# writeback_buffer

Figure 1. Close-up of the layout (writeback_buffer).
Window x 39 to 64, y 39 to 64 um. Cells in gray, sequential cells in the stronger gray; small squares are vias.
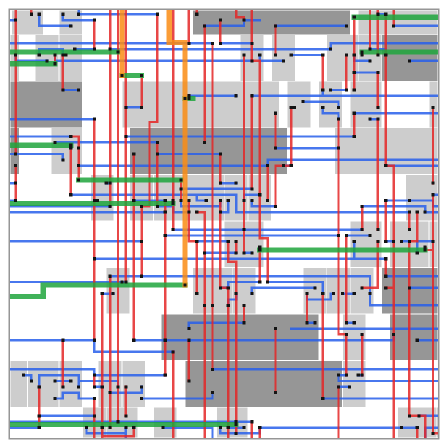

### src/rtl/pipeline_pkg.sv
// Shared pipeline types: default register-file widths and the write-back entry layout
// used by the decode stage and the write-back buffer.
package pipeline_pkg;

  localparam int WB_WIDTH        = 8;
  localparam int WB_ADDRESSWIDTH = 3;

  typedef struct packed {
    logic [WB_ADDRESSWIDTH-1:0] address;
    logic [WB_WIDTH-1:0]        data;
  } wb_entry_t;

endpackage

### src/rtl/wb_fifo.sv
// In-order {address, data} FIFO for the write-back buffer. Push is refused when full,
// pop is ignored when empty; the whole entry array is exposed for the forwarding search.
module wb_fifo #(
  parameter int WIDTH        = 8,
  parameter int ADDRESSWIDTH = 3,
  parameter int DEPTH        = 4,
  localparam int EW = ADDRESSWIDTH + WIDTH,
  localparam int PW = $clog2(DEPTH),
  localparam int CW = $clog2(DEPTH) + 1
) (
  input  logic                      clock,
  input  logic                      reset,
  input  logic                      push,
  input  logic [EW-1:0]             push_entry,
  input  logic                      pop,
  output logic [CW-1:0]             count,
  output logic                      full,
  output logic                      empty,
  output logic [PW-1:0]             head_ptr,
  output logic [EW-1:0]             head_entry,
  output logic [DEPTH-1:0][EW-1:0]  entries
);

  logic [DEPTH-1:0][EW-1:0] mem_q, mem_d;
  logic [PW-1:0]            head_q, head_d, tail_q, tail_d;
  logic [CW-1:0]            count_q, count_d;
  logic                     do_push, do_pop;

  assign full       = (count_q == CW'(DEPTH));
  assign empty      = (count_q == '0);
  assign do_push    = push && !full;
  assign do_pop     = pop && !empty;
  assign count      = count_q;
  assign head_ptr   = head_q;
  assign head_entry = mem_q[head_q];
  assign entries    = mem_q;

  always_comb begin
    mem_d   = mem_q;
    head_d  = head_q;
    tail_d  = tail_q;
    count_d = count_q;
    if (do_push) begin
      mem_d[tail_q] = push_entry;
      tail_d        = tail_q + 1'b1;
    end
    if (do_pop) head_d = head_q + 1'b1;
    case ({do_push, do_pop})
      2'b10:   count_d = count_q + 1'b1;
      2'b01:   count_d = count_q - 1'b1;
      default: count_d = count_q;
    endcase
  end

  always_ff @(posedge clock or negedge reset) begin
    if (!reset) begin
      mem_q   <= '0;
      head_q  <= '0;
      tail_q  <= '0;
      count_q <= '0;
    end else begin
      mem_q   <= mem_d;
      head_q  <= head_d;
      tail_q  <= tail_d;
      count_q <= count_d;
    end
  end

endmodule

### src/rtl/writeback_buffer.sv
// Register-file write-side buffer: queues results and drains one per cycle unless held.
// Forwarding of buffered results to the decode read ports is built only with WB_FORWARD_EN.
module writeback_buffer
  import pipeline_pkg::*;
#(
  parameter int WIDTH        = WB_WIDTH,
  parameter int ADDRESSWIDTH = WB_ADDRESSWIDTH,
  parameter int DEPTH        = 4
) (
  input  logic                    clock,
  input  logic                    reset,
  input  logic                    resultValid,
  output logic                    resultReady,
  input  logic [ADDRESSWIDTH-1:0] resultAddress,
  input  logic [WIDTH-1:0]        resultData,
  input  logic                    hold,
  output logic                    writeEnable,
  output logic [ADDRESSWIDTH-1:0] writeAddress,
  output logic [WIDTH-1:0]        dataToSave,
  input  logic [ADDRESSWIDTH-1:0] reg1Address,
  input  logic [ADDRESSWIDTH-1:0] reg2Address,
  output logic                    fwd1Valid,
  output logic                    fwd2Valid,
  output logic [WIDTH-1:0]        fwd1Data,
  output logic [WIDTH-1:0]        fwd2Data
);

  localparam int EW = ADDRESSWIDTH + WIDTH;
  localparam int PW = $clog2(DEPTH);
  localparam int CW = $clog2(DEPTH) + 1;

  typedef struct packed {
    logic [ADDRESSWIDTH-1:0] address;
    logic [WIDTH-1:0]        data;
  } entry_t;

  logic [DEPTH-1:0][EW-1:0] entries;
  logic [EW-1:0]            head_raw;
  entry_t                   head, incoming;
  logic [CW-1:0]            count;
  logic [PW-1:0]            head_ptr;
  logic                     full, empty;

  assign incoming = '{address: resultAddress, data: resultData};
  assign head     = head_raw;

  wb_fifo #(.WIDTH(WIDTH), .ADDRESSWIDTH(ADDRESSWIDTH), .DEPTH(DEPTH)) u_fifo (
    .clock      (clock),
    .reset      (reset),
    .push       (resultValid),
    .push_entry (incoming),
    .pop        (writeEnable),
    .count      (count),
    .full       (full),
    .empty      (empty),
    .head_ptr   (head_ptr),
    .head_entry (head_raw),
    .entries    (entries)
  );

  assign resultReady  = !full;
  assign writeEnable  = !empty && !hold;
  assign writeAddress = empty ? '0 : head.address;
  assign dataToSave   = empty ? '0 : head.data;

`ifdef WB_FORWARD_EN
  entry_t fwd_e;

  // Walk oldest to youngest so the last match wins (youngest write-after-write value).
  always_comb begin
    fwd1Valid = 1'b0;
    fwd2Valid = 1'b0;
    fwd1Data  = '0;
    fwd2Data  = '0;
    fwd_e     = '0;
    for (int i = 0; i < DEPTH; i++) begin
      if (CW'(i) < count) begin
        fwd_e = entries[head_ptr + PW'(i)];
        if (fwd_e.address == reg1Address) begin
          fwd1Valid = 1'b1;
          fwd1Data  = fwd_e.data;
        end
        if (fwd_e.address == reg2Address) begin
          fwd2Valid = 1'b1;
          fwd2Data  = fwd_e.data;
        end
      end
    end
  end
`else
  logic unused_fwd;
  assign unused_fwd = ^{entries, count, head_ptr, reg1Address, reg2Address};
  assign fwd1Valid  = 1'b0;
  assign fwd2Valid  = 1'b0;
  assign fwd1Data   = '0;
  assign fwd2Data   = '0;
`endif

endmodule
### config.mk
export PLATFORM = sky130hd
export DESIGN_NAME = writeback_buffer
export DESIGN_NICKNAME = d
export VERILOG_FILES = /design/src/rtl/pipeline_pkg.sv /design/src/rtl/wb_fifo.sv /design/src/rtl/writeback_buffer.sv
export SDC_FILE = /design/constraint.sdc
export NUM_CORES = 1
export LEC_CHECK = 0
export ABC_AREA = 1
export CAP_MARGIN = 20
export CORE_MARGIN = 1.5
export CORE_UTILIZATION = 30
export CTS_BUF_LIST = sky130_fd_sc_hd__clkbuf_16
export DETAILED_ROUTE_END_ITERATION = 8
export GPL_ROUTABILITY_DRIVEN = 0
export GPL_TIMING_DRIVEN = 1
export SYNTH_ARGS = -nofsm -noshare
export SYNTH_HDL_FRONTEND = slang
export SYNTH_SLANG_ARGS = --single-unit
export TNS_END_PERCENT = 10
### constraint.sdc
create_clock -name clock -period 6.1 [get_ports clock]
set_clock_uncertainty 0.15 [all_clocks]
set_input_delay 1.22 -clock clock [delete_from_list [all_inputs] [get_ports clock]]
set_output_delay 1.22 -clock clock [all_outputs]
set_load 0.02 [all_outputs]
# reset_sequencer

File: src/rtl/reset_sequencer.sv
// Lock-qualified reset release: periph -> mem -> core, with a filtered lock-loss re-assert.
// Optional define RSTSEQ_LOSS_CNT_EN adds an 8-bit saturating loss_cnt output.
//
// state      | meaning
// WAIT_LOCK  | all domains held, qualifying lock stability
// STG_PERIPH | peripherals released, gap before memory
// STG_MEM    | memory released, gap before core
// RUN        | all domains released, ready high
module reset_sequencer #(
    parameter int unsigned STABLE_CYCLES = 1024,
    parameter int unsigned STAGE_GAP     = 16,
    parameter int unsigned LOSS_FILTER   = 2,
    parameter int unsigned CNT_W         = 16
) (
    input  logic       clk,
    input  logic       n_rst,
    input  logic       locked,
    input  logic       soft_rst_req,
    output logic       n_rst_periph,
    output logic       n_rst_mem,
    output logic       n_rst_core,
    output logic       ready,
    output logic       lock_lost,
    output logic [1:0] state
`ifdef RSTSEQ_LOSS_CNT_EN
    ,
    output logic [7:0] loss_cnt
`endif
);

    typedef enum logic [1:0] {
        WAIT_LOCK  = 2'd0,
        STG_PERIPH = 2'd1,
        STG_MEM    = 2'd2,
        RUN        = 2'd3
    } state_t;

    localparam logic [CNT_W-1:0] STABLE_TC = CNT_W'(STABLE_CYCLES);
    localparam logic [CNT_W-1:0] GAP_TC    = CNT_W'(STAGE_GAP);
    localparam logic [CNT_W-1:0] LOSS_TC   = CNT_W'(LOSS_FILTER);

    state_t             state_q, state_d;
    logic [CNT_W-1:0]   stable_q, stable_d;
    logic [CNT_W-1:0]   gap_q, gap_d;
    logic [CNT_W-1:0]   low_q, low_d;
    logic               periph_q, periph_d;
    logic               mem_q, mem_d;
    logic               core_q, core_d;
    logic               ready_q, ready_d;
    logic               lost_q, lost_d;
    logic [CNT_W-1:0]   stable_inc, gap_inc, low_inc;
    logic               loss_fire;

    function automatic logic [CNT_W-1:0] sat_inc(input logic [CNT_W-1:0] v);
        return (v == '1) ? v : v + CNT_W'(1);
    endfunction

    assign stable_inc = sat_inc(stable_q);
    assign gap_inc    = sat_inc(gap_q);
    assign low_inc    = sat_inc(low_q);
    assign loss_fire  = (state_q != WAIT_LOCK) && !locked && (low_inc == LOSS_TC);

    always_comb begin
        state_d  = state_q;
        stable_d = stable_q;
        gap_d    = gap_q;
        low_d    = low_q;
        periph_d = periph_q;
        mem_d    = mem_q;
        core_d   = core_q;
        ready_d  = ready_q;
        lost_d   = lost_q;

        if (state_q == WAIT_LOCK) begin
            low_d = '0;
            if (soft_rst_req) lost_d = 1'b0;
            if (!locked) begin
                stable_d = '0;
            end else begin
                stable_d = stable_inc;
                if (stable_inc == STABLE_TC) begin
                    periph_d = 1'b1;
                    gap_d    = '0;
                    state_d  = STG_PERIPH;
                end
            end
        end else if (loss_fire || soft_rst_req) begin
            // Lock loss takes priority so a coincident soft request still leaves lock_lost set.
            periph_d = 1'b0;
            mem_d    = 1'b0;
            core_d   = 1'b0;
            ready_d  = 1'b0;
            lost_d   = loss_fire;
            stable_d = '0;
            gap_d    = '0;
            low_d    = '0;
            state_d  = WAIT_LOCK;
        end else begin
            low_d = locked ? '0 : low_inc;
            case (state_q)
                STG_PERIPH: begin
                    gap_d = gap_inc;
                    if (gap_inc == GAP_TC) begin
                        mem_d   = 1'b1;
                        gap_d   = '0;
                        state_d = STG_MEM;
                    end
                end
                STG_MEM: begin
                    gap_d = gap_inc;
                    if (gap_inc == GAP_TC) begin
                        core_d  = 1'b1;
                        ready_d = 1'b1;
                        gap_d   = '0;
                        state_d = RUN;
                    end
                end
                default: ;
            endcase
        end
    end

    always_ff @(posedge clk or negedge n_rst) begin
        if (!n_rst) begin
            state_q  <= WAIT_LOCK;
            stable_q <= '0;
            gap_q    <= '0;
            low_q    <= '0;
            periph_q <= 1'b0;
            mem_q    <= 1'b0;
            core_q   <= 1'b0;
            ready_q  <= 1'b0;
            lost_q   <= 1'b0;
        end else begin
            state_q  <= state_d;
            stable_q <= stable_d;
            gap_q    <= gap_d;
            low_q    <= low_d;
            periph_q <= periph_d;
            mem_q    <= mem_d;
            core_q   <= core_d;
            ready_q  <= ready_d;
            lost_q   <= lost_d;
        end
    end

`ifdef RSTSEQ_LOSS_CNT_EN
    logic [7:0] loss_cnt_q;

    always_ff @(posedge clk or negedge n_rst) begin
        if (!n_rst) begin
            loss_cnt_q <= 8'd0;
        end else if (loss_fire && (loss_cnt_q != 8'hFF)) begin
            loss_cnt_q <= loss_cnt_q + 8'd1;
        end
    end

    assign loss_cnt = loss_cnt_q;
`endif

    assign n_rst_periph = periph_q;
    assign n_rst_mem    = mem_q;
    assign n_rst_core   = core_q;
    assign ready        = ready_q;
    assign lock_lost    = lost_q;
    assign state        = state_q;

endmodule
File: config.mk
export PLATFORM = sky130hd
export DESIGN_NAME = reset_sequencer
export DESIGN_NICKNAME = d
export VERILOG_FILES = /design/src/rtl/reset_sequencer.sv
export SDC_FILE = /design/constraint.sdc
export NUM_CORES = 1
export LEC_CHECK = 0
export CORE_MARGIN = 2
export CORE_UTILIZATION = 43
export CTS_BUF_LIST = sky130_fd_sc_hd__clkbuf_2 sky130_fd_sc_hd__clkbuf_4 sky130_fd_sc_hd__clkbuf_8
export CTS_CLUSTER_SIZE = 16
export DETAILED_ROUTE_END_ITERATION = 7
export PLACE_DENSITY = 0.64
export SETUP_SLACK_MARGIN = 0.1
export SLEW_MARGIN = 30
export SYNTH_ARGS = -nofsm -noshare
export SYNTH_HDL_FRONTEND = slang
export SYNTH_SLANG_ARGS = --single-unit
File: constraint.sdc
create_clock -name clk -period 3.4 [get_ports clk]
set_input_delay 0.68 -clock clk [delete_from_list [all_inputs] [get_ports clk]]
set_output_delay 0.68 -clock clk [all_outputs]
set_load 0.02 [all_outputs]
Figure 2. Clock nets (reset_sequencer).
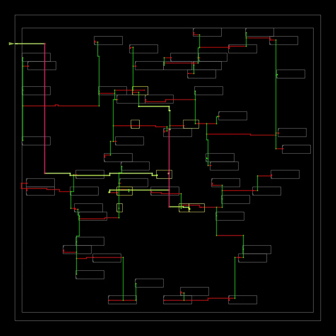
Layout clock buffers: 5
CTS Sinks: 54

==> reports/summary.txt, reset_sequencer <==
outcome: finished, final reports clean
Top-area cell share: 0.345
initial antenna violation count: 0
Net Switching: 0.512 mW
logic share of the area: 0.556
Seq pwr share: 0.512
crit-path leading delay family: simple AND/OR/NAND/NOR gates
Synth mux share: 0.0204
Worst-Margin Slew: 779 ps
ANT cells: 0
WP data arrival: 3260 ps
yosys cell count: 460
clock network fraction of design power: 0.260
final hold violations: 0
yosys xor share: 0.0425
CP most frequent cell: nand4_1
cell accounting for the most synthesized area: dfrtp_1
yosys simple share: 0.296
Hold Crit Class: in2async
Met2 Routed Length: 4550 um
Regs by FF count: gap_q x16, low_q x16, stable_q x16
Unique cell types: 69
Layout Nets: 478
Seq area share: 0.320
most numerous logic cells after layout: dfrtp_1, nand2_1, nor2_1
Crit path required time: 3620 ps
drt wl/cell: 16.4 um
crit path capture type: flop
area delta synth->final: 7.92%
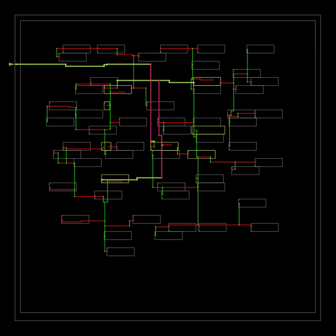
Figure 3: writeback_buffer, clock nets.
CTS Sinks: 51
Worst-Skew Late Latency: 290 ps
Flops: 51

About Figure 1:
[orange] metal 4
[blue] metal 1
[green] metal 3
[red] metal 2
netlist names of flops here include: u_fifo.entries (3), u_fifo.head_ptr (1)
cells with their middle in the window: 45
most frequent: nand2_1 (16), inv_1 (7), nand3_1 (7)
sequential cells in the window: 4

==> reports/summary.txt, writeback_buffer <==
Log Warnings: 35
CTS Buffer Depth: 2
top-count cell post-synth: nand2_1
YS chip area: 2970 sq um
hold depth: 2
Top power group: combinational logic
chip area: 10500 sq um
Top FF cell, synth: dfrtp_1
initial antenna violation count: 0
combinational power: 0.935 mW
worst hold slack: 320 ps
Top-area cell share: 0.429
met1 usage: 0.216
outcome: finished, final reports clean
I/O Buffers: 27
Gate power share: 0.497
via count: 2518
Crit path required time: 4730 ps
Reg2Reg Launch Point: u_fifo.count[0]
ClkCell Share: 0.0506
Tap Cells: 133
Cell area leaders: dfrtp_1, nand2_1, nand4_1
GRT overflow: 0

==> notes/layouts.md <==
Pictures saved along the way, in no particular order.

Cell classes on the final placement.
Scale: 4 px per um. Fill, decap, tap and diode cells in gray.
Plate I
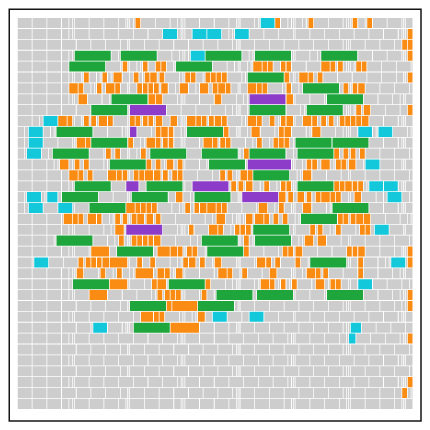
Plate II
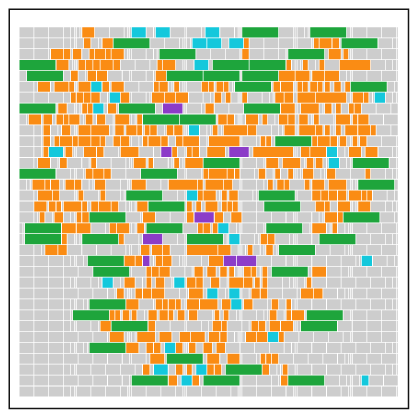
- highest utilization: Plate II
For reset_sequencer, see Plate II.
For writeback_buffer, see Plate I.

Key to Plate I:
[green] flops | cells: 51
[orange] combinational and other logic | cells: 319
[purple] clock drivers and dummy loads | cells: 8
[cyan] other buffers and delay cells | cells: 29


# uart_link_sequencer

$ cat src/rtl/lgbs_link_pkg.sv
// Shared constants for the UART command/acknowledge link: command bytes,
// response status codes and the one-hot sequencer state encoding.
package lgbs_link_pkg;

  localparam logic [7:0] CMD_TURN_ON  = 8'hAA;
  localparam logic [7:0] CMD_TURN_OFF = 8'h55;
  localparam logic [7:0] CMD_TOGGLE   = 8'hC3;

  localparam logic [1:0] ST_OK       = 2'b00;
  localparam logic [1:0] ST_TIMEOUT  = 2'b01;
  localparam logic [1:0] ST_MISMATCH = 2'b10;
  localparam logic [1:0] ST_PARITY   = 2'b11;

  typedef enum logic [5:0] {
    S_IDLE      = 6'b000001,
    S_LOAD      = 6'b000010,
    S_TX_WAIT   = 6'b000100,
    S_ECHO_WAIT = 6'b001000,
    S_GUARD     = 6'b010000,
    S_REPORT    = 6'b100000
  } state_t;

  // The timer spends (value + 1) cycles in a phase, the last one being the
  // expiry cycle, so a phase of n cycles loads n-1.
  function automatic int load_count(input int cycles);
    return (cycles > 0) ? cycles - 1 : 0;
  endfunction

endpackage

$ cat src/rtl/link_timer.sv
// Loadable down-counter shared by the TX, echo and guard phases; saturates at
// zero and reports expiry while the count is zero.
module link_timer #(
  parameter int W = 8
) (
  input  logic         clk,
  input  logic         reset,
  input  logic         load,
  input  logic [W-1:0] value,
  output logic         expired
);

  logic [W-1:0] count;

  always_ff @(posedge clk or negedge reset) begin
    if (!reset)              count <= '0;
    else if (load)           count <= value;
    else if (count != '0)    count <= count - 1'b1;
  end

  assign expired = (count == '0);

endmodule

$ cat src/rtl/uart_link_sequencer.sv
// Sends one command byte through uart_tx, waits for the far side to echo it on
// uart_rx, retries after a guard gap on failure and reports one status per command.
module uart_link_sequencer
  import lgbs_link_pkg::*;
#(
  parameter  int TIMEOUT_CYCLES = 480000,
  parameter  int GUARD_CYCLES   = 4800,
  parameter  int MAX_RETRIES    = 3,
  localparam int AW             = $clog2(MAX_RETRIES + 2)
) (
  input  logic          clk,
  input  logic          reset,
  input  logic          cmd_valid,
  input  logic [7:0]    cmd_data,
  output logic          cmd_ready,
  output logic [7:0]    data_to_tx,
  output logic          start_tx,
  input  logic          tx_busy,
  input  logic [7:0]    data_received,
  input  logic          rx_done,
  input  logic          parity_error,
  output logic          rsp_valid,
  output logic [1:0]    rsp_status,
  output logic [AW-1:0] rsp_attempts,
  output logic [7:0]    rsp_data,
  output logic          busy
);

  localparam int TMAX = (TIMEOUT_CYCLES > GUARD_CYCLES) ? TIMEOUT_CYCLES : GUARD_CYCLES;
  localparam int TW   = $clog2(TMAX + 1);
  localparam logic [TW-1:0] TO_LOAD = TW'(load_count(TIMEOUT_CYCLES));
  localparam logic [TW-1:0] GD_LOAD = TW'(load_count(GUARD_CYCLES));
  localparam logic [AW-1:0] MAX_ATT = AW'(MAX_RETRIES + 1);

  state_t        state;
  logic          seen_busy;
  logic          tx_fall;
  logic          retry;
  logic          fail_now;
  logic [1:0]    fail_cause;
  logic          timer_load;
  logic [TW-1:0] timer_value;
  logic          expired;

  assign tx_fall = seen_busy & ~tx_busy;
  assign retry   = (rsp_attempts < MAX_ATT);

  // An echo arriving in the expiry cycle still counts as received.
  always_comb begin
    fail_now   = 1'b0;
    fail_cause = ST_TIMEOUT;
    case (state)
      S_TX_WAIT:   if (!tx_fall && expired) fail_now = 1'b1;
      S_ECHO_WAIT: begin
        if (rx_done) begin
          if (parity_error) begin
            fail_now   = 1'b1;
            fail_cause = ST_PARITY;
          end else if (data_received != data_to_tx) begin
            fail_now   = 1'b1;
            fail_cause = ST_MISMATCH;
          end
        end else if (expired) begin
          fail_now = 1'b1;
        end
      end
      default: ;
    endcase
  end

  always_comb begin
    timer_load  = (state == S_LOAD) || ((state == S_TX_WAIT) && tx_fall) || (fail_now && retry);
    timer_value = fail_now ? GD_LOAD : TO_LOAD;
  end

  link_timer #(.W(TW)) u_timer (
    .clk     (clk),
    .reset   (reset),
    .load    (timer_load),
    .value   (timer_value),
    .expired (expired)
  );

  always_ff @(posedge clk or negedge reset) begin
    if (!reset) begin
      state        <= S_IDLE;
      cmd_ready    <= 1'b1;
      busy         <= 1'b0;
      start_tx     <= 1'b0;
      rsp_valid    <= 1'b0;
      data_to_tx   <= '0;
      rsp_status   <= ST_OK;
      rsp_attempts <= '0;
      rsp_data     <= '0;
      seen_busy    <= 1'b0;
    end else begin
      start_tx  <= 1'b0;
      rsp_valid <= 1'b0;
      case (state)
        S_IDLE: if (cmd_valid) begin
          data_to_tx   <= cmd_data;
          rsp_attempts <= '0;
          rsp_status   <= ST_OK;
          rsp_data     <= '0;
          start_tx     <= 1'b1;
          cmd_ready    <= 1'b0;
          busy         <= 1'b1;
          state        <= S_LOAD;
        end
        S_LOAD: begin
          if (rsp_attempts != MAX_ATT) rsp_attempts <= rsp_attempts + 1'b1;
          seen_busy <= 1'b0;
          state     <= S_TX_WAIT;
        end
        S_TX_WAIT: begin
          seen_busy <= seen_busy | tx_busy;
          if (tx_fall) state <= S_ECHO_WAIT;
        end
        S_ECHO_WAIT: if (rx_done) begin
          rsp_data <= data_received;
          if (!fail_now) begin
            rsp_status <= ST_OK;
            rsp_valid  <= 1'b1;
            state      <= S_REPORT;
          end
        end
        S_GUARD: if (expired) begin
          start_tx <= 1'b1;
          state    <= S_LOAD;
        end
        S_REPORT: begin
          cmd_ready <= 1'b1;
          busy      <= 1'b0;
          state     <= S_IDLE;
        end
        default: begin
          cmd_ready <= 1'b1;
          busy      <= 1'b0;
          state     <= S_IDLE;
        end
      endcase
      // Failure handling overrides the per-state next state above.
      if (fail_now) begin
        rsp_status <= fail_cause;
        if (retry) begin
          state <= S_GUARD;
        end else begin
          rsp_valid <= 1'b1;
          state     <= S_REPORT;
        end
      end
    end
  end

endmodule
$ cat config.mk
export PLATFORM = sky130hd
export DESIGN_NAME = uart_link_sequencer
export DESIGN_NICKNAME = d
export VERILOG_FILES = /design/src/rtl/lgbs_link_pkg.sv /design/src/rtl/link_timer.sv /design/src/rtl/uart_link_sequencer.sv
export SDC_FILE = /design/constraint.sdc
export NUM_CORES = 1
export LEC_CHECK = 0
export CAP_MARGIN = 20
export CORE_ASPECT_RATIO = 0.5
export CORE_MARGIN = 4
export CORE_UTILIZATION = 30
export CTS_BUF_LIST = sky130_fd_sc_hd__clkbuf_4
export DETAILED_ROUTE_END_ITERATION = 8
export MAX_ROUTING_LAYER = met4
export PLACE_DENSITY_LB_ADDON = 0.15
export SYNTH_ARGS = -nofsm -noshare
export SYNTH_HDL_FRONTEND = slang
export SYNTH_SLANG_ARGS = --single-unit
$ cat constraint.sdc
create_clock -name clk -period 2.37 [get_ports clk]
set_input_delay 0.237 -clock clk [delete_from_list [all_inputs] [get_ports clk]]
set_output_delay 0.237 -clock clk [all_outputs]
set_load 0.01 [all_outputs]
# tlk2711_rx_buf_ctrl

<file path="src/rtl/tlk2711_rx_buf_ctrl.sv">
// Receive-side ring-buffer scheduler for the TLK2711 link: hands out DDR slot
// addresses, tracks slot fill against host releases, drains and resets on loss.
module tlk2711_rx_buf_ctrl #(
   parameter int ADDR_WIDTH = 32,
   parameter int NUM_BUF    = 4,
   parameter int IDX_W      = 2,
   parameter int FLUSH_TO   = 4096
) (
   input  logic                  clk,
   input  logic                  rst,
   input  logic                  i_enable,
   input  logic [ADDR_WIDTH-1:0] i_cfg_base_addr,
   input  logic [ADDR_WIDTH-1:0] i_cfg_buf_stride,
   input  logic [15:0]           i_cfg_frames_per_buf,
   input  logic                  i_buf_release,
   input  logic                  i_rx_interrupt,
   input  logic                  i_loss_interrupt,
   input  logic                  i_fifo_empty,
   output logic                  o_rx_start,
   output logic [ADDR_WIDTH-1:0] o_rx_base_addr,
   output logic                  o_rx_fifo_rd,
   output logic                  o_soft_rst,
   output logic                  o_buf_done,
   output logic [IDX_W-1:0]      o_buf_done_idx,
   output logic [IDX_W-1:0]      o_wr_idx,
   output logic [IDX_W:0]        o_fill_level,
   output logic                  o_overflow,
   output logic [2:0]            o_state
);

   localparam int FC_W = (FLUSH_TO > 1) ? $clog2(FLUSH_TO) : 1;
   localparam logic [IDX_W:0]  FILL_FULL = (IDX_W+1)'(NUM_BUF);
   localparam logic [FC_W-1:0] FLUSH_LAST = FC_W'(FLUSH_TO - 1);

   typedef enum logic [2:0] {
      S_IDLE     = 3'd0,
      S_START    = 3'd1,
      S_RUN      = 3'd2,
      S_WAIT_BUF = 3'd3,
      S_FLUSH    = 3'd4,
      S_SRST     = 3'd5
   } state_t;

   state_t                  state_q, state_d;
   logic [ADDR_WIDTH-1:0]   base_q, base_d;
   logic [ADDR_WIDTH-1:0]   stride_q, stride_d;
   logic [15:0]             fpb_q, fpb_d;
   logic [15:0]             frame_cnt_q, frame_cnt_d;
   logic [IDX_W-1:0]        wr_idx_q, wr_idx_d;
   logic [IDX_W:0]          fill_q, fill_d;
   logic [FC_W-1:0]         flush_cnt_q, flush_cnt_d;
   logic [1:0]              srst_cnt_q, srst_cnt_d;
   logic                    rx_start_q, rx_start_d;
   logic [ADDR_WIDTH-1:0]   rx_addr_q, rx_addr_d;
   logic                    buf_done_q, buf_done_d;
   logic [IDX_W-1:0]        done_idx_q, done_idx_d;
   logic                    soft_rst_q, soft_rst_d;
   logic                    overflow_q, overflow_d;
   logic                    complete;
   logic                    release_ok;

   always_comb begin
      state_d     = state_q;
      base_d      = base_q;
      stride_d    = stride_q;
      fpb_d       = fpb_q;
      frame_cnt_d = frame_cnt_q;
      wr_idx_d    = wr_idx_q;
      flush_cnt_d = flush_cnt_q;
      srst_cnt_d  = srst_cnt_q;
      rx_start_d  = 1'b0;
      rx_addr_d   = rx_addr_q;
      buf_done_d  = 1'b0;
      done_idx_d  = done_idx_q;
      overflow_d  = overflow_q;

      // A completing frame is counted even when a loss arrives in the same cycle.
      complete   = (state_q == S_RUN) && i_rx_interrupt && (frame_cnt_q == fpb_q - 16'd1);
      release_ok = i_buf_release && (fill_q != '0);

      fill_d = fill_q;
      if (complete && !release_ok) begin
         fill_d = fill_q + (IDX_W+1)'(1);
      end else if (!complete && release_ok) begin
         fill_d = fill_q - (IDX_W+1)'(1);
      end

      if (complete) begin
         buf_done_d = 1'b1;
         done_idx_d = wr_idx_q;
         wr_idx_d   = wr_idx_q + IDX_W'(1);
      end

      case (state_q)
         S_IDLE: begin
            if (i_enable && (i_cfg_frames_per_buf != 16'd0)) begin
               base_d   = i_cfg_base_addr;
               stride_d = i_cfg_buf_stride;
               fpb_d    = i_cfg_frames_per_buf;
               state_d  = S_START;
            end
         end
         S_START: begin
            frame_cnt_d = 16'd0;
            if (i_loss_interrupt) begin
               flush_cnt_d = '0;
               state_d     = S_FLUSH;
            end else begin
               rx_start_d = 1'b1;
               rx_addr_d  = base_q + ADDR_WIDTH'(wr_idx_q) * stride_q;
               state_d    = S_RUN;
            end
         end
         S_RUN: begin
            if (i_rx_interrupt && !complete) begin
               frame_cnt_d = frame_cnt_q + 16'd1;
            end
            if (i_loss_interrupt || (!complete && !i_enable)) begin
               flush_cnt_d = '0;
               state_d     = S_FLUSH;
            end else if (complete) begin
               state_d = (fill_d == FILL_FULL) ? S_WAIT_BUF : S_START;
            end
         end
         S_WAIT_BUF: begin
            if (i_rx_interrupt) begin
               overflow_d = 1'b1;
            end
            if (i_loss_interrupt) begin
               flush_cnt_d = '0;
               state_d     = S_FLUSH;
            end else if (fill_q < FILL_FULL) begin
               state_d = S_START;
            end
         end
         S_FLUSH: begin
            flush_cnt_d = flush_cnt_q + FC_W'(1);
            if (i_fifo_empty || (flush_cnt_q == FLUSH_LAST)) begin
               srst_cnt_d  = 2'd0;
               frame_cnt_d = 16'd0;
               state_d     = S_SRST;
            end
         end
         S_SRST: begin
            srst_cnt_d = srst_cnt_q + 2'd1;
            if (srst_cnt_q == 2'd3) begin
               state_d = S_IDLE;
            end
         end
         default: state_d = S_IDLE;
      endcase

      // Registered so that the soft reset is high exactly while in SRST.
      soft_rst_d = (state_d == S_SRST);
   end

   always_ff @(posedge clk or posedge rst) begin
      if (rst) begin
         state_q     <= S_IDLE;
         base_q      <= '0;
         stride_q    <= '0;
         fpb_q       <= '0;
         frame_cnt_q <= '0;
         wr_idx_q    <= '0;
         fill_q      <= '0;
         flush_cnt_q <= '0;
         srst_cnt_q  <= '0;
         rx_start_q  <= 1'b0;
         rx_addr_q   <= '0;
         buf_done_q  <= 1'b0;
         done_idx_q  <= '0;
         soft_rst_q  <= 1'b0;
         overflow_q  <= 1'b0;
      end else begin
         state_q     <= state_d;
         base_q      <= base_d;
         stride_q    <= stride_d;
         fpb_q       <= fpb_d;
         frame_cnt_q <= frame_cnt_d;
         wr_idx_q    <= wr_idx_d;
         fill_q      <= fill_d;
         flush_cnt_q <= flush_cnt_d;
         srst_cnt_q  <= srst_cnt_d;
         rx_start_q  <= rx_start_d;
         rx_addr_q   <= rx_addr_d;
         buf_done_q  <= buf_done_d;
         done_idx_q  <= done_idx_d;
         soft_rst_q  <= soft_rst_d;
         overflow_q  <= overflow_d;
      end
   end

   assign o_rx_start     = rx_start_q;
   assign o_rx_base_addr = rx_addr_q;
   assign o_rx_fifo_rd   = (state_q == S_FLUSH) && !i_fifo_empty;
   assign o_soft_rst     = soft_rst_q;
   assign o_buf_done     = buf_done_q;
   assign o_buf_done_idx = done_idx_q;
   assign o_wr_idx       = wr_idx_q;
   assign o_fill_level   = fill_q;
   assign o_overflow     = overflow_q;
   assign o_state        = state_q;

endmodule

</file>
<file path="config.mk">
export PLATFORM = sky130hd
export DESIGN_NAME = tlk2711_rx_buf_ctrl
export DESIGN_NICKNAME = d
export VERILOG_FILES = /design/src/rtl/tlk2711_rx_buf_ctrl.sv
export SDC_FILE = /design/constraint.sdc
export NUM_CORES = 1
export LEC_CHECK = 0
export CORE_ASPECT_RATIO = 1.2
export CORE_UTILIZATION = 55
export CTS_CLUSTER_DIAMETER = 40
export DETAILED_ROUTE_END_ITERATION = 16
export PLACE_DENSITY = 0.85
export REMOVE_ABC_BUFFERS = 1
export SLEW_MARGIN = 20
export SYNTH_ARGS = -nofsm -noshare
export SYNTH_HDL_FRONTEND = slang
export SYNTH_SLANG_ARGS = --single-unit
</file>
<file path="constraint.sdc">
create_clock -name clk -period 5.3 [get_ports clk]
set_input_delay 0.53 -clock clk [delete_from_list [all_inputs] [get_ports clk]]
set_output_delay 0.53 -clock clk [all_outputs]
set_load 0.005 [all_outputs]
</file>
# pot_spi_master_flat

--- src/rtl/pot_spi_master_if.sv ---
// rtl/pot_spi_master_if.sv - upstream request/response and SPI pin bundle for pot_spi_master
interface pot_spi_master_if;
  logic        send_data_spi;
  logic [15:0] dat_spi_in;
  logic        send_ok_strobe;
  logic        pot_busy;
  logic [15:0] rd_data;
  logic        spi_cs_n;
  logic        spi_sclk;
  logic        spi_mosi;
  logic        spi_miso;

  modport master (
    input  send_data_spi, dat_spi_in, spi_miso,
    output send_ok_strobe, pot_busy, rd_data, spi_cs_n, spi_sclk, spi_mosi
  );

  modport slave (
    output send_data_spi, dat_spi_in, spi_miso,
    input  send_ok_strobe, pot_busy, rd_data, spi_cs_n, spi_sclk, spi_mosi
  );
endinterface

--- src/rtl/pot_spi_master.sv ---
// rtl/pot_spi_master.sv - SPI mode-0 master serialising the 16-bit potentiometer word
module pot_spi_master #(
  parameter int CLK_DIV  = 2,
  parameter int CS_SETUP = 2,
  parameter int CS_HOLD  = 2,
  parameter int CS_GAP   = 4
) (
  input  logic             clk,
  input  logic             rst_,
  pot_spi_master_if.master bus
);
  localparam int MAX_A = (CLK_DIV > CS_SETUP) ? CLK_DIV : CS_SETUP;
  localparam int MAX_B = (CS_HOLD > CS_GAP) ? CS_HOLD : CS_GAP;
  localparam int MAX_C = (MAX_A > MAX_B) ? MAX_A : MAX_B;
  localparam int CW    = $clog2(MAX_C + 1);

  localparam logic [CW-1:0] DIV_LAST   = CW'(CLK_DIV - 1);
  localparam logic [CW-1:0] SETUP_LAST = CW'(CS_SETUP - 1);
  localparam logic [CW-1:0] HOLD_LAST  = CW'(CS_HOLD - 1);
  localparam logic [CW-1:0] GAP_LAST   = CW'(CS_GAP - 1);

  typedef enum logic [2:0] {IDLE, SETUP, SHIFT, HOLD, GAP} state_t;

  state_t        state_q, state_d;
  logic [CW-1:0] cnt_q, cnt_d;
  logic [4:0]    half_q, half_d;
  logic [15:0]   shift_q, shift_d;
  logic [15:0]   in_q, in_d;
  logic [15:0]   rd_q, rd_d;
  logic          armed_q, armed_d;
  logic          cs_n_q, cs_n_d;
  logic          sclk_q, sclk_d;
  logic          stb_q, stb_d;
  logic          busy_q, busy_d;

  always_ff @(posedge clk or negedge rst_) begin
    if (!rst_) begin
      state_q <= IDLE;
      cnt_q   <= '0;
      half_q  <= '0;
      shift_q <= '0;
      in_q    <= '0;
      rd_q    <= '0;
      armed_q <= 1'b1;
      cs_n_q  <= 1'b1;
      sclk_q  <= 1'b0;
      stb_q   <= 1'b0;
      busy_q  <= 1'b0;
    end else begin
      state_q <= state_d;
      cnt_q   <= cnt_d;
      half_q  <= half_d;
      shift_q <= shift_d;
      in_q    <= in_d;
      rd_q    <= rd_d;
      armed_q <= armed_d;
      cs_n_q  <= cs_n_d;
      sclk_q  <= sclk_d;
      stb_q   <= stb_d;
      busy_q  <= busy_d;
    end
  end

  always_comb begin
    state_d = state_q;
    cnt_d   = cnt_q;
    half_d  = half_q;
    shift_d = shift_q;
    in_d    = in_q;
    rd_d    = rd_q;
    cs_n_d  = cs_n_q;
    sclk_d  = sclk_q;
    stb_d   = stb_q;
    busy_d  = busy_q;
    // A held request must be seen low once before it can start another frame.
    armed_d = armed_q | ~bus.send_data_spi;

    case (state_q)
      IDLE: begin
        if (bus.send_data_spi && armed_q) begin
          shift_d = bus.dat_spi_in;
          cs_n_d  = 1'b0;
          busy_d  = 1'b1;
          armed_d = 1'b0;
          cnt_d   = '0;
          state_d = SETUP;
        end
      end
      SETUP: begin
        if (cnt_q == SETUP_LAST) begin
          sclk_d  = 1'b1;
          in_d    = {in_q[14:0], bus.spi_miso};
          cnt_d   = '0;
          half_d  = '0;
          state_d = SHIFT;
        end else begin
          cnt_d = cnt_q + 1'b1;
        end
      end
      SHIFT: begin
        if (cnt_q == DIV_LAST) begin
          cnt_d  = '0;
          half_d = half_q + 5'd1;
          if (half_q == 5'd31) begin
            state_d = HOLD;
          end else if (sclk_q) begin
            // Zero fill leaves mosi low once the 16th bit has gone out.
            sclk_d  = 1'b0;
            shift_d = {shift_q[14:0], 1'b0};
          end else begin
            sclk_d = 1'b1;
            in_d   = {in_q[14:0], bus.spi_miso};
          end
        end else begin
          cnt_d = cnt_q + 1'b1;
        end
      end
      HOLD: begin
        if (cnt_q == HOLD_LAST) begin
          cs_n_d  = 1'b1;
          stb_d   = 1'b1;
          rd_d    = in_q;
          cnt_d   = '0;
          state_d = GAP;
        end else begin
          cnt_d = cnt_q + 1'b1;
        end
      end
      GAP: begin
        stb_d = 1'b0;
        if (cnt_q == GAP_LAST) begin
          busy_d  = 1'b0;
          cnt_d   = '0;
          state_d = IDLE;
        end else begin
          cnt_d = cnt_q + 1'b1;
        end
      end
      default: state_d = IDLE;
    endcase
  end

  assign bus.spi_cs_n       = cs_n_q;
  assign bus.spi_sclk       = sclk_q;
  assign bus.spi_mosi       = shift_q[15];
  assign bus.send_ok_strobe = stb_q;
  assign bus.pot_busy       = busy_q;
  assign bus.rd_data        = rd_q;
endmodule
--- src/flat_wrapper.sv ---
// flat-port wrapper written by rule: the top's interface ports become plain ports
module pot_spi_master_flat 
#(
  parameter int CLK_DIV  = 2,
  parameter int CS_SETUP = 2,
  parameter int CS_HOLD  = 2,
  parameter int CS_GAP   = 4
)
  (clk, rst_, bus_send_data_spi, bus_dat_spi_in, bus_spi_miso, bus_send_ok_strobe, bus_pot_busy, bus_rd_data, bus_spi_cs_n, bus_spi_sclk, bus_spi_mosi);
  pot_spi_master_if bus_i ();
  input  logic clk;
  input  logic rst_;
  input wire logic [$bits(bus_i.send_data_spi)-1:0] bus_send_data_spi;
  input wire logic [$bits(bus_i.dat_spi_in)-1:0] bus_dat_spi_in;
  input wire logic [$bits(bus_i.spi_miso)-1:0] bus_spi_miso;
  output wire logic [$bits(bus_i.send_ok_strobe)-1:0] bus_send_ok_strobe;
  output wire logic [$bits(bus_i.pot_busy)-1:0] bus_pot_busy;
  output wire logic [$bits(bus_i.rd_data)-1:0] bus_rd_data;
  output wire logic [$bits(bus_i.spi_cs_n)-1:0] bus_spi_cs_n;
  output wire logic [$bits(bus_i.spi_sclk)-1:0] bus_spi_sclk;
  output wire logic [$bits(bus_i.spi_mosi)-1:0] bus_spi_mosi;
  assign bus_i.send_data_spi = bus_send_data_spi;
  assign bus_i.dat_spi_in = bus_dat_spi_in;
  assign bus_i.spi_miso = bus_spi_miso;
  assign bus_send_ok_strobe = bus_i.send_ok_strobe;
  assign bus_pot_busy = bus_i.pot_busy;
  assign bus_rd_data = bus_i.rd_data;
  assign bus_spi_cs_n = bus_i.spi_cs_n;
  assign bus_spi_sclk = bus_i.spi_sclk;
  assign bus_spi_mosi = bus_i.spi_mosi;
  pot_spi_master #(.CLK_DIV(CLK_DIV), .CS_SETUP(CS_SETUP), .CS_HOLD(CS_HOLD), .CS_GAP(CS_GAP)) u_core (.clk(clk), .rst_(rst_), .bus(bus_i));
endmodule
--- config.mk ---
export PLATFORM = sky130hd
export DESIGN_NAME = pot_spi_master_flat
export DESIGN_NICKNAME = d
export VERILOG_FILES = /design/src/rtl/pot_spi_master_if.sv /design/src/rtl/pot_spi_master.sv /design/src/flat_wrapper.sv
export SDC_FILE = /design/constraint.sdc
export NUM_CORES = 1
export LEC_CHECK = 0
export CAP_MARGIN = 20
export CORE_MARGIN = 2
export CORE_UTILIZATION = 25
export DETAILED_ROUTE_END_ITERATION = 8
export GPL_ROUTABILITY_DRIVEN = 0
export PLACE_DENSITY = 0.48
export SLEW_MARGIN = 10
export SYNTH_ARGS = -nofsm -noshare
export SYNTH_HDL_FRONTEND = slang
export SYNTH_SLANG_ARGS = --single-unit
--- constraint.sdc ---
create_clock -name clk -period 2.5 [get_ports clk]
set_input_delay 0.5 -clock clk [delete_from_list [all_inputs] [get_ports clk]]
set_output_delay 0.5 -clock clk [all_outputs]
set_load 0.01 [all_outputs]
Figure 4. Cell classes on the final placement (uart_link_sequencer).
Scale: 4 px per um. Fill, decap, tap and diode cells in gray.
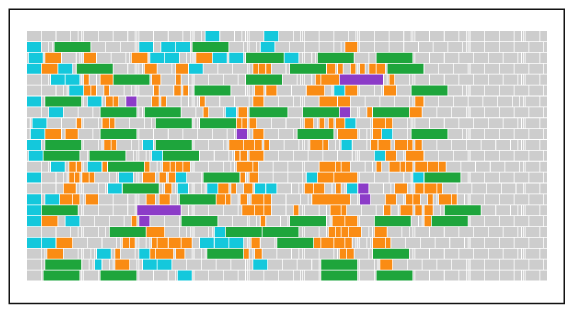
[green] flops | cells: 51
[cyan] other buffers and delay cells | cells: 65
[orange] combinational and other logic | cells: 190
[purple] clock drivers and dummy loads | cells: 8

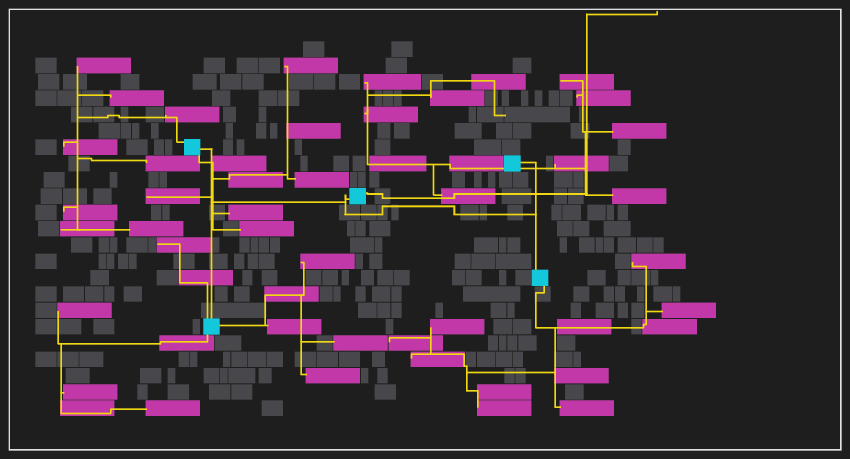
Figure 5: uart_link_sequencer, clock distribution.
Scale: 6 px per um.
[yellow] clock wires | length: 720 um
[cyan] clock drivers | count: 5
[magenta] flip-flops | count: 51
flops lie: widely spread

==> reports/summary.txt, uart_link_sequencer <==
DR vias/cell: 4.84
Placed Cells: 417
Regs by FF count: u_timer.count x19, data_to_tx x8, rsp_data x8
layout cells sized above 1: 0.162
WS Path Type: reg2reg
antenna viol nets, final: 0
I/O Buffers: 46
P_int: 2.08 mW
comb area leader: simple AND/OR/NAND/NOR gates
Finished Cell Area: 3360 sq um
Post-DP HPWL: 4640 um
R2R cell count: 7
Gates resized, CTS repair: 0
Levels on crit path: 7
clock network power: 0.624 mW
CTS Buffer Depth: 2
area delta synth->final: 31.8%
Sw Ratio: 0.336
inverters: 6
width of the chip: 138 um
post-CTS setup buffers: 0
Hold Crit Class: in2async
ANT cells: 0
CTS tree: built
Core ar.: 8140 sq um
outcome: finished, final reports clean
most instantiated cells after synthesis: dfrtp_1, nand2_1, xnor2_1
Clock transition at path regs: 160 ps
worst hold slack: 287 ps
yosys simple share: 0.219
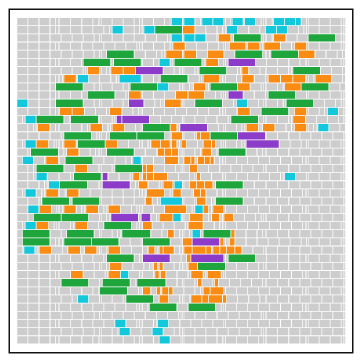
Figure 6: pot_spi_master_flat, cell classes on the final placement.
Scale: 3 px per um. Fill, decap, tap and diode cells in gray.
[cyan] other buffers and delay cells | cells: 48
[orange] combinational and other logic | cells: 148
[purple] clock drivers and dummy loads | cells: 16
[green] flops | cells: 64

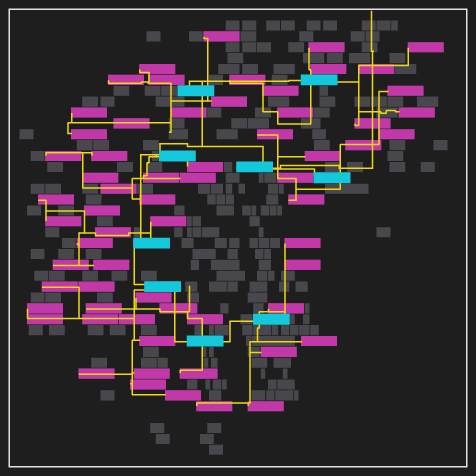
Figure 7: pot_spi_master_flat, clock distribution.
Scale: 4 px per um.
[cyan] clock drivers | count: 9
[magenta] flip-flops | count: 64
[yellow] clock wires | length: 926 um
routed clock nets: 10
worst clock skew: 8.54 ps
clock network power: 1.37 mW
Worst-Skew Late Latency: 320 ps
clock network fraction of design power: 0.280

==> reports/summary.txt, pot_spi_master_flat <==
inverters: 6
layout cells sized above 1: 0.359
post-CTS setup buffers: 0
Syn Nets: 248
Worst-Margin Slew: 859 ps
crit path capture type: flop
Top cell excl fill/tap: dfrtp_1
yosys xor share: 0.00289
Post-Syn Instances: 222
Register Area: 1600 sq um
outcome: finished, final reports clean
combinational power: 1.74 mW
crit-path leading delay family: simple AND/OR/NAND/NOR gates
Flops: 64
met1 usage: 0.125
fillers: 1195
Die Y: 114 um
Gate Area: 1340 sq um
Levels on crit path: 6
H-tree lvl count: 3
top-count cell post-synth: dfrtp_1
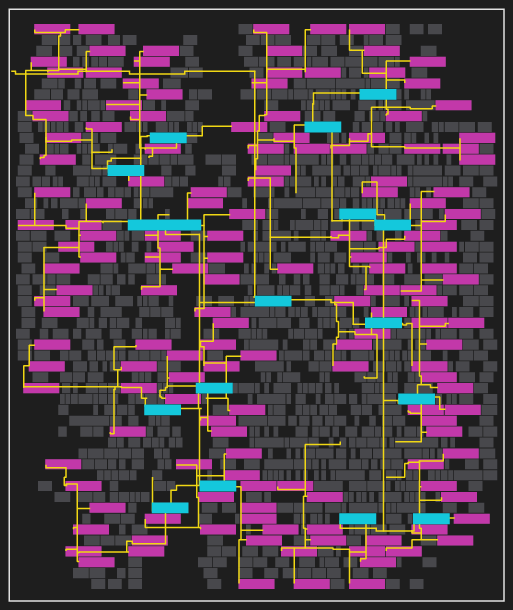
Figure 8: tlk2711_rx_buf_ctrl, clock distribution.
Scale: 4 px per um.
[magenta] flip-flops | count: 156
[yellow] clock wires | length: 1930 um
[cyan] clock drivers | count: 17
flops lie: widely spread
Worst-Skew Late Latency: 430 ps
clock network power: 1.15 mW
worst clock skew: 7.67 ps
clock network fraction of design power: 0.214

==> reports/summary.txt, tlk2711_rx_buf_ctrl <==
Fin Setup TNS: 0 ps
final hold violations: 0
R2R cell count: 13
Max Cap Viol: 0
max_slew headroom: 0.291
Hold Path Origin: o_overflow
Signal buffers: 138
Clock transition at path regs: 60 ps
Final Worst Setup Slack: 1120 ps
most numerous logic cells after layout: dfrtp_1, nand2_1, clkdlybuf4s50_1
Placed Cells: 1308
layout cells sized above 1: 0.125
Top FF cell, synth: dfrtp_1
via count: 7586
outcome: finished, final reports clean
fillers: 1300
non-clk buf share: 0.117
width of the chip: 123 um
inverters: 115
Slowest cell on crit path: dfrtp_1
Worst-Margin Slew: 1060 ps
most instantiated cells after synthesis: dfrtp_1, nand2_1, inv_1
Critical R2R Capture: o_rx_base_addr[26]
logic share of the area: 0.443
Worst path max stage delay: 720 ps
worst ir drop on vdd: 0.000416 V
Worst Hold Endpoint: o_overflow
TritonCTS Buffers: 17
GPL Wtd Cong: 0.869

==> screenshots <==
Cell density map.
shot_01.png
Scale: 3 px per um. 14 x 7 tiles, from black (low) to pale yellow (high), 0 to 100% covered.
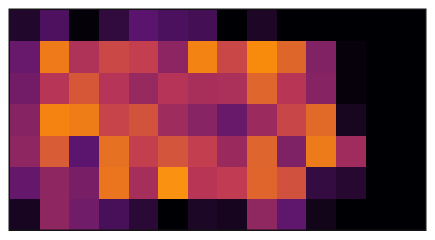
shot_02.png
Scale: 2 px per um. 12 x 15 tiles, from black (low) to pale yellow (high), 0 to 100% covered.
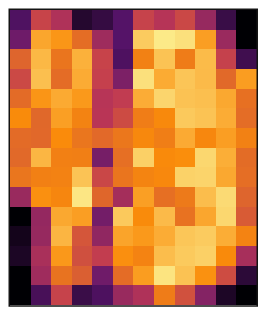
shot_03.png
Scale: 2 px per um. 11 x 11 tiles, from black (low) to pale yellow (high), 0 to 100% covered.
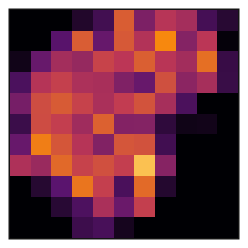
- largest die: shot_02.png
- highest utilization: shot_02.png
| from | picture |
|---|---|
| uart_link_sequencer | shot_01.png |
| pot_spi_master_flat | shot_03.png |
| tlk2711_rx_buf_ctrl | shot_02.png |


# fault_campaign_ctrl

Figure 9. Close-up of the layout (fault_campaign_ctrl).
Window x 74 to 99, y 48 to 73 um. Cells in gray, sequential cells in the stronger gray; small squares are vias.
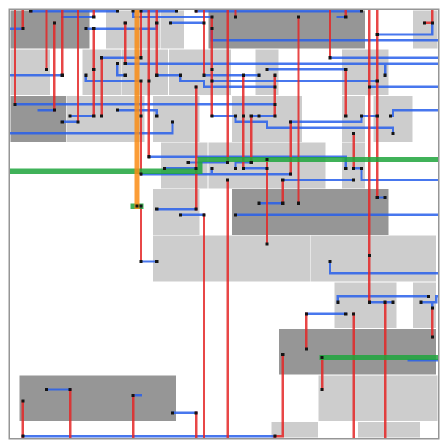

--- src/rtl/fault_campaign_ctrl.sv ---
// Fault-injection campaign sequencer placed directly upstream of a register file.
// For each address in [cfg_addr_lo, cfg_addr_hi] it writes a golden pattern,
// arms a fault on that register, reads it back and compares against the pattern.
//
// Ports:
//   clk, rst_n                      clock, asynchronous active-low reset
//   start                           begin a campaign (sampled only when idle)
//   cfg_addr_lo/hi                  inclusive address range to test
//   cfg_pattern                     golden write data
//   cfg_fault_mask/type             forwarded to the regfile fault inputs
//   rf_we/rf_waddr/rf_wdata         regfile write port
//   rf_raddr/rf_rdata               regfile read port 1
//   fault_enable/addr/mask/type     regfile fault-injection inputs
//   busy, done                      status (done is a one-cycle pulse)
//   err_cfg                         last accepted start had an illegal range
//   tested_cnt, mismatch_cnt        result counters (mismatch_cnt saturates)
//   last_bad_addr, last_bad_data    most recent failing address and readback
module fault_campaign_ctrl #(
  parameter int unsigned WIDTH    = 32,
  parameter int unsigned DEPTH    = 32,
  parameter int unsigned ADDR_W   = 5,
  parameter int unsigned READ_LAT = 1,
  parameter int unsigned CNT_W    = 16,
  parameter bit          SKIP_R0  = 1'b1
) (
  input  logic              clk,
  input  logic              rst_n,
  input  logic              start,
  input  logic [ADDR_W-1:0] cfg_addr_lo,
  input  logic [ADDR_W-1:0] cfg_addr_hi,
  input  logic [WIDTH-1:0]  cfg_pattern,
  input  logic [WIDTH-1:0]  cfg_fault_mask,
  input  logic [1:0]        cfg_fault_type,
  output logic              rf_we,
  output logic [ADDR_W-1:0] rf_waddr,
  output logic [WIDTH-1:0]  rf_wdata,
  output logic [ADDR_W-1:0] rf_raddr,
  input  logic [WIDTH-1:0]  rf_rdata,
  output logic              fault_enable,
  output logic [ADDR_W-1:0] fault_addr,
  output logic [WIDTH-1:0]  fault_mask,
  output logic [1:0]        fault_type,
  output logic              busy,
  output logic              done,
  output logic              err_cfg,
  output logic [CNT_W-1:0]  tested_cnt,
  output logic [CNT_W-1:0]  mismatch_cnt,
  output logic [ADDR_W-1:0] last_bad_addr,
  output logic [WIDTH-1:0]  last_bad_data
);

  typedef enum logic [2:0] {StIdle, StWrite, StInject, StNext, StDone} state_e;

  localparam logic [2:0] LatLast = 3'(READ_LAT);

  state_e            state_q;
  logic [ADDR_W-1:0] addr_q;
  logic [ADDR_W-1:0] hi_q;
  logic [WIDTH-1:0]  pat_q;
  logic [WIDTH-1:0]  mask_q;
  logic [1:0]        type_q;
  logic [2:0]        lat_q;

  logic [ADDR_W-1:0] start_addr;
  logic              range_bad;

  // Address 0 is a hardwired-zero register, so optionally begin at 1.
  always_comb begin
    start_addr = cfg_addr_lo;
    if (SKIP_R0 && (cfg_addr_lo == '0)) start_addr = ADDR_W'(1);
    range_bad = (cfg_addr_lo > cfg_addr_hi) || (32'(cfg_addr_hi) >= DEPTH);
  end

  // All outputs are registered; each is set on the transition into the state that owns it.
  always_ff @(posedge clk or negedge rst_n) begin
    if (!rst_n) begin
      state_q       <= StIdle;
      addr_q        <= '0;
      hi_q          <= '0;
      pat_q         <= '0;
      mask_q        <= '0;
      type_q        <= '0;
      lat_q         <= '0;
      rf_we         <= 1'b0;
      rf_waddr      <= '0;
      rf_wdata      <= '0;
      rf_raddr      <= '0;
      fault_enable  <= 1'b0;
      fault_addr    <= '0;
      fault_mask    <= '0;
      fault_type    <= '0;
      busy          <= 1'b0;
      done          <= 1'b0;
      err_cfg       <= 1'b0;
      tested_cnt    <= '0;
      mismatch_cnt  <= '0;
      last_bad_addr <= '0;
      last_bad_data <= '0;
    end else begin
      rf_we <= 1'b0;
      done  <= 1'b0;
      unique case (state_q)
        StIdle: begin
          if (start) begin
            addr_q        <= start_addr;
            hi_q          <= cfg_addr_hi;
            pat_q         <= cfg_pattern;
            mask_q        <= cfg_fault_mask;
            type_q        <= cfg_fault_type;
            err_cfg       <= range_bad;
            tested_cnt    <= '0;
            mismatch_cnt  <= '0;
            last_bad_addr <= '0;
            last_bad_data <= '0;
            // An empty range (only R0 requested) finishes cleanly without error.
            if (range_bad || (start_addr > cfg_addr_hi)) begin
              state_q <= StDone;
              done    <= 1'b1;
            end else begin
              state_q  <= StWrite;
              busy     <= 1'b1;
              rf_we    <= 1'b1;
              rf_waddr <= start_addr;
              rf_wdata <= cfg_pattern;
            end
          end
        end
        StWrite: begin
          state_q      <= StInject;
          lat_q        <= '0;
          fault_enable <= 1'b1;
          fault_addr   <= addr_q;
          fault_mask   <= mask_q;
          fault_type   <= type_q;
          rf_raddr     <= addr_q;
        end
        StInject: begin
          if (lat_q == LatLast) begin
            state_q      <= StNext;
            fault_enable <= 1'b0;
            tested_cnt   <= tested_cnt + CNT_W'(1);
            if (rf_rdata != pat_q) begin
              if (mismatch_cnt != '1) mismatch_cnt <= mismatch_cnt + CNT_W'(1);
              last_bad_addr <= addr_q;
              last_bad_data <= rf_rdata;
            end
          end else begin
            lat_q <= lat_q + 3'd1;
          end
        end
        StNext: begin
          // Compare before incrementing so a range ending at DEPTH-1 never wraps.
          if (addr_q == hi_q) begin
            state_q <= StDone;
            busy    <= 1'b0;
            done    <= 1'b1;
          end else begin
            addr_q   <= addr_q + ADDR_W'(1);
            state_q  <= StWrite;
            rf_we    <= 1'b1;
            rf_waddr <= addr_q + ADDR_W'(1);
            rf_wdata <= pat_q;
          end
        end
        StDone: begin
          state_q <= StIdle;
        end
        default: begin
          state_q <= StIdle;
        end
      endcase
    end
  end

endmodule

--- config.mk ---
export PLATFORM = sky130hd
export DESIGN_NAME = fault_campaign_ctrl
export DESIGN_NICKNAME = d
export VERILOG_FILES = /design/src/rtl/fault_campaign_ctrl.sv
export SDC_FILE = /design/constraint.sdc
export NUM_CORES = 1
export LEC_CHECK = 0
export CORE_ASPECT_RATIO = 0.7
export CORE_MARGIN = 2
export CORE_UTILIZATION = 53
export DETAILED_ROUTE_END_ITERATION = 16
export GPL_ROUTABILITY_DRIVEN = 0
export PLACE_DENSITY = 0.87
export SYNTH_ARGS = -nofsm -noshare
export SYNTH_HDL_FRONTEND = slang
export SYNTH_SLANG_ARGS = --single-unit
--- constraint.sdc ---
create_clock -name clk -period 3.9 [get_ports clk]
set_input_delay 0.585 -clock clk [delete_from_list [all_inputs] [get_ports clk]]
set_output_delay 0.585 -clock clk [all_outputs]
set_load 0.1 [all_outputs]
# iter_barrel_shifter

## src/rtl/iter_barrel_shifter.sv

```systemverilog
// Multi-cycle barrel shifter: resolves BITS_PER_CYCLE shift-amount bits per clock behind valid/ready handshakes.
// Define SHIFTER_ROTATE_EN to build rotate-right for mode 11; otherwise mode 11 behaves exactly as SRL.
module iter_barrel_shifter #(
    parameter int WIDTH          = 32,
    parameter int BITS_PER_CYCLE = 1
) (
    input  logic             clk,
    input  logic             rst_n,
    input  logic             in_valid,
    output logic             in_ready,
    input  logic [1:0]       mode,
    input  logic [WIDTH-1:0] A,
    input  logic [WIDTH-1:0] B,
    output logic             out_valid,
    input  logic             out_ready,
    output logic [WIDTH-1:0] out,
    output logic             busy
);

    localparam int SHW = $clog2(WIDTH);
    localparam logic [SHW-1:0] FIRST_MASK = SHW'((1 << BITS_PER_CYCLE) - 1);

    typedef enum logic [1:0] {IDLE, BUSY, DONE} state_e;
    typedef enum logic [1:0] {MODE_SLL, MODE_SRL, MODE_SRA, MODE_ROR} shiftMode_e;

    state_e           state_q, state_d;
    shiftMode_e       mode_q, mode_d, capMode;
    logic             readyEn_q;
    logic [WIDTH-1:0] data_q, data_d;
    logic [WIDTH-1:0] out_q, out_d;
    logic [SHW-1:0]   amt_q, amt_d;
    logic [SHW-1:0]   stepMask_q, stepMask_d;
    logic [SHW-1:0]   nextMask;
    logic [SHW-1:0]   cycShift;
    logic [WIDTH-1:0] stepResult;
    logic             overshift;
`ifdef SHIFTER_ROTATE_EN
    logic [2*WIDTH-1:0] rotWide;
`endif

    assign in_ready  = readyEn_q && (state_q == IDLE);
    assign out_valid = (state_q == DONE);
    assign busy      = (state_q != IDLE);
    assign out       = out_q;
    assign nextMask  = stepMask_q << BITS_PER_CYCLE;

    // The stages of one step merge into a single shift by the masked amount bits; fills compose additively.
    always_comb begin
        cycShift = amt_q & stepMask_q;
`ifdef SHIFTER_ROTATE_EN
        rotWide  = {data_q, data_q} >> cycShift;
`endif
        case (mode_q)
            MODE_SLL: stepResult = data_q << cycShift;
            MODE_SRA: stepResult = $signed(data_q) >>> cycShift;
`ifdef SHIFTER_ROTATE_EN
            MODE_ROR: stepResult = rotWide[WIDTH-1:0];
`endif
            default:  stepResult = data_q >> cycShift;
        endcase
    end

    always_comb begin
        capMode = shiftMode_e'(mode);
`ifndef SHIFTER_ROTATE_EN
        if (capMode == MODE_ROR) begin
            capMode = MODE_SRL;
        end
`endif
        overshift = |(B >> SHW);
    end

    // Overshift is folded into the captured operand so the iteration runs unchanged with a zero amount.
    always_comb begin
        state_d    = state_q;
        mode_d     = mode_q;
        data_d     = data_q;
        amt_d      = amt_q;
        stepMask_d = stepMask_q;
        out_d      = out_q;
        case (state_q)
            IDLE: begin
                if (in_valid && in_ready) begin
                    state_d    = BUSY;
                    mode_d     = capMode;
                    stepMask_d = FIRST_MASK;
                    if (overshift && (capMode != MODE_ROR)) begin
                        data_d = (capMode == MODE_SRA) ? {WIDTH{A[WIDTH-1]}} : '0;
                        amt_d  = '0;
                    end else begin
                        data_d = A;
                        amt_d  = B[SHW-1:0];
                    end
                end
            end
            BUSY: begin
                data_d     = stepResult;
                stepMask_d = nextMask;
                if (nextMask == '0) begin
                    state_d = DONE;
                    out_d   = stepResult;
                end
            end
            DONE: begin
                if (out_ready) begin
                    state_d = IDLE;
                end
            end
            default: state_d = IDLE;
        endcase
    end

    always_ff @(posedge clk or negedge rst_n) begin
        if (!rst_n) begin
            state_q    <= IDLE;
            mode_q     <= MODE_SLL;
            readyEn_q  <= 1'b0;
            data_q     <= '0;
            amt_q      <= '0;
            stepMask_q <= '0;
            out_q      <= '0;
        end else begin
            state_q    <= state_d;
            mode_q     <= mode_d;
            readyEn_q  <= 1'b1;
            data_q     <= data_d;
            amt_q      <= amt_d;
            stepMask_q <= stepMask_d;
            out_q      <= out_d;
        end
    end

endmodule

```

## config.mk

```make
export PLATFORM = sky130hd
export DESIGN_NAME = iter_barrel_shifter
export DESIGN_NICKNAME = d
export VERILOG_FILES = /design/src/rtl/iter_barrel_shifter.sv
export SDC_FILE = /design/constraint.sdc
export NUM_CORES = 1
export LEC_CHECK = 0
export CORE_MARGIN = 2
export CORE_UTILIZATION = 56
export CTS_BUF_LIST = sky130_fd_sc_hd__clkbuf_16
export DETAILED_ROUTE_END_ITERATION = 6
export PLACE_DENSITY = 0.82
export SETUP_SLACK_MARGIN = 0.05
export SLEW_MARGIN = 20
export SYNTH_ARGS = -nofsm -noshare
export SYNTH_HDL_FRONTEND = slang
export SYNTH_SLANG_ARGS = --single-unit
```

## constraint.sdc

```tcl
create_clock -name clk -period 3.16 [get_ports clk]
set_input_delay 0.948 -clock clk [delete_from_list [all_inputs] [get_ports clk]]
set_output_delay 0.948 -clock clk [all_outputs]
set_load 0.01 [all_outputs]
```


==> notes/layouts.md <==
Pictures saved along the way, in no particular order.

Clock nets.
(a)
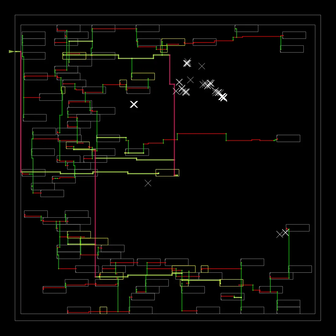
(b)
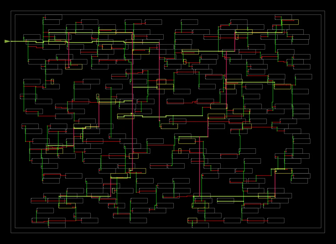
| from | picture |
|---|---|
| fault_campaign_ctrl | (b) |
| iter_barrel_shifter | (a) |

Figure 10. Clock distribution (iter_barrel_shifter).
Scale: 4 px per um.
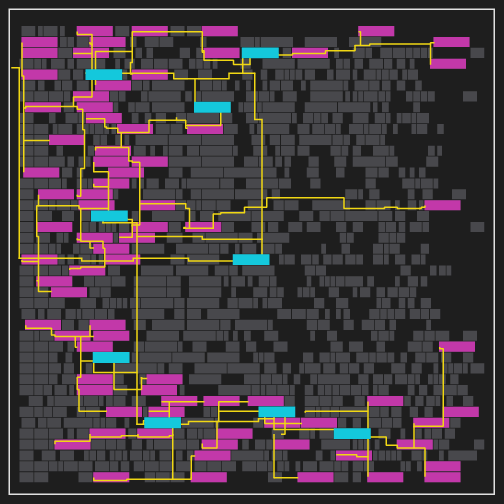
[yellow] clock wires | length: 1280 um
[magenta] flip-flops | count: 79
[cyan] clock drivers | count: 9
flops lie: widely spread
routed clock nets: 10

==> reports/summary.txt, iter_barrel_shifter <==
yosys xor share: 0
YS chip area: 7650 sq um
CTS Sinks: 79
Top cell excl fill/tap: nand2_1
outcome: complete, but fails checks
yosys warning tally: 0
initial antenna violation count: 0
CTS root buffer: clkbuf_16
Synth async-reset ratio: 1.00
crit path to: out[26]
Critical R2R Capture: out[26]
DRC: 103
most instantiated cells after synthesis: nand2_1, dfrtp_1, mux4_2
Hold Crit Class: reg2reg
FA/HA/MAJ Cells, Area Fraction: 0
Starting DRT DRC Count: 1836
ANT cells: 0
met2 usage: 0.679
via count: 8715
Final Worst Setup Slack: 101 ps
dpl cell area: 9070 sq um
TritonCTS Buffers: 9
ClkCell Share: 0.0317
Placed Cells: 1089
violated checks: design-rule violations
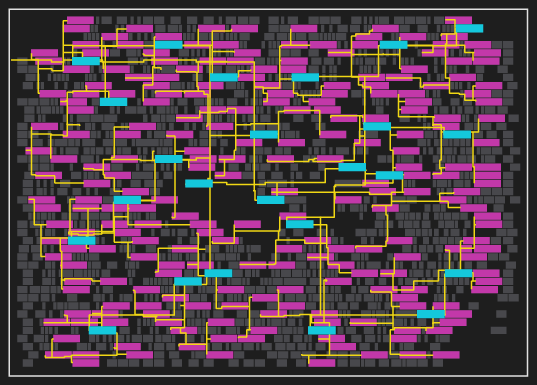
Figure 11: fault_campaign_ctrl, clock distribution.
Scale: 3 px per um.
[magenta] flip-flops | count: 232
[cyan] clock drivers | count: 24
[yellow] clock wires | length: 2760 um
flops lie: widely spread
routed clock nets: 25
worst clock skew: 6.49 ps
Worst-Skew Late Latency: 510 ps

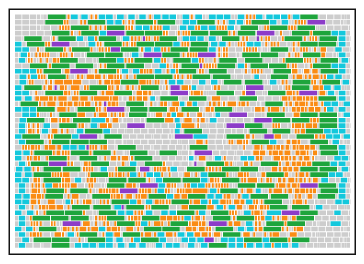
Figure 12: fault_campaign_ctrl, cell classes on the final placement.
Scale: 2 px per um. Fill, decap, tap and diode cells in gray.
[purple] clock drivers and dummy loads | cells: 39
[orange] combinational and other logic | cells: 863
[green] flops | cells: 232
[cyan] other buffers and delay cells | cells: 282
Finished Cell Area: 14100 sq um
Seq area share: 0.411

About Figure 9:
[red] metal 2
[green] metal 3
[orange] metal 4
[blue] metal 1
sequential cells in the window: 5
most frequent: dfrtp_1 (5), buf_4 (4)
cells with their middle in the window: 28
netlist names of flops here include: state_q (2)

==> reports/summary.txt, fault_campaign_ctrl <==
Worst-Margin Slew: 1050 ps
Slew Viols, Final: 0
DR vias/cell: 5.41
crit-path leading delay family: simple AND/OR/NAND/NOR gates
top-count cell post-synth: nand2_1
dpl cell area: 13400 sq um
Post-Syn Instances: 1162
Log Warnings: 30
Starting DRT DRC Count: 870
RSZ-0062 raised after global routing: no
outcome: finished, final reports clean
Signal buffers: 282
Met3 Wirelength: 2930 um
CTS tree: built
yosys warning tally: 0
YS chip area: 10500 sq um
yosys xor share: 0.0434
DRC: 0
CTS Hold Bufs: 0
layout cells sized above 1: 0.0473
Crit path required time: 4280 ps

# fetch_sequencer

Figure 13. Clock nets (fetch_sequencer).
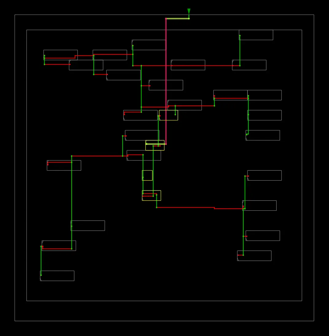

File: src/rtl/fetch_sequencer.sv
`default_nettype none
// ============================================================================
//  Module   : fetch_sequencer
//  Brief    : Instruction-fetch sequencer with stall, branch redirect,
//             halt/resume and a single registered instruction slot.
//  Revision : 1.0 - initial release
// ============================================================================
module fetch_sequencer #(
  parameter int N = 6,
  parameter int W = 16
) (
  input  logic         Clock,
  input  logic         Reset,
  input  logic [N-1:0] PC_Output,
  output logic [N-1:0] PC_Input,
  output logic         Control,
  input  logic [W-1:0] Imem_Data,
  output logic [W-1:0] Instr,
  output logic [N-1:0] Instr_PC,
  output logic         Instr_Valid,
  input  logic         Instr_Ready,
  input  logic         Branch_Taken,
  input  logic [N-1:0] Branch_Offset,
  input  logic         Halt_Req,
  input  logic         Resume
);

  typedef enum logic [1:0] {
    S_IDLE  = 2'd0,
    S_FETCH = 2'd1,
    S_WAIT  = 2'd2,
    S_HALT  = 2'd3
  } state_t;

  localparam logic [N-1:0] C_ONE = {{(N-1){1'b0}}, 1'b1};

  state_t r_state;
  state_t w_next_state;
  logic   w_capture;
  logic   w_flush;

  always_ff @(posedge Clock or negedge Reset) begin
    if (!Reset) begin
      r_state     <= S_IDLE;
      Instr       <= '0;
      Instr_PC    <= '0;
      Instr_Valid <= 1'b0;
    end else begin
      r_state <= w_next_state;
      if (w_capture) begin
        Instr       <= Imem_Data;
        Instr_PC    <= PC_Output;
        Instr_Valid <= 1'b1;
      end else if (w_flush) begin
        Instr_Valid <= 1'b0;
      end
    end
  end

  // Halt beats branch beats stall; a held PC is presented back unchanged.
  always_comb begin
    w_next_state = r_state;
    Control      = 1'b0;
    PC_Input     = PC_Output;
    w_capture    = 1'b0;
    w_flush      = 1'b0;
    case (r_state)
      S_IDLE: begin
        w_next_state = S_FETCH;
      end
      S_FETCH, S_WAIT: begin
        if (Halt_Req) begin
          w_flush      = 1'b1;
          w_next_state = S_HALT;
        end else if (Branch_Taken && Instr_Valid) begin
          Control      = 1'b1;
          PC_Input     = Instr_PC + C_ONE + Branch_Offset;
          w_flush      = 1'b1;
          w_next_state = S_FETCH;
        end else if (Instr_Valid && !Instr_Ready) begin
          w_next_state = S_WAIT;
        end else begin
          Control      = 1'b1;
          PC_Input     = PC_Output + C_ONE;
          w_capture    = 1'b1;
          w_next_state = S_FETCH;
        end
      end
      S_HALT: begin
        if (Resume && !Halt_Req) begin
          w_next_state = S_FETCH;
        end
      end
      default: begin
        w_next_state = S_IDLE;
      end
    endcase
  end

endmodule
`default_nettype wire
File: config.mk
export PLATFORM = sky130hd
export DESIGN_NAME = fetch_sequencer
export DESIGN_NICKNAME = d
export VERILOG_FILES = /design/src/rtl/fetch_sequencer.sv
export SDC_FILE = /design/constraint.sdc
export NUM_CORES = 1
export LEC_CHECK = 0
export CAP_MARGIN = 10
export CORE_AREA = 3 3 78 80
export DETAILED_ROUTE_END_ITERATION = 8
export DIE_AREA = 0 0 81 83
export PLACE_DENSITY_LB_ADDON = 0.3
export SLEW_MARGIN = 0
export SYNTH_ARGS = -nofsm -noshare
export SYNTH_HDL_FRONTEND = slang
export SYNTH_SLANG_ARGS = --single-unit
File: constraint.sdc
create_clock -name Clock -period 3.05 [get_ports Clock]
set_input_delay 0.61 -clock Clock [delete_from_list [all_inputs] [get_ports Clock]]
set_output_delay 0.61 -clock Clock [all_outputs]
set_load 0.01 [all_outputs]
# alu_cmd_serializer

### src/rtl/alu_pkg.sv
// Shared types and helpers for the ALU serial command protocol: FSM states,
// packet/frame geometry and the 11-bit packet builder.
package alu_pkg;

    typedef enum logic [1:0] {
        S_IDLE,
        S_SEND,
        S_GAP
    } serializer_state_t;

    localparam int   PKT_BITS      = 11;
    localparam int   FRAME_BITS    = 99;
    localparam logic PKT_TYPE_DATA = 1'b0;
    localparam logic PKT_TYPE_CTL  = 1'b1;

    // Start bit, type bit, payload MSB first, stop bit; bit 10 goes on the line first.
    function automatic logic [PKT_BITS-1:0] build_packet(input logic ptype, input logic [7:0] pbyte);
        return {1'b0, ptype, pbyte, 1'b1};
    endfunction

endpackage

### src/rtl/alu_crc4_d68.sv
// Combinational CRC-4 (x^4+x+1, init 0) over a 68-bit word, data[67] processed first.
// Kept standalone so RTL-side checkers can reuse the same generator.
module alu_crc4_d68 (
    input  logic [67:0] data,
    output logic [3:0]  crc
);

    function automatic logic [3:0] crc4_d68(input logic [67:0] d);
        logic [3:0] c;
        logic       fb;
        c  = 4'b0000;
        fb = 1'b0;
        for (int i = 67; i >= 0; i--) begin
            fb = c[3] ^ d[i];
            c  = {c[2:0], 1'b0} ^ {2'b00, fb, fb};
        end
        return c;
    endfunction

    assign crc = crc4_d68(data);

endmodule

### src/rtl/alu_cmd_serializer.sv
// Serial transmitter for ALU commands: accepts (A, B, op) on valid/ready and shifts out the
// 99-bit frame on sin. Optional fault injection (CRC invert, A[7:0] drop) under ALU_SER_ERR_INJECT_EN.
module alu_cmd_serializer
    import alu_pkg::*;
#(
    parameter int GAP_CYCLES = 2
) (
    input  logic               clk,
    input  logic               rst,
    input  logic               cmd_valid,
    output logic               cmd_ready,
    input  logic signed [31:0] cmd_a,
    input  logic signed [31:0] cmd_b,
    input  logic [2:0]         cmd_op,
`ifdef ALU_SER_ERR_INJECT_EN
    input  logic               cmd_inj_crc,
    input  logic               cmd_inj_drop,
`endif
    output logic               sin,
    output logic               busy,
    output logic               done
);

    localparam logic [3:0] GAP_LAST = 4'(GAP_CYCLES - 1);

    serializer_state_t     state;
    logic [FRAME_BITS-1:0] shreg;
    logic [6:0]            bit_cnt;
    logic [3:0]            gap_cnt;
    logic                  ready_q;

    logic [67:0]             crc_data;
    logic [3:0]              crc_calc;
    logic [3:0]              crc_tx;
    logic [7*PKT_BITS-1:0]   head_pkts;
    logic [PKT_BITS-1:0]     a0_pkt;
    logic [PKT_BITS-1:0]     ctl_pkt;
    logic [FRAME_BITS-1:0]   frame_next;
    logic [6:0]              bit_cnt_init;

    assign crc_data  = {cmd_b, cmd_a, 1'b1, cmd_op};
    assign cmd_ready = ready_q && !rst;

    alu_crc4_d68 u_crc (
        .data (crc_data),
        .crc  (crc_calc)
    );

    // Whole frame is assembled from the live inputs and captured on the accept edge.
    always_comb begin
        crc_tx = crc_calc;
`ifdef ALU_SER_ERR_INJECT_EN
        if (cmd_inj_crc) crc_tx = ~crc_calc;
`endif
        head_pkts = {build_packet(PKT_TYPE_DATA, cmd_b[31:24]),
                     build_packet(PKT_TYPE_DATA, cmd_b[23:16]),
                     build_packet(PKT_TYPE_DATA, cmd_b[15:8]),
                     build_packet(PKT_TYPE_DATA, cmd_b[7:0]),
                     build_packet(PKT_TYPE_DATA, cmd_a[31:24]),
                     build_packet(PKT_TYPE_DATA, cmd_a[23:16]),
                     build_packet(PKT_TYPE_DATA, cmd_a[15:8])};
        a0_pkt       = build_packet(PKT_TYPE_DATA, cmd_a[7:0]);
        ctl_pkt      = build_packet(PKT_TYPE_CTL, {1'b0, cmd_op, crc_tx});
        frame_next   = {head_pkts, a0_pkt, ctl_pkt};
        bit_cnt_init = 7'(FRAME_BITS - 1);
`ifdef ALU_SER_ERR_INJECT_EN
        if (cmd_inj_drop) begin
            frame_next   = {{PKT_BITS{1'b0}}, head_pkts, ctl_pkt};
            bit_cnt_init = 7'(FRAME_BITS - PKT_BITS - 1);
        end
`endif
    end

    always_ff @(posedge clk) begin
        if (rst) begin
            state   <= S_IDLE;
            sin     <= 1'b1;
            busy    <= 1'b0;
            done    <= 1'b0;
            bit_cnt <= '0;
            shreg   <= '0;
            gap_cnt <= '0;
            ready_q <= 1'b0;
        end else begin
            done <= 1'b0;
            case (state)
                S_IDLE: begin
                    sin     <= 1'b1;
                    ready_q <= 1'b1;
                    if (cmd_valid && ready_q) begin
                        shreg   <= frame_next;
                        bit_cnt <= bit_cnt_init;
                        busy    <= 1'b1;
                        ready_q <= 1'b0;
                        state   <= S_SEND;
                    end
                end
                S_SEND: begin
                    sin <= shreg[bit_cnt];
                    if (bit_cnt == 7'd0) begin
                        gap_cnt <= '0;
                        state   <= S_GAP;
                    end else begin
                        bit_cnt <= bit_cnt - 7'd1;
                    end
                end
                S_GAP: begin
                    // First gap cycle is the one right after the stop bit was on the line.
                    sin  <= 1'b1;
                    done <= (gap_cnt == 4'd0);
                    if (gap_cnt == GAP_LAST) begin
                        busy    <= 1'b0;
                        ready_q <= 1'b1;
                        state   <= S_IDLE;
                    end else begin
                        gap_cnt <= gap_cnt + 4'd1;
                    end
                end
                default: state <= S_IDLE;
            endcase
        end
    end

endmodule

### config.mk
export PLATFORM = sky130hd
export DESIGN_NAME = alu_cmd_serializer
export DESIGN_NICKNAME = d
export VERILOG_FILES = /design/src/rtl/alu_pkg.sv /design/src/rtl/alu_crc4_d68.sv /design/src/rtl/alu_cmd_serializer.sv
export SDC_FILE = /design/constraint.sdc
export NUM_CORES = 1
export LEC_CHECK = 0
export ABC_AREA = 1
export CAP_MARGIN = 20
export CORE_MARGIN = 4
export CORE_UTILIZATION = 45
export CTS_BUF_LIST = sky130_fd_sc_hd__clkbuf_4 sky130_fd_sc_hd__clkbuf_8
export CTS_CLUSTER_DIAMETER = 60
export DETAILED_ROUTE_END_ITERATION = 16
export PLACE_DENSITY = 0.65
export RECOVER_POWER = 25
export SKIP_CTS_REPAIR_TIMING = 1
export SLEW_MARGIN = 20
export SYNTH_ARGS = -nofsm -noshare
export SYNTH_HDL_FRONTEND = slang
export SYNTH_SLANG_ARGS = --single-unit
export TNS_END_PERCENT = 5
### constraint.sdc
create_clock -name clk -period 9.97 [get_ports clk]
set_input_delay 1.994 -clock clk [delete_from_list [all_inputs] [get_ports clk]]
set_output_delay 1.994 -clock clk [all_outputs]
set_load 0.005 [all_outputs]
# cmp_seq_ctrl_flat

<file path="src/rtl/cmp_seq_ctrl_pkg.sv">
// Shared definitions for the nibble-serial magnitude compare sequencer.
//   state_e     : sequencer state encoding
//   CASC_*      : bit positions inside the 3-bit cascade vector {G,E,L}
//   CASC_INIT   : cascade seed, "equal so far"
package cmp_seq_ctrl_pkg;

  typedef enum logic [1:0] {
    ST_IDLE = 2'd0,
    ST_RUN  = 2'd1,
    ST_DONE = 2'd2
  } state_e;

  localparam int CASC_G = 2;
  localparam int CASC_E = 1;
  localparam int CASC_L = 0;

  localparam logic [2:0] CASC_INIT = 3'b010;

endpackage

</file>
<file path="src/rtl/cmp_seq_ctrl_if.sv">
// Operand/result handshake bundle for cmp_seq_ctrl.
//   master : operand producer / result consumer (drives clr, in_valid, a, b,
//            is_signed, out_ready)
//   slave  : the sequencer (drives in_ready, out_valid, gt, eq, lt, busy)
interface cmp_seq_ctrl_if #(
  parameter int WIDTH = 16
);
  logic             clr;
  logic             in_valid;
  logic             in_ready;
  logic [WIDTH-1:0] a;
  logic [WIDTH-1:0] b;
  logic             is_signed;
  logic             out_valid;
  logic             out_ready;
  logic             gt;
  logic             eq;
  logic             lt;
  logic             busy;

  modport master (
    output clr, in_valid, a, b, is_signed, out_ready,
    input  in_ready, out_valid, gt, eq, lt, busy
  );

  modport slave (
    input  clr, in_valid, a, b, is_signed, out_ready,
    output in_ready, out_valid, gt, eq, lt, busy
  );
endinterface

</file>
<file path="src/rtl/cmp_seq_ctrl_comparator_4.sv">
// 4-bit cascadable magnitude comparator cell (comparator_4).
//   a_i, b_i : nibbles to compare
//   casc_i   : {G,E,L} verdict of the less significant nibbles
//   casc_o   : {G,E,L} verdict including this nibble
// An unequal nibble decides on its own; an equal nibble passes the cascade through.
module cmp_seq_ctrl_comparator_4
  import cmp_seq_ctrl_pkg::*;
(
  input  logic [3:0] a_i,
  input  logic [3:0] b_i,
  input  logic [2:0] casc_i,
  output logic [2:0] casc_o
);

  logic nib_gt, nib_eq, nib_lt;

  assign nib_gt = (a_i > b_i);
  assign nib_eq = (a_i == b_i);
  assign nib_lt = (a_i < b_i);

  assign casc_o[CASC_G] = nib_gt | (nib_eq & casc_i[CASC_G]);
  assign casc_o[CASC_E] = nib_eq & casc_i[CASC_E];
  assign casc_o[CASC_L] = nib_lt | (nib_eq & casc_i[CASC_L]);

endmodule

</file>
<file path="src/rtl/cmp_seq_ctrl.sv">
// Nibble-serial wide magnitude compare sequencer.
// Walks one comparator_4 cell across the operands LSB nibble first, carrying the
// {G,E,L} cascade in a register; result after WIDTH/4 RUN cycles.
//   clk, rst_n : clock, async active-low reset
//   bus        : slave side of cmp_seq_ctrl_if (clr, operand and result handshakes)
//
//   state   | meaning
//   --------+-----------------------------------------------
//   IDLE    | waiting for operands, in_ready=1
//   RUN     | one nibble per cycle through the cell
//   DONE    | result held on gt/eq/lt until out_ready
module cmp_seq_ctrl
  import cmp_seq_ctrl_pkg::*;
#(
  parameter int WIDTH = 16
) (
  input  logic          clk,
  input  logic          rst_n,
  cmp_seq_ctrl_if.slave bus
);

  localparam int NIB = WIDTH / 4;
  localparam int CW  = (NIB > 1) ? $clog2(NIB) : 1;
  localparam logic [CW-1:0] CNT_LAST = CW'(NIB - 1);

  state_e            state_q;
  logic [CW-1:0]     cnt_q;
  logic [WIDTH-1:0]  a_q, b_q;
  logic [2:0]        casc_q;
  logic              in_ready_q, out_valid_q, busy_q;
  logic              gt_q, eq_q, lt_q;

  logic [NIB-1:0][3:0] a_nib, b_nib;
  logic [2:0]          casc_d;

  assign a_nib = a_q;
  assign b_nib = b_q;

  cmp_seq_ctrl_comparator_4 u_cell (
    .a_i    (a_nib[cnt_q]),
    .b_i    (b_nib[cnt_q]),
    .casc_i (casc_q),
    .casc_o (casc_d)
  );

  always_ff @(posedge clk or negedge rst_n) begin
    if (!rst_n) begin
      state_q     <= ST_IDLE;
      cnt_q       <= '0;
      a_q         <= '0;
      b_q         <= '0;
      casc_q      <= CASC_INIT;
      in_ready_q  <= 1'b1;
      out_valid_q <= 1'b0;
      busy_q      <= 1'b0;
      gt_q        <= 1'b0;
      eq_q        <= 1'b0;
      lt_q        <= 1'b0;
    end else if (bus.clr) begin
      state_q     <= ST_IDLE;
      cnt_q       <= '0;
      casc_q      <= CASC_INIT;
      in_ready_q  <= 1'b1;
      out_valid_q <= 1'b0;
      busy_q      <= 1'b0;
      gt_q        <= 1'b0;
      eq_q        <= 1'b0;
      lt_q        <= 1'b0;
    end else begin
      unique case (state_q)
        ST_IDLE: begin
          if (bus.in_valid && in_ready_q) begin
            // Flipping the sign bit maps two's complement order onto unsigned order.
            a_q        <= {bus.a[WIDTH-1] ^ bus.is_signed, bus.a[WIDTH-2:0]};
            b_q        <= {bus.b[WIDTH-1] ^ bus.is_signed, bus.b[WIDTH-2:0]};
            cnt_q      <= '0;
            casc_q     <= CASC_INIT;
            in_ready_q <= 1'b0;
            busy_q     <= 1'b1;
            state_q    <= ST_RUN;
          end
        end
        ST_RUN: begin
          casc_q <= casc_d;
          if (cnt_q == CNT_LAST) begin
            // Counter parks on the last nibble instead of wrapping.
            out_valid_q <= 1'b1;
            gt_q        <= casc_d[CASC_G];
            eq_q        <= casc_d[CASC_E];
            lt_q        <= casc_d[CASC_L];
            state_q     <= ST_DONE;
          end else begin
            cnt_q <= cnt_q + 1'b1;
          end
        end
        ST_DONE: begin
          if (bus.out_ready) begin
            out_valid_q <= 1'b0;
            gt_q        <= 1'b0;
            eq_q        <= 1'b0;
            lt_q        <= 1'b0;
            busy_q      <= 1'b0;
            in_ready_q  <= 1'b1;
            state_q     <= ST_IDLE;
          end
        end
        default: begin
          state_q <= ST_IDLE;
        end
      endcase
    end
  end

  assign bus.in_ready  = in_ready_q;
  assign bus.out_valid = out_valid_q;
  assign bus.gt        = gt_q;
  assign bus.eq        = eq_q;
  assign bus.lt        = lt_q;
  assign bus.busy      = busy_q;

endmodule

</file>
<file path="src/flat_wrapper.sv">
// flat-port wrapper written by rule: the top's interface ports become plain ports
module cmp_seq_ctrl_flat import cmp_seq_ctrl_pkg::*;
#(
  parameter int WIDTH = 16
)
  (clk, rst_n, bus_clr, bus_in_valid, bus_a, bus_b, bus_is_signed, bus_out_ready, bus_in_ready, bus_out_valid, bus_gt, bus_eq, bus_lt, bus_busy);
  cmp_seq_ctrl_if #(.WIDTH(WIDTH)) bus_i ();
  input  logic clk;
  input  logic rst_n;
  input wire logic [$bits(bus_i.clr)-1:0] bus_clr;
  input wire logic [$bits(bus_i.in_valid)-1:0] bus_in_valid;
  input wire logic [$bits(bus_i.a)-1:0] bus_a;
  input wire logic [$bits(bus_i.b)-1:0] bus_b;
  input wire logic [$bits(bus_i.is_signed)-1:0] bus_is_signed;
  input wire logic [$bits(bus_i.out_ready)-1:0] bus_out_ready;
  output wire logic [$bits(bus_i.in_ready)-1:0] bus_in_ready;
  output wire logic [$bits(bus_i.out_valid)-1:0] bus_out_valid;
  output wire logic [$bits(bus_i.gt)-1:0] bus_gt;
  output wire logic [$bits(bus_i.eq)-1:0] bus_eq;
  output wire logic [$bits(bus_i.lt)-1:0] bus_lt;
  output wire logic [$bits(bus_i.busy)-1:0] bus_busy;
  assign bus_i.clr = bus_clr;
  assign bus_i.in_valid = bus_in_valid;
  assign bus_i.a = bus_a;
  assign bus_i.b = bus_b;
  assign bus_i.is_signed = bus_is_signed;
  assign bus_i.out_ready = bus_out_ready;
  assign bus_in_ready = bus_i.in_ready;
  assign bus_out_valid = bus_i.out_valid;
  assign bus_gt = bus_i.gt;
  assign bus_eq = bus_i.eq;
  assign bus_lt = bus_i.lt;
  assign bus_busy = bus_i.busy;
  cmp_seq_ctrl #(.WIDTH(WIDTH)) u_core (.clk(clk), .rst_n(rst_n), .bus(bus_i));
endmodule
</file>
<file path="config.mk">
export PLATFORM = sky130hd
export DESIGN_NAME = cmp_seq_ctrl_flat
export DESIGN_NICKNAME = d
export VERILOG_FILES = /design/src/rtl/cmp_seq_ctrl_pkg.sv /design/src/rtl/cmp_seq_ctrl_if.sv /design/src/rtl/cmp_seq_ctrl_comparator_4.sv /design/src/rtl/cmp_seq_ctrl.sv /design/src/flat_wrapper.sv
export SDC_FILE = /design/constraint.sdc
export NUM_CORES = 1
export LEC_CHECK = 0
export CORE_ASPECT_RATIO = 1.4
export CORE_MARGIN = 2
export CORE_UTILIZATION = 40
export CTS_BUF_LIST = sky130_fd_sc_hd__clkbuf_8
export CTS_CLUSTER_SIZE = 8
export DETAILED_ROUTE_END_ITERATION = 10
export PLACE_DENSITY = 0.65
export SYNTH_ARGS = -nofsm -noshare
export SYNTH_HDL_FRONTEND = slang
export SYNTH_SLANG_ARGS = --single-unit
</file>
<file path="constraint.sdc">
create_clock -name clk -period 6.1 [get_ports clk]
set_clock_uncertainty 0.15 [all_clocks]
set_input_delay 0.915 -clock clk [delete_from_list [all_inputs] [get_ports clk]]
set_output_delay 0.915 -clock clk [all_outputs]
set_load 0.005 [all_outputs]
</file>
# mem_port_arbiter

--- config.mk ---
export PLATFORM = sky130hd
export DESIGN_NAME = mem_port_arbiter
export DESIGN_NICKNAME = d
export VERILOG_FILES = /design/src/rtl/mem_port_arbiter.sv
export SDC_FILE = /design/constraint.sdc
export NUM_CORES = 1
export LEC_CHECK = 0
export CORE_MARGIN = 1.5
export CORE_UTILIZATION = 36
export DETAILED_ROUTE_END_ITERATION = 10
export MAX_ROUTING_LAYER = met4
export PLACE_DENSITY = 0.87
export SKIP_LAST_GASP = 1
export SYNTH_ARGS = -nofsm -noshare
export SYNTH_HDL_FRONTEND = slang
export SYNTH_SLANG_ARGS = --single-unit
--- constraint.sdc ---
create_clock -name clk -period 2.2 [get_ports clk]
set_input_delay 0.22 -clock clk [delete_from_list [all_inputs] [get_ports clk]]
set_output_delay 0.22 -clock clk [all_outputs]
set_load 0.05 [all_outputs]
--- src/rtl/mem_port_arbiter.sv ---
// Shares one single-ported fixed-latency memory between the fetch port and the data port.
// mem_en one cycle after grant, done LATENCY cycles later; the waiting port stalls (req & ~done).
module mem_port_arbiter #(
    parameter int LATENCY = 4,
    parameter int ADDR_W  = 16,
    parameter int DATA_W  = 16
) (
    input  logic              clk,
    input  logic              rst_n,
    input  logic              if_req,
    input  logic [ADDR_W-1:0] if_addr,
    output logic [DATA_W-1:0] if_rdata,
    output logic              if_done,
    output logic              if_stall,
    input  logic              dm_req,
    input  logic              dm_wr,
    input  logic [ADDR_W-1:0] dm_addr,
    input  logic [DATA_W-1:0] dm_wdata,
    output logic [DATA_W-1:0] dm_rdata,
    output logic              dm_done,
    output logic              dm_err,
    output logic              dm_stall,
    output logic              mem_en,
    output logic              mem_wr,
    output logic [ADDR_W-1:0] mem_addr,
    output logic [DATA_W-1:0] mem_wdata,
    input  logic [DATA_W-1:0] mem_rdata
);
    localparam int               CNT_W    = $clog2(LATENCY + 1);
    localparam logic [CNT_W-1:0] CNT_LOAD = CNT_W'(LATENCY);
    localparam logic [CNT_W-1:0] CNT_LAST = CNT_W'(1);

    typedef enum logic [1:0] {IDLE, ISSUE, WAIT, ERR} state_t;
    typedef enum logic {PORT_IF, PORT_DM} port_t;

    state_t              r_state;
    state_t              w_state_nxt;
    port_t               r_grant;
    port_t               r_last_grant;
    logic [CNT_W-1:0]    r_cnt;
    logic                r_mem_wr;
    logic [ADDR_W-1:0]   r_mem_addr;
    logic [DATA_W-1:0]   r_mem_wdata;
    logic                w_grant_vld;
    logic                w_pick_dm;
    logic                w_misalign;

    always_ff @(posedge clk or negedge rst_n) begin
        if (!rst_n) begin
            r_state <= IDLE;
        end else begin
            r_state <= w_state_nxt;
        end
    end

    always_comb begin
        w_state_nxt = r_state;
        w_grant_vld = 1'b0;
        w_pick_dm   = 1'b0;
        w_misalign  = 1'b0;
        mem_en      = 1'b0;
        if_done     = 1'b0;
        if_rdata    = '0;
        dm_done     = 1'b0;
        dm_err      = 1'b0;
        dm_rdata    = '0;
        case (r_state)
            IDLE: begin
                if (if_req || dm_req) begin
                    w_grant_vld = 1'b1;
                    // Data port wins a tie only when fetch had the previous grant
                    w_pick_dm   = dm_req && (!if_req || r_last_grant == PORT_IF);
                    w_misalign  = w_pick_dm && dm_addr[0];
                    w_state_nxt = w_misalign ? ERR : ISSUE;
                end
            end
            ISSUE: begin
                mem_en      = 1'b1;
                w_state_nxt = WAIT;
            end
            WAIT: begin
                if (r_cnt == CNT_LAST) begin
                    w_state_nxt = IDLE;
                    if (r_grant == PORT_DM) begin
                        dm_done  = 1'b1;
                        dm_rdata = mem_rdata;
                    end else begin
                        if_done  = 1'b1;
                        if_rdata = mem_rdata;
                    end
                end
            end
            ERR: begin
                dm_done     = 1'b1;
                dm_err      = 1'b1;
                w_state_nxt = IDLE;
            end
            default: w_state_nxt = IDLE;
        endcase
    end

    always_ff @(posedge clk or negedge rst_n) begin
        if (!rst_n) begin
            r_grant      <= PORT_IF;
            r_last_grant <= PORT_IF;
            r_cnt        <= '0;
            r_mem_wr     <= 1'b0;
            r_mem_addr   <= '0;
            r_mem_wdata  <= '0;
        end else begin
            if (r_state == ISSUE) begin
                r_cnt <= CNT_LOAD;
            end else if (r_state == WAIT) begin
                r_cnt <= r_cnt - CNT_LAST;
            end
            if (w_grant_vld) begin
                r_grant      <= w_pick_dm ? PORT_DM : PORT_IF;
                r_last_grant <= w_pick_dm ? PORT_DM : PORT_IF;
                // A rejected misaligned access leaves the memory-side registers untouched
                if (!w_misalign) begin
                    r_mem_addr <= w_pick_dm ? dm_addr : if_addr;
                    r_mem_wr   <= w_pick_dm & dm_wr;
                    if (w_pick_dm) begin
                        r_mem_wdata <= dm_wdata;
                    end
                end
            end
        end
    end

    assign mem_wr    = r_mem_wr;
    assign mem_addr  = r_mem_addr;
    assign mem_wdata = r_mem_wdata;
    assign if_stall  = if_req & ~if_done;
    assign dm_stall  = dm_req & ~dm_done;

endmodule

Figure 14. Close-up of the layout (fetch_sequencer).
Window x 28 to 53, y 29 to 54 um. Cells in gray, sequential cells in the stronger gray; small squares are vias.
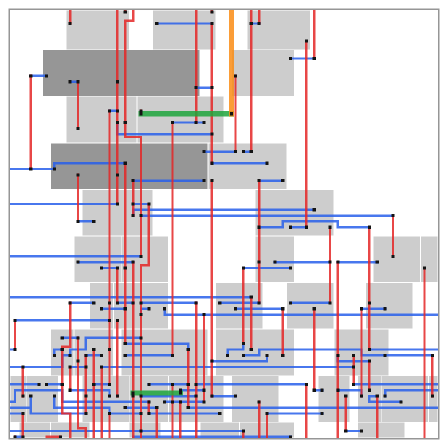
[orange] metal 4
[blue] metal 1
[green] metal 3
[red] metal 2
cells with their middle in the window: 34
sequential cells in the window: 2
netlist names of flops here include: Instr_PC (2)
most frequent: buf_4 (7), clkdlybuf4s50_1 (4)

## Picture notes: Figure 13
Flops: 25
TritonCTS Buffers: 3
worst clock skew: 2.11 ps
CTS Sinks: 25

==> reports/summary.txt, fetch_sequencer <==
outcome: finished, final reports clean
final core occ: 0.433
Boundary Pins: 64
Critical Path Source: Branch_Offset[1]
crit path to: PC_Input[5]
Starting DRT DRC Count: 34
flop-to-flop setup slack: 990 ps
CTS root buffer: clkbuf_8
R2R cell count: 6
met2 usage: 0.196
non-clk buf share: 0.325
WL final: 3920 um
CP startpoint kind: input pin
WP data arrival: 2300 ps
drt wl/cell: 13.7 um
Slew Viols, Final: 0
Register Area: 626 sq um
Top reg by flops: Instr
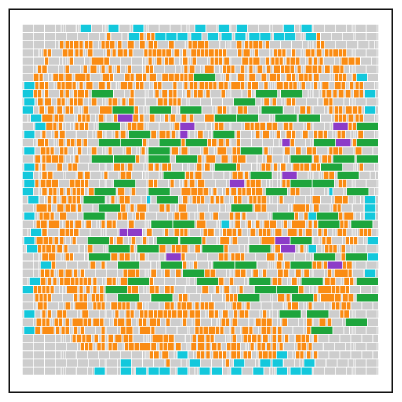
Figure 15: alu_cmd_serializer, cell classes on the final placement.
Scale: 3 px per um. Fill, decap, tap and diode cells in gray.
[cyan] other buffers and delay cells | cells: 78
[purple] clock drivers and dummy loads | cells: 14
[orange] combinational and other logic | cells: 986
[green] flops | cells: 89

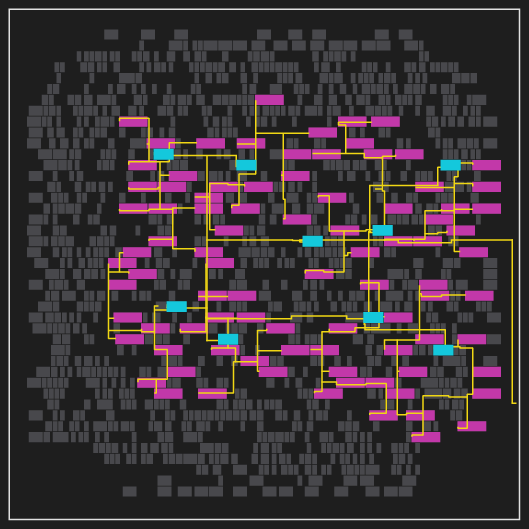
Figure 16: alu_cmd_serializer, clock distribution.
Scale: 4 px per um.
[cyan] clock drivers | count: 9
[magenta] flip-flops | count: 89
[yellow] clock wires | length: 1130 um
routed clock nets: 10
Worst-Skew Late Latency: 370 ps
worst clock skew: 6.77 ps

==> reports/summary.txt, alu_cmd_serializer <==
CTS Buffer Depth: 2
Top reg by flops: shreg
outcome: complete, but fails checks
Hold Crit Class: reg2reg
Complex Gates by Area: 0.149
Critical R2R Capture: sin
GR peak layer: met2
Slew Viols, Final: 48
Fmax achieved: 134 MHz
Max Cap Viol: 1
Reg2Reg Launch Point: bit_cnt[0]
Finished Cell Area: 7440 sq um
Fin Setup TNS: 0 ps
Worst-Margin Slew: 1850 ps
Flops: 89
Synth async-reset ratio: 0
violated checks: max-capacitance violations, max-slew violations
flop-to-flop setup slack: 5620 ps
width of the chip: 127 um
non-clk buf share: 0.102
Post-Syn Instances: 1106
Post-synth EDFFs: 0
largest net degree at the start of global routing: 55
final critical-path required period: 7480 ps
Clock transition at path regs: 80 ps
met2 usage: 0.347
chip area: 16200 sq um
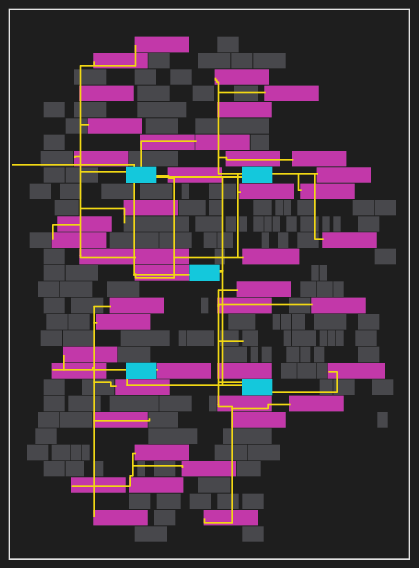
Figure 17: cmp_seq_ctrl_flat, clock distribution.
Scale: 6 px per um.
[cyan] clock drivers | count: 5
[yellow] clock wires | length: 553 um
[magenta] flip-flops | count: 45
routed clock nets: 6

==> reports/summary.txt, cmp_seq_ctrl_flat <==
WP data arrival: 2590 ps
Seq area share: 0.408
final critical-path required period: 2550 ps
ANT cells: 0
DRT met1 WL: 1660 um
WL final: 4000 um
Worst-Skew Late Latency: 290 ps
crit path max fanout: 10
layout cells sized above 1: 0.276
yosys simple share: 0.0556
outcome: finished, final reports clean
initial antenna violation count: 0
drt wl/cell: 15.3 um
WS Path Type: reg2reg
Syn Nets: 193
area delta synth->final: 26.8%
Worst-Margin Slew: 978 ps
crit path to: u_core.casc_q[2]
post-CTS setup buffers: 0
CTS Hold Bufs: 0
dpl cell area: 2650 sq um
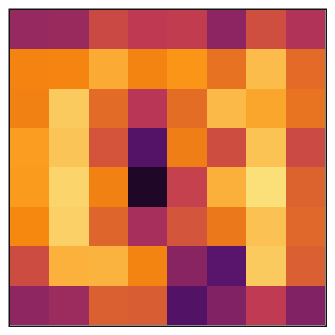
Figure 18: mem_port_arbiter, cell density map.
Scale: 4 px per um. 8 x 8 tiles, from black (low) to pale yellow (high), 0 to 100% covered.
mean over tiles: 63%
tiles over 75% full: 28%
fullest tile: 93%
Core ar.: 5540 sq um
Init Core Util: 0.374
final core occ: 0.720

==> reports/summary.txt, mem_port_arbiter <==
Unique cell types: 24
vias in the first global route: 2011
R2R cell count: 6
Critical Path Source: r_cnt[0]
Layout Cells excl Fill: 391
Synth async-reset ratio: 1.00
yosys simple share: 0.155
Synth mux share: 0.261
crit path capture type: output pin
WP data arrival: 1890 ps
outcome: finished, final reports clean
worst hold slack: 31.0 ps
top-count cell post-synth: mux2_2
Finished Cell Area: 3990 sq um
met3 usage: 0.0793
Gate Area: 1010 sq um
H-tree lvl count: 2

# det2_loader

Figure 19. Clock distribution (det2_loader).
Scale: 10 px per um.
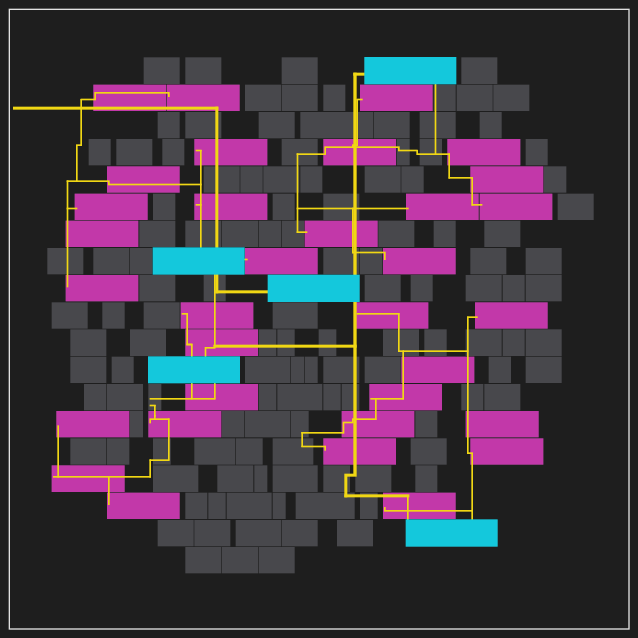

### src/rtl/det2_loader.sv
// Serial-to-parallel loader feeding det2: collects a,b,c,d words over a
// valid/ready stream, checks in_last framing and holds each matrix until acked.
module det2_loader #(
    parameter int DW = 4
) (
    input  logic          clk,
    input  logic          rst,
    input  logic          in_valid,
    output logic          in_ready,
    input  logic [DW-1:0] in_data,
    input  logic          in_last,
    input  logic          clr,
    output logic [DW-1:0] mat_a,
    output logic [DW-1:0] mat_b,
    output logic [DW-1:0] mat_c,
    output logic [DW-1:0] mat_d,
    output logic          out_valid,
    input  logic          out_ack,
    output logic          frame_err
);

    typedef enum logic {
        LOAD,
        HOLD
    } state_t;

    state_t        state;
    state_t        state_next;
    logic [1:0]    idx;
    logic [1:0]    idx_next;
    logic [DW-1:0] stage_a;
    logic [DW-1:0] stage_b;
    logic [DW-1:0] stage_c;
    logic          accept;
    logic          commit;
    logic          stage_wr;
    logic          err_set;

    assign accept    = in_valid && in_ready;
    assign out_valid = (state == HOLD);

    always_ff @(posedge clk) begin
        if (rst) begin
            state <= LOAD;
        end else begin
            state <= state_next;
        end
    end

    // clr outranks a beat in LOAD; a malformed frame only rewinds idx so the
    // stale staging words are overwritten before the next commit
    always_comb begin
        state_next = state;
        idx_next   = idx;
        commit     = 1'b0;
        stage_wr   = 1'b0;
        err_set    = 1'b0;
        case (state)
            LOAD: begin
                if (clr) begin
                    idx_next = 2'd0;
                end else if (accept) begin
                    if (in_last && (idx == 2'd3)) begin
                        commit     = 1'b1;
                        idx_next   = 2'd0;
                        state_next = HOLD;
                    end else if (in_last || (idx == 2'd3)) begin
                        err_set  = 1'b1;
                        idx_next = 2'd0;
                    end else begin
                        stage_wr = 1'b1;
                        idx_next = idx + 2'd1;
                    end
                end
            end
            HOLD: begin
                if (out_ack) begin
                    state_next = LOAD;
                end
            end
        endcase
    end

    always_ff @(posedge clk) begin
        if (rst) begin
            idx       <= 2'd0;
            in_ready  <= 1'b0;
            stage_a   <= '0;
            stage_b   <= '0;
            stage_c   <= '0;
            mat_a     <= '0;
            mat_b     <= '0;
            mat_c     <= '0;
            mat_d     <= '0;
            frame_err <= 1'b0;
        end else begin
            idx      <= idx_next;
            in_ready <= (state_next == LOAD);
            if (stage_wr) begin
                case (idx)
                    2'd0:    stage_a <= in_data;
                    2'd1:    stage_b <= in_data;
                    2'd2:    stage_c <= in_data;
                    default: ;
                endcase
            end
            // all four outputs switch on the same edge so det2 never sees a mix
            if (commit) begin
                mat_a <= stage_a;
                mat_b <= stage_b;
                mat_c <= stage_c;
                mat_d <= in_data;
            end
            if (err_set) begin
                frame_err <= 1'b1;
            end
        end
    end

endmodule
### config.mk
export PLATFORM = sky130hd
export DESIGN_NAME = det2_loader
export DESIGN_NICKNAME = d
export VERILOG_FILES = /design/src/rtl/det2_loader.sv
export SDC_FILE = /design/constraint.sdc
export NUM_CORES = 1
export LEC_CHECK = 0
export CORE_MARGIN = 3
export CORE_UTILIZATION = 45
export CTS_BUF_LIST = sky130_fd_sc_hd__clkbuf_16
export DETAILED_ROUTE_END_ITERATION = 7
export PLACE_DENSITY = 0.81
export SYNTH_ARGS = -nofsm -noshare
export SYNTH_HDL_FRONTEND = slang
export SYNTH_SLANG_ARGS = --single-unit
### constraint.sdc
create_clock -name clk -period 2 [get_ports clk]
set_input_delay 0.4 -clock clk [delete_from_list [all_inputs] [get_ports clk]]
set_output_delay 0.4 -clock clk [all_outputs]
set_load 0.03 [all_outputs]
# wb_port_arbiter

`src/rtl/wb_port_arbiter.sv`:
```
// Register-file write-port arbiter: in-order writeback result vs. buffered auxiliary results.
// Optional same-cycle bypass of idle slots when WB_ARB_BYPASS_EN is defined.
module wb_port_arbiter #(
  parameter int D_WIDTH      = 32,
  parameter int A_WIDTH      = 5,
  parameter int FIFO_DEPTH   = 2,
  parameter int STARVE_LIMIT = 4
) (
  input  logic               clk,
  input  logic               rst,
  input  logic               reg_write_w,
  input  logic [A_WIDTH-1:0] rd_w,
  input  logic [D_WIDTH-1:0] result_w,
  input  logic               aux_valid,
  output logic               aux_ready,
  input  logic [A_WIDTH-1:0] aux_rd,
  input  logic [D_WIDTH-1:0] aux_data,
  output logic               rf_we,
  output logic [A_WIDTH-1:0] rf_addr,
  output logic [D_WIDTH-1:0] rf_wd,
  output logic               stall_req,
  output logic               aux_pending
);

  localparam int PW = (FIFO_DEPTH > 1) ? $clog2(FIFO_DEPTH) : 1;
  localparam int CW = $clog2(FIFO_DEPTH + 1);
  localparam int SW = $clog2(STARVE_LIMIT + 1);

  logic [A_WIDTH-1:0] rd_mem_q   [FIFO_DEPTH];
  logic [A_WIDTH-1:0] rd_mem_d   [FIFO_DEPTH];
  logic [D_WIDTH-1:0] data_mem_q [FIFO_DEPTH];
  logic [D_WIDTH-1:0] data_mem_d [FIFO_DEPTH];
  logic [PW-1:0]      wr_ptr_q, wr_ptr_d;
  logic [PW-1:0]      rd_ptr_q, rd_ptr_d;
  logic [CW-1:0]      count_q, count_d;
  logic [SW-1:0]      starve_q, starve_d;

  logic               pipe_req;
  logic               fifo_empty;
  logic               fifo_full;
  logic               push;
  logic               pop;
  logic               bypass;
  logic [A_WIDTH-1:0] head_rd;
  logic [D_WIDTH-1:0] head_data;

  assign pipe_req   = reg_write_w && (rd_w != '0);
  assign fifo_empty = (count_q == '0);
  assign fifo_full  = (count_q == CW'(FIFO_DEPTH));
  assign head_rd    = rd_mem_q[rd_ptr_q];
  assign head_data  = data_mem_q[rd_ptr_q];

  // Grant: forced slot, then pipeline, then buffered head, then (optionally) bypass.
  always_comb begin
    stall_req   = !rst && (starve_q == SW'(STARVE_LIMIT));
    aux_ready   = !rst && !fifo_full;
    aux_pending = !rst && !fifo_empty;
    pop         = 1'b0;
    bypass      = 1'b0;
    rf_we       = 1'b0;
    rf_addr     = rd_w;
    rf_wd       = result_w;
    if (!rst) begin
      if (stall_req) begin
        pop     = !fifo_empty;
        rf_we   = !fifo_empty && (head_rd != '0);
        rf_addr = head_rd;
        rf_wd   = head_data;
      end else if (pipe_req) begin
        rf_we   = 1'b1;
      end else if (!fifo_empty) begin
        pop     = 1'b1;
        rf_we   = (head_rd != '0);
        rf_addr = head_rd;
        rf_wd   = head_data;
      end
`ifdef WB_ARB_BYPASS_EN
      else if (aux_valid) begin
        bypass  = 1'b1;
        rf_we   = (aux_rd != '0);
        rf_addr = aux_rd;
        rf_wd   = aux_data;
      end
`endif
    end
    push = aux_valid && aux_ready && !bypass;
  end

  always_comb begin
    rd_mem_d   = rd_mem_q;
    data_mem_d = data_mem_q;
    wr_ptr_d   = wr_ptr_q;
    rd_ptr_d   = rd_ptr_q;
    count_d    = count_q;
    starve_d   = starve_q;
    if (push) begin
      rd_mem_d[wr_ptr_q]   = aux_rd;
      data_mem_d[wr_ptr_q] = aux_data;
      wr_ptr_d             = wr_ptr_q + PW'(1);
    end
    if (pop) begin
      rd_ptr_d = rd_ptr_q + PW'(1);
    end
    case ({push, pop})
      2'b10:   count_d = count_q + CW'(1);
      2'b01:   count_d = count_q - CW'(1);
      default: count_d = count_q;
    endcase
    // Starvation only accrues while an entry sits in the buffer without being served.
    if (fifo_empty || pop) begin
      starve_d = '0;
    end else if (starve_q != SW'(STARVE_LIMIT)) begin
      starve_d = starve_q + SW'(1);
    end
  end

  always_ff @(posedge clk) begin
    if (rst) begin
      wr_ptr_q <= '0;
      rd_ptr_q <= '0;
      count_q  <= '0;
      starve_q <= '0;
    end else begin
      wr_ptr_q <= wr_ptr_d;
      rd_ptr_q <= rd_ptr_d;
      count_q  <= count_d;
      starve_q <= starve_d;
    end
  end

  always_ff @(posedge clk) begin
    rd_mem_q   <= rd_mem_d;
    data_mem_q <= data_mem_d;
  end

endmodule

```
`config.mk`:
```
export PLATFORM = sky130hd
export DESIGN_NAME = wb_port_arbiter
export DESIGN_NICKNAME = d
export VERILOG_FILES = /design/src/rtl/wb_port_arbiter.sv
export SDC_FILE = /design/constraint.sdc
export NUM_CORES = 1
export LEC_CHECK = 0
export ABC_AREA = 1
export CAP_MARGIN = 20
export CORE_MARGIN = 2
export CORE_UTILIZATION = 40
export DETAILED_ROUTE_END_ITERATION = 6
export HOLD_SLACK_MARGIN = 0.05
export PLACE_DENSITY_LB_ADDON = 0.05
export SETUP_SLACK_MARGIN = 0.2
export SYNTH_ARGS = -nofsm -noshare
export SYNTH_HDL_FRONTEND = slang
export SYNTH_SLANG_ARGS = --single-unit
export TNS_END_PERCENT = 100
```
`constraint.sdc`:
```
create_clock -name clk -period 7.2 [get_ports clk]
set_clock_uncertainty 0.2 [all_clocks]
set_input_delay 2.16 -clock clk [delete_from_list [all_inputs] [get_ports clk]]
set_output_delay 2.16 -clock clk [all_outputs]
set_load 0.005 [all_outputs]
```
Figure 20. Cell density map (det2_loader).
Scale: 4 px per um. 6 x 6 tiles, from black (low) to pale yellow (high), 0 to 100% covered.
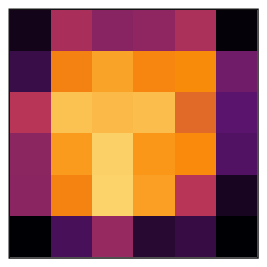
nearly empty tiles: 8.3%
emptiest ninth of the die: south-east
mean over tiles: 48%

Notes on Figure 19 above:
[cyan] clock drivers | count: 5
[yellow] clock wires | length: 377 um
[magenta] flip-flops | count: 33
routed clock nets: 6
clock network power: 0.682 mW
clock network fraction of design power: 0.478

==> reports/summary.txt, det2_loader <==
outcome: finished, final reports clean
Seq pwr share: 0.468
Final Worst Setup Slack: 192 ps
Power Total: 1.42 mW
worst ir drop on vdd: 0.000628 V
area delta synth->final: 32.5%
Syn Nets: 144
Leak: 0.848 nW
vias in the first global route: 941
Finished Cell Area: 1860 sq um
pwr dens: 767 nW/um^2
Slowest cell on crit path: clkdlybuf4s50_1
FA/HA/MAJ Cells, Area Fraction: 0.0535
P_int: 1.15 mW
WS Path Type: reg2out
ClkCell Share: 0.0714
combinational power: 0.0759 mW
crit path capture type: output pin
Worst Hold Endpoint: mat_c[3]
mapped cell area: 1400 sq um
final critical-path required period: 1810 ps
final worst-path cycle share: 0.904
Gate power share: 0.053
fillers: 228
Post-Syn Instances: 128
Sw Ratio: 0.193
Top FF cell, synth: dfxtp_1
num rows: 19
Total GRT Usage: 0.149
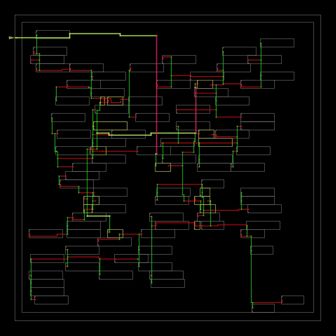
Figure 21: wb_port_arbiter, clock nets.
Flops: 81
CTS Sinks: 81
clock network power: 0.347 mW
Worst-Skew Late Latency: 340 ps

==> reports/summary.txt, wb_port_arbiter <==
Top power group: registers
Tap Cells: 111
Fmax achieved: 151 MHz
ClkCell Share: 0.0400
met3 usage: 0.0369
width of the chip: 100 um
Seq pwr share: 0.508
crit-path leading delay family: buffers and inverters
vias in the first global route: 2411
hold depth: 2
yosys xor share: 0.00236
max FFs per register: 64
Die Y: 100 um
Gates resized, CTS repair: 0
Clock transition at path regs: 70 ps
Synth async-reset ratio: 0
highest routed layer: met4
Layout Nets: 478
Net Switching: 0.236 mW
Core ar.: 9110 sq um
cell accounting for the most synthesized area: edfxtp_1
outcome: finished, final reports clean


==> screenshots <==
Clock nets.
picture 1
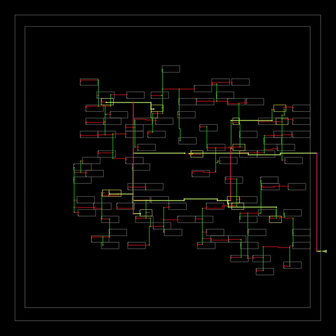
picture 2
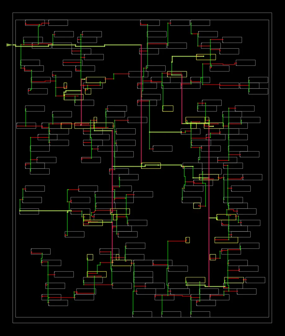
picture 3
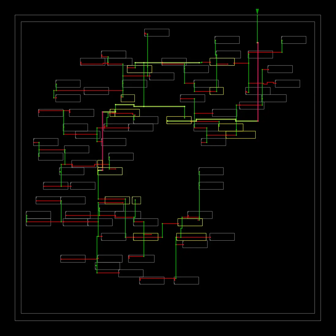
picture 4
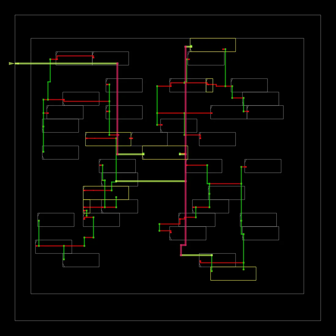
picture 5
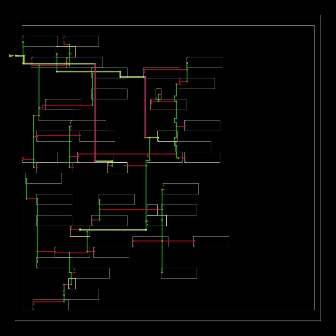
picture 6
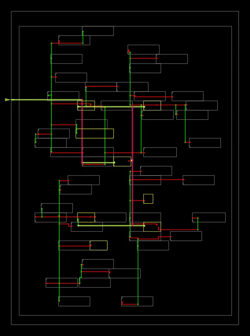
The one with the most clock buffers is picture 2.
The one with the most sequential cells is picture 2.
cmp_seq_ctrl_flat is picture 6.
mem_port_arbiter is picture 5.
alu_cmd_serializer is picture 1.
pot_spi_master_flat is picture 3.
det2_loader is picture 4.
tlk2711_rx_buf_ctrl is picture 2.


==> notes/layouts.md <==
Pictures saved along the way, in no particular order.

Cell density map.
panel A
Scale: 2 px per um. 13 x 13 tiles, from black (low) to pale yellow (high), 0 to 100% covered.
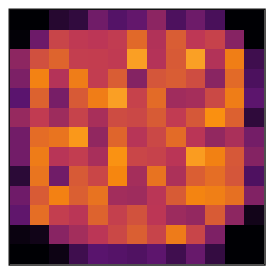
panel B
Scale: 3 px per um. 10 x 10 tiles, from black (low) to pale yellow (high), 0 to 100% covered.
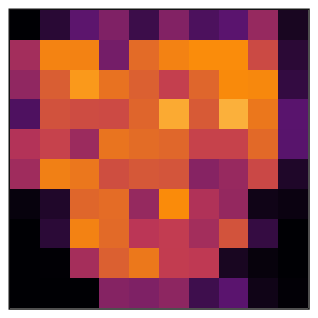
panel C
Scale: 3 px per um. 10 x 10 tiles, from black (low) to pale yellow (high), 0 to 100% covered.
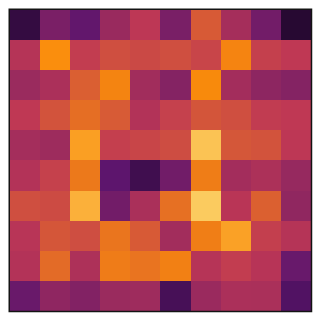
panel D
Scale: 2 px per um. 12 x 12 tiles, from black (low) to pale yellow (high), 0 to 100% covered.
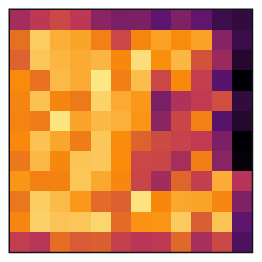
panel E
Scale: 3 px per um. 10 x 10 tiles, from black (low) to pale yellow (high), 0 to 100% covered.
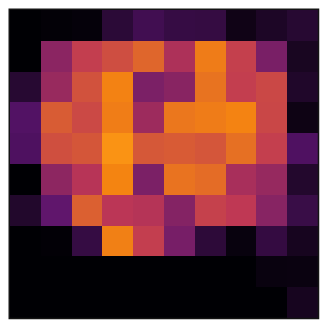
panel F
Scale: 3 px per um. 8 x 8 tiles, from black (low) to pale yellow (high), 0 to 100% covered.
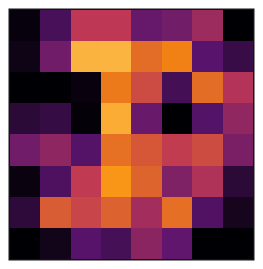
- iter_barrel_shifter = panel D
- wb_port_arbiter = panel C
- fetch_sequencer = panel F
- writeback_buffer = panel E
- alu_cmd_serializer = panel A
- reset_sequencer = panel B
Of these, lowest utilization: panel E
Of these, highest utilization: panel D

Key to panel F:
tiles over 75% full: 6.2%
nearly empty tiles: 14%
mean over tiles: 34%
fullest tile: 84%

Power figures rest on the tool's default switching activity, not on a simulated workload.
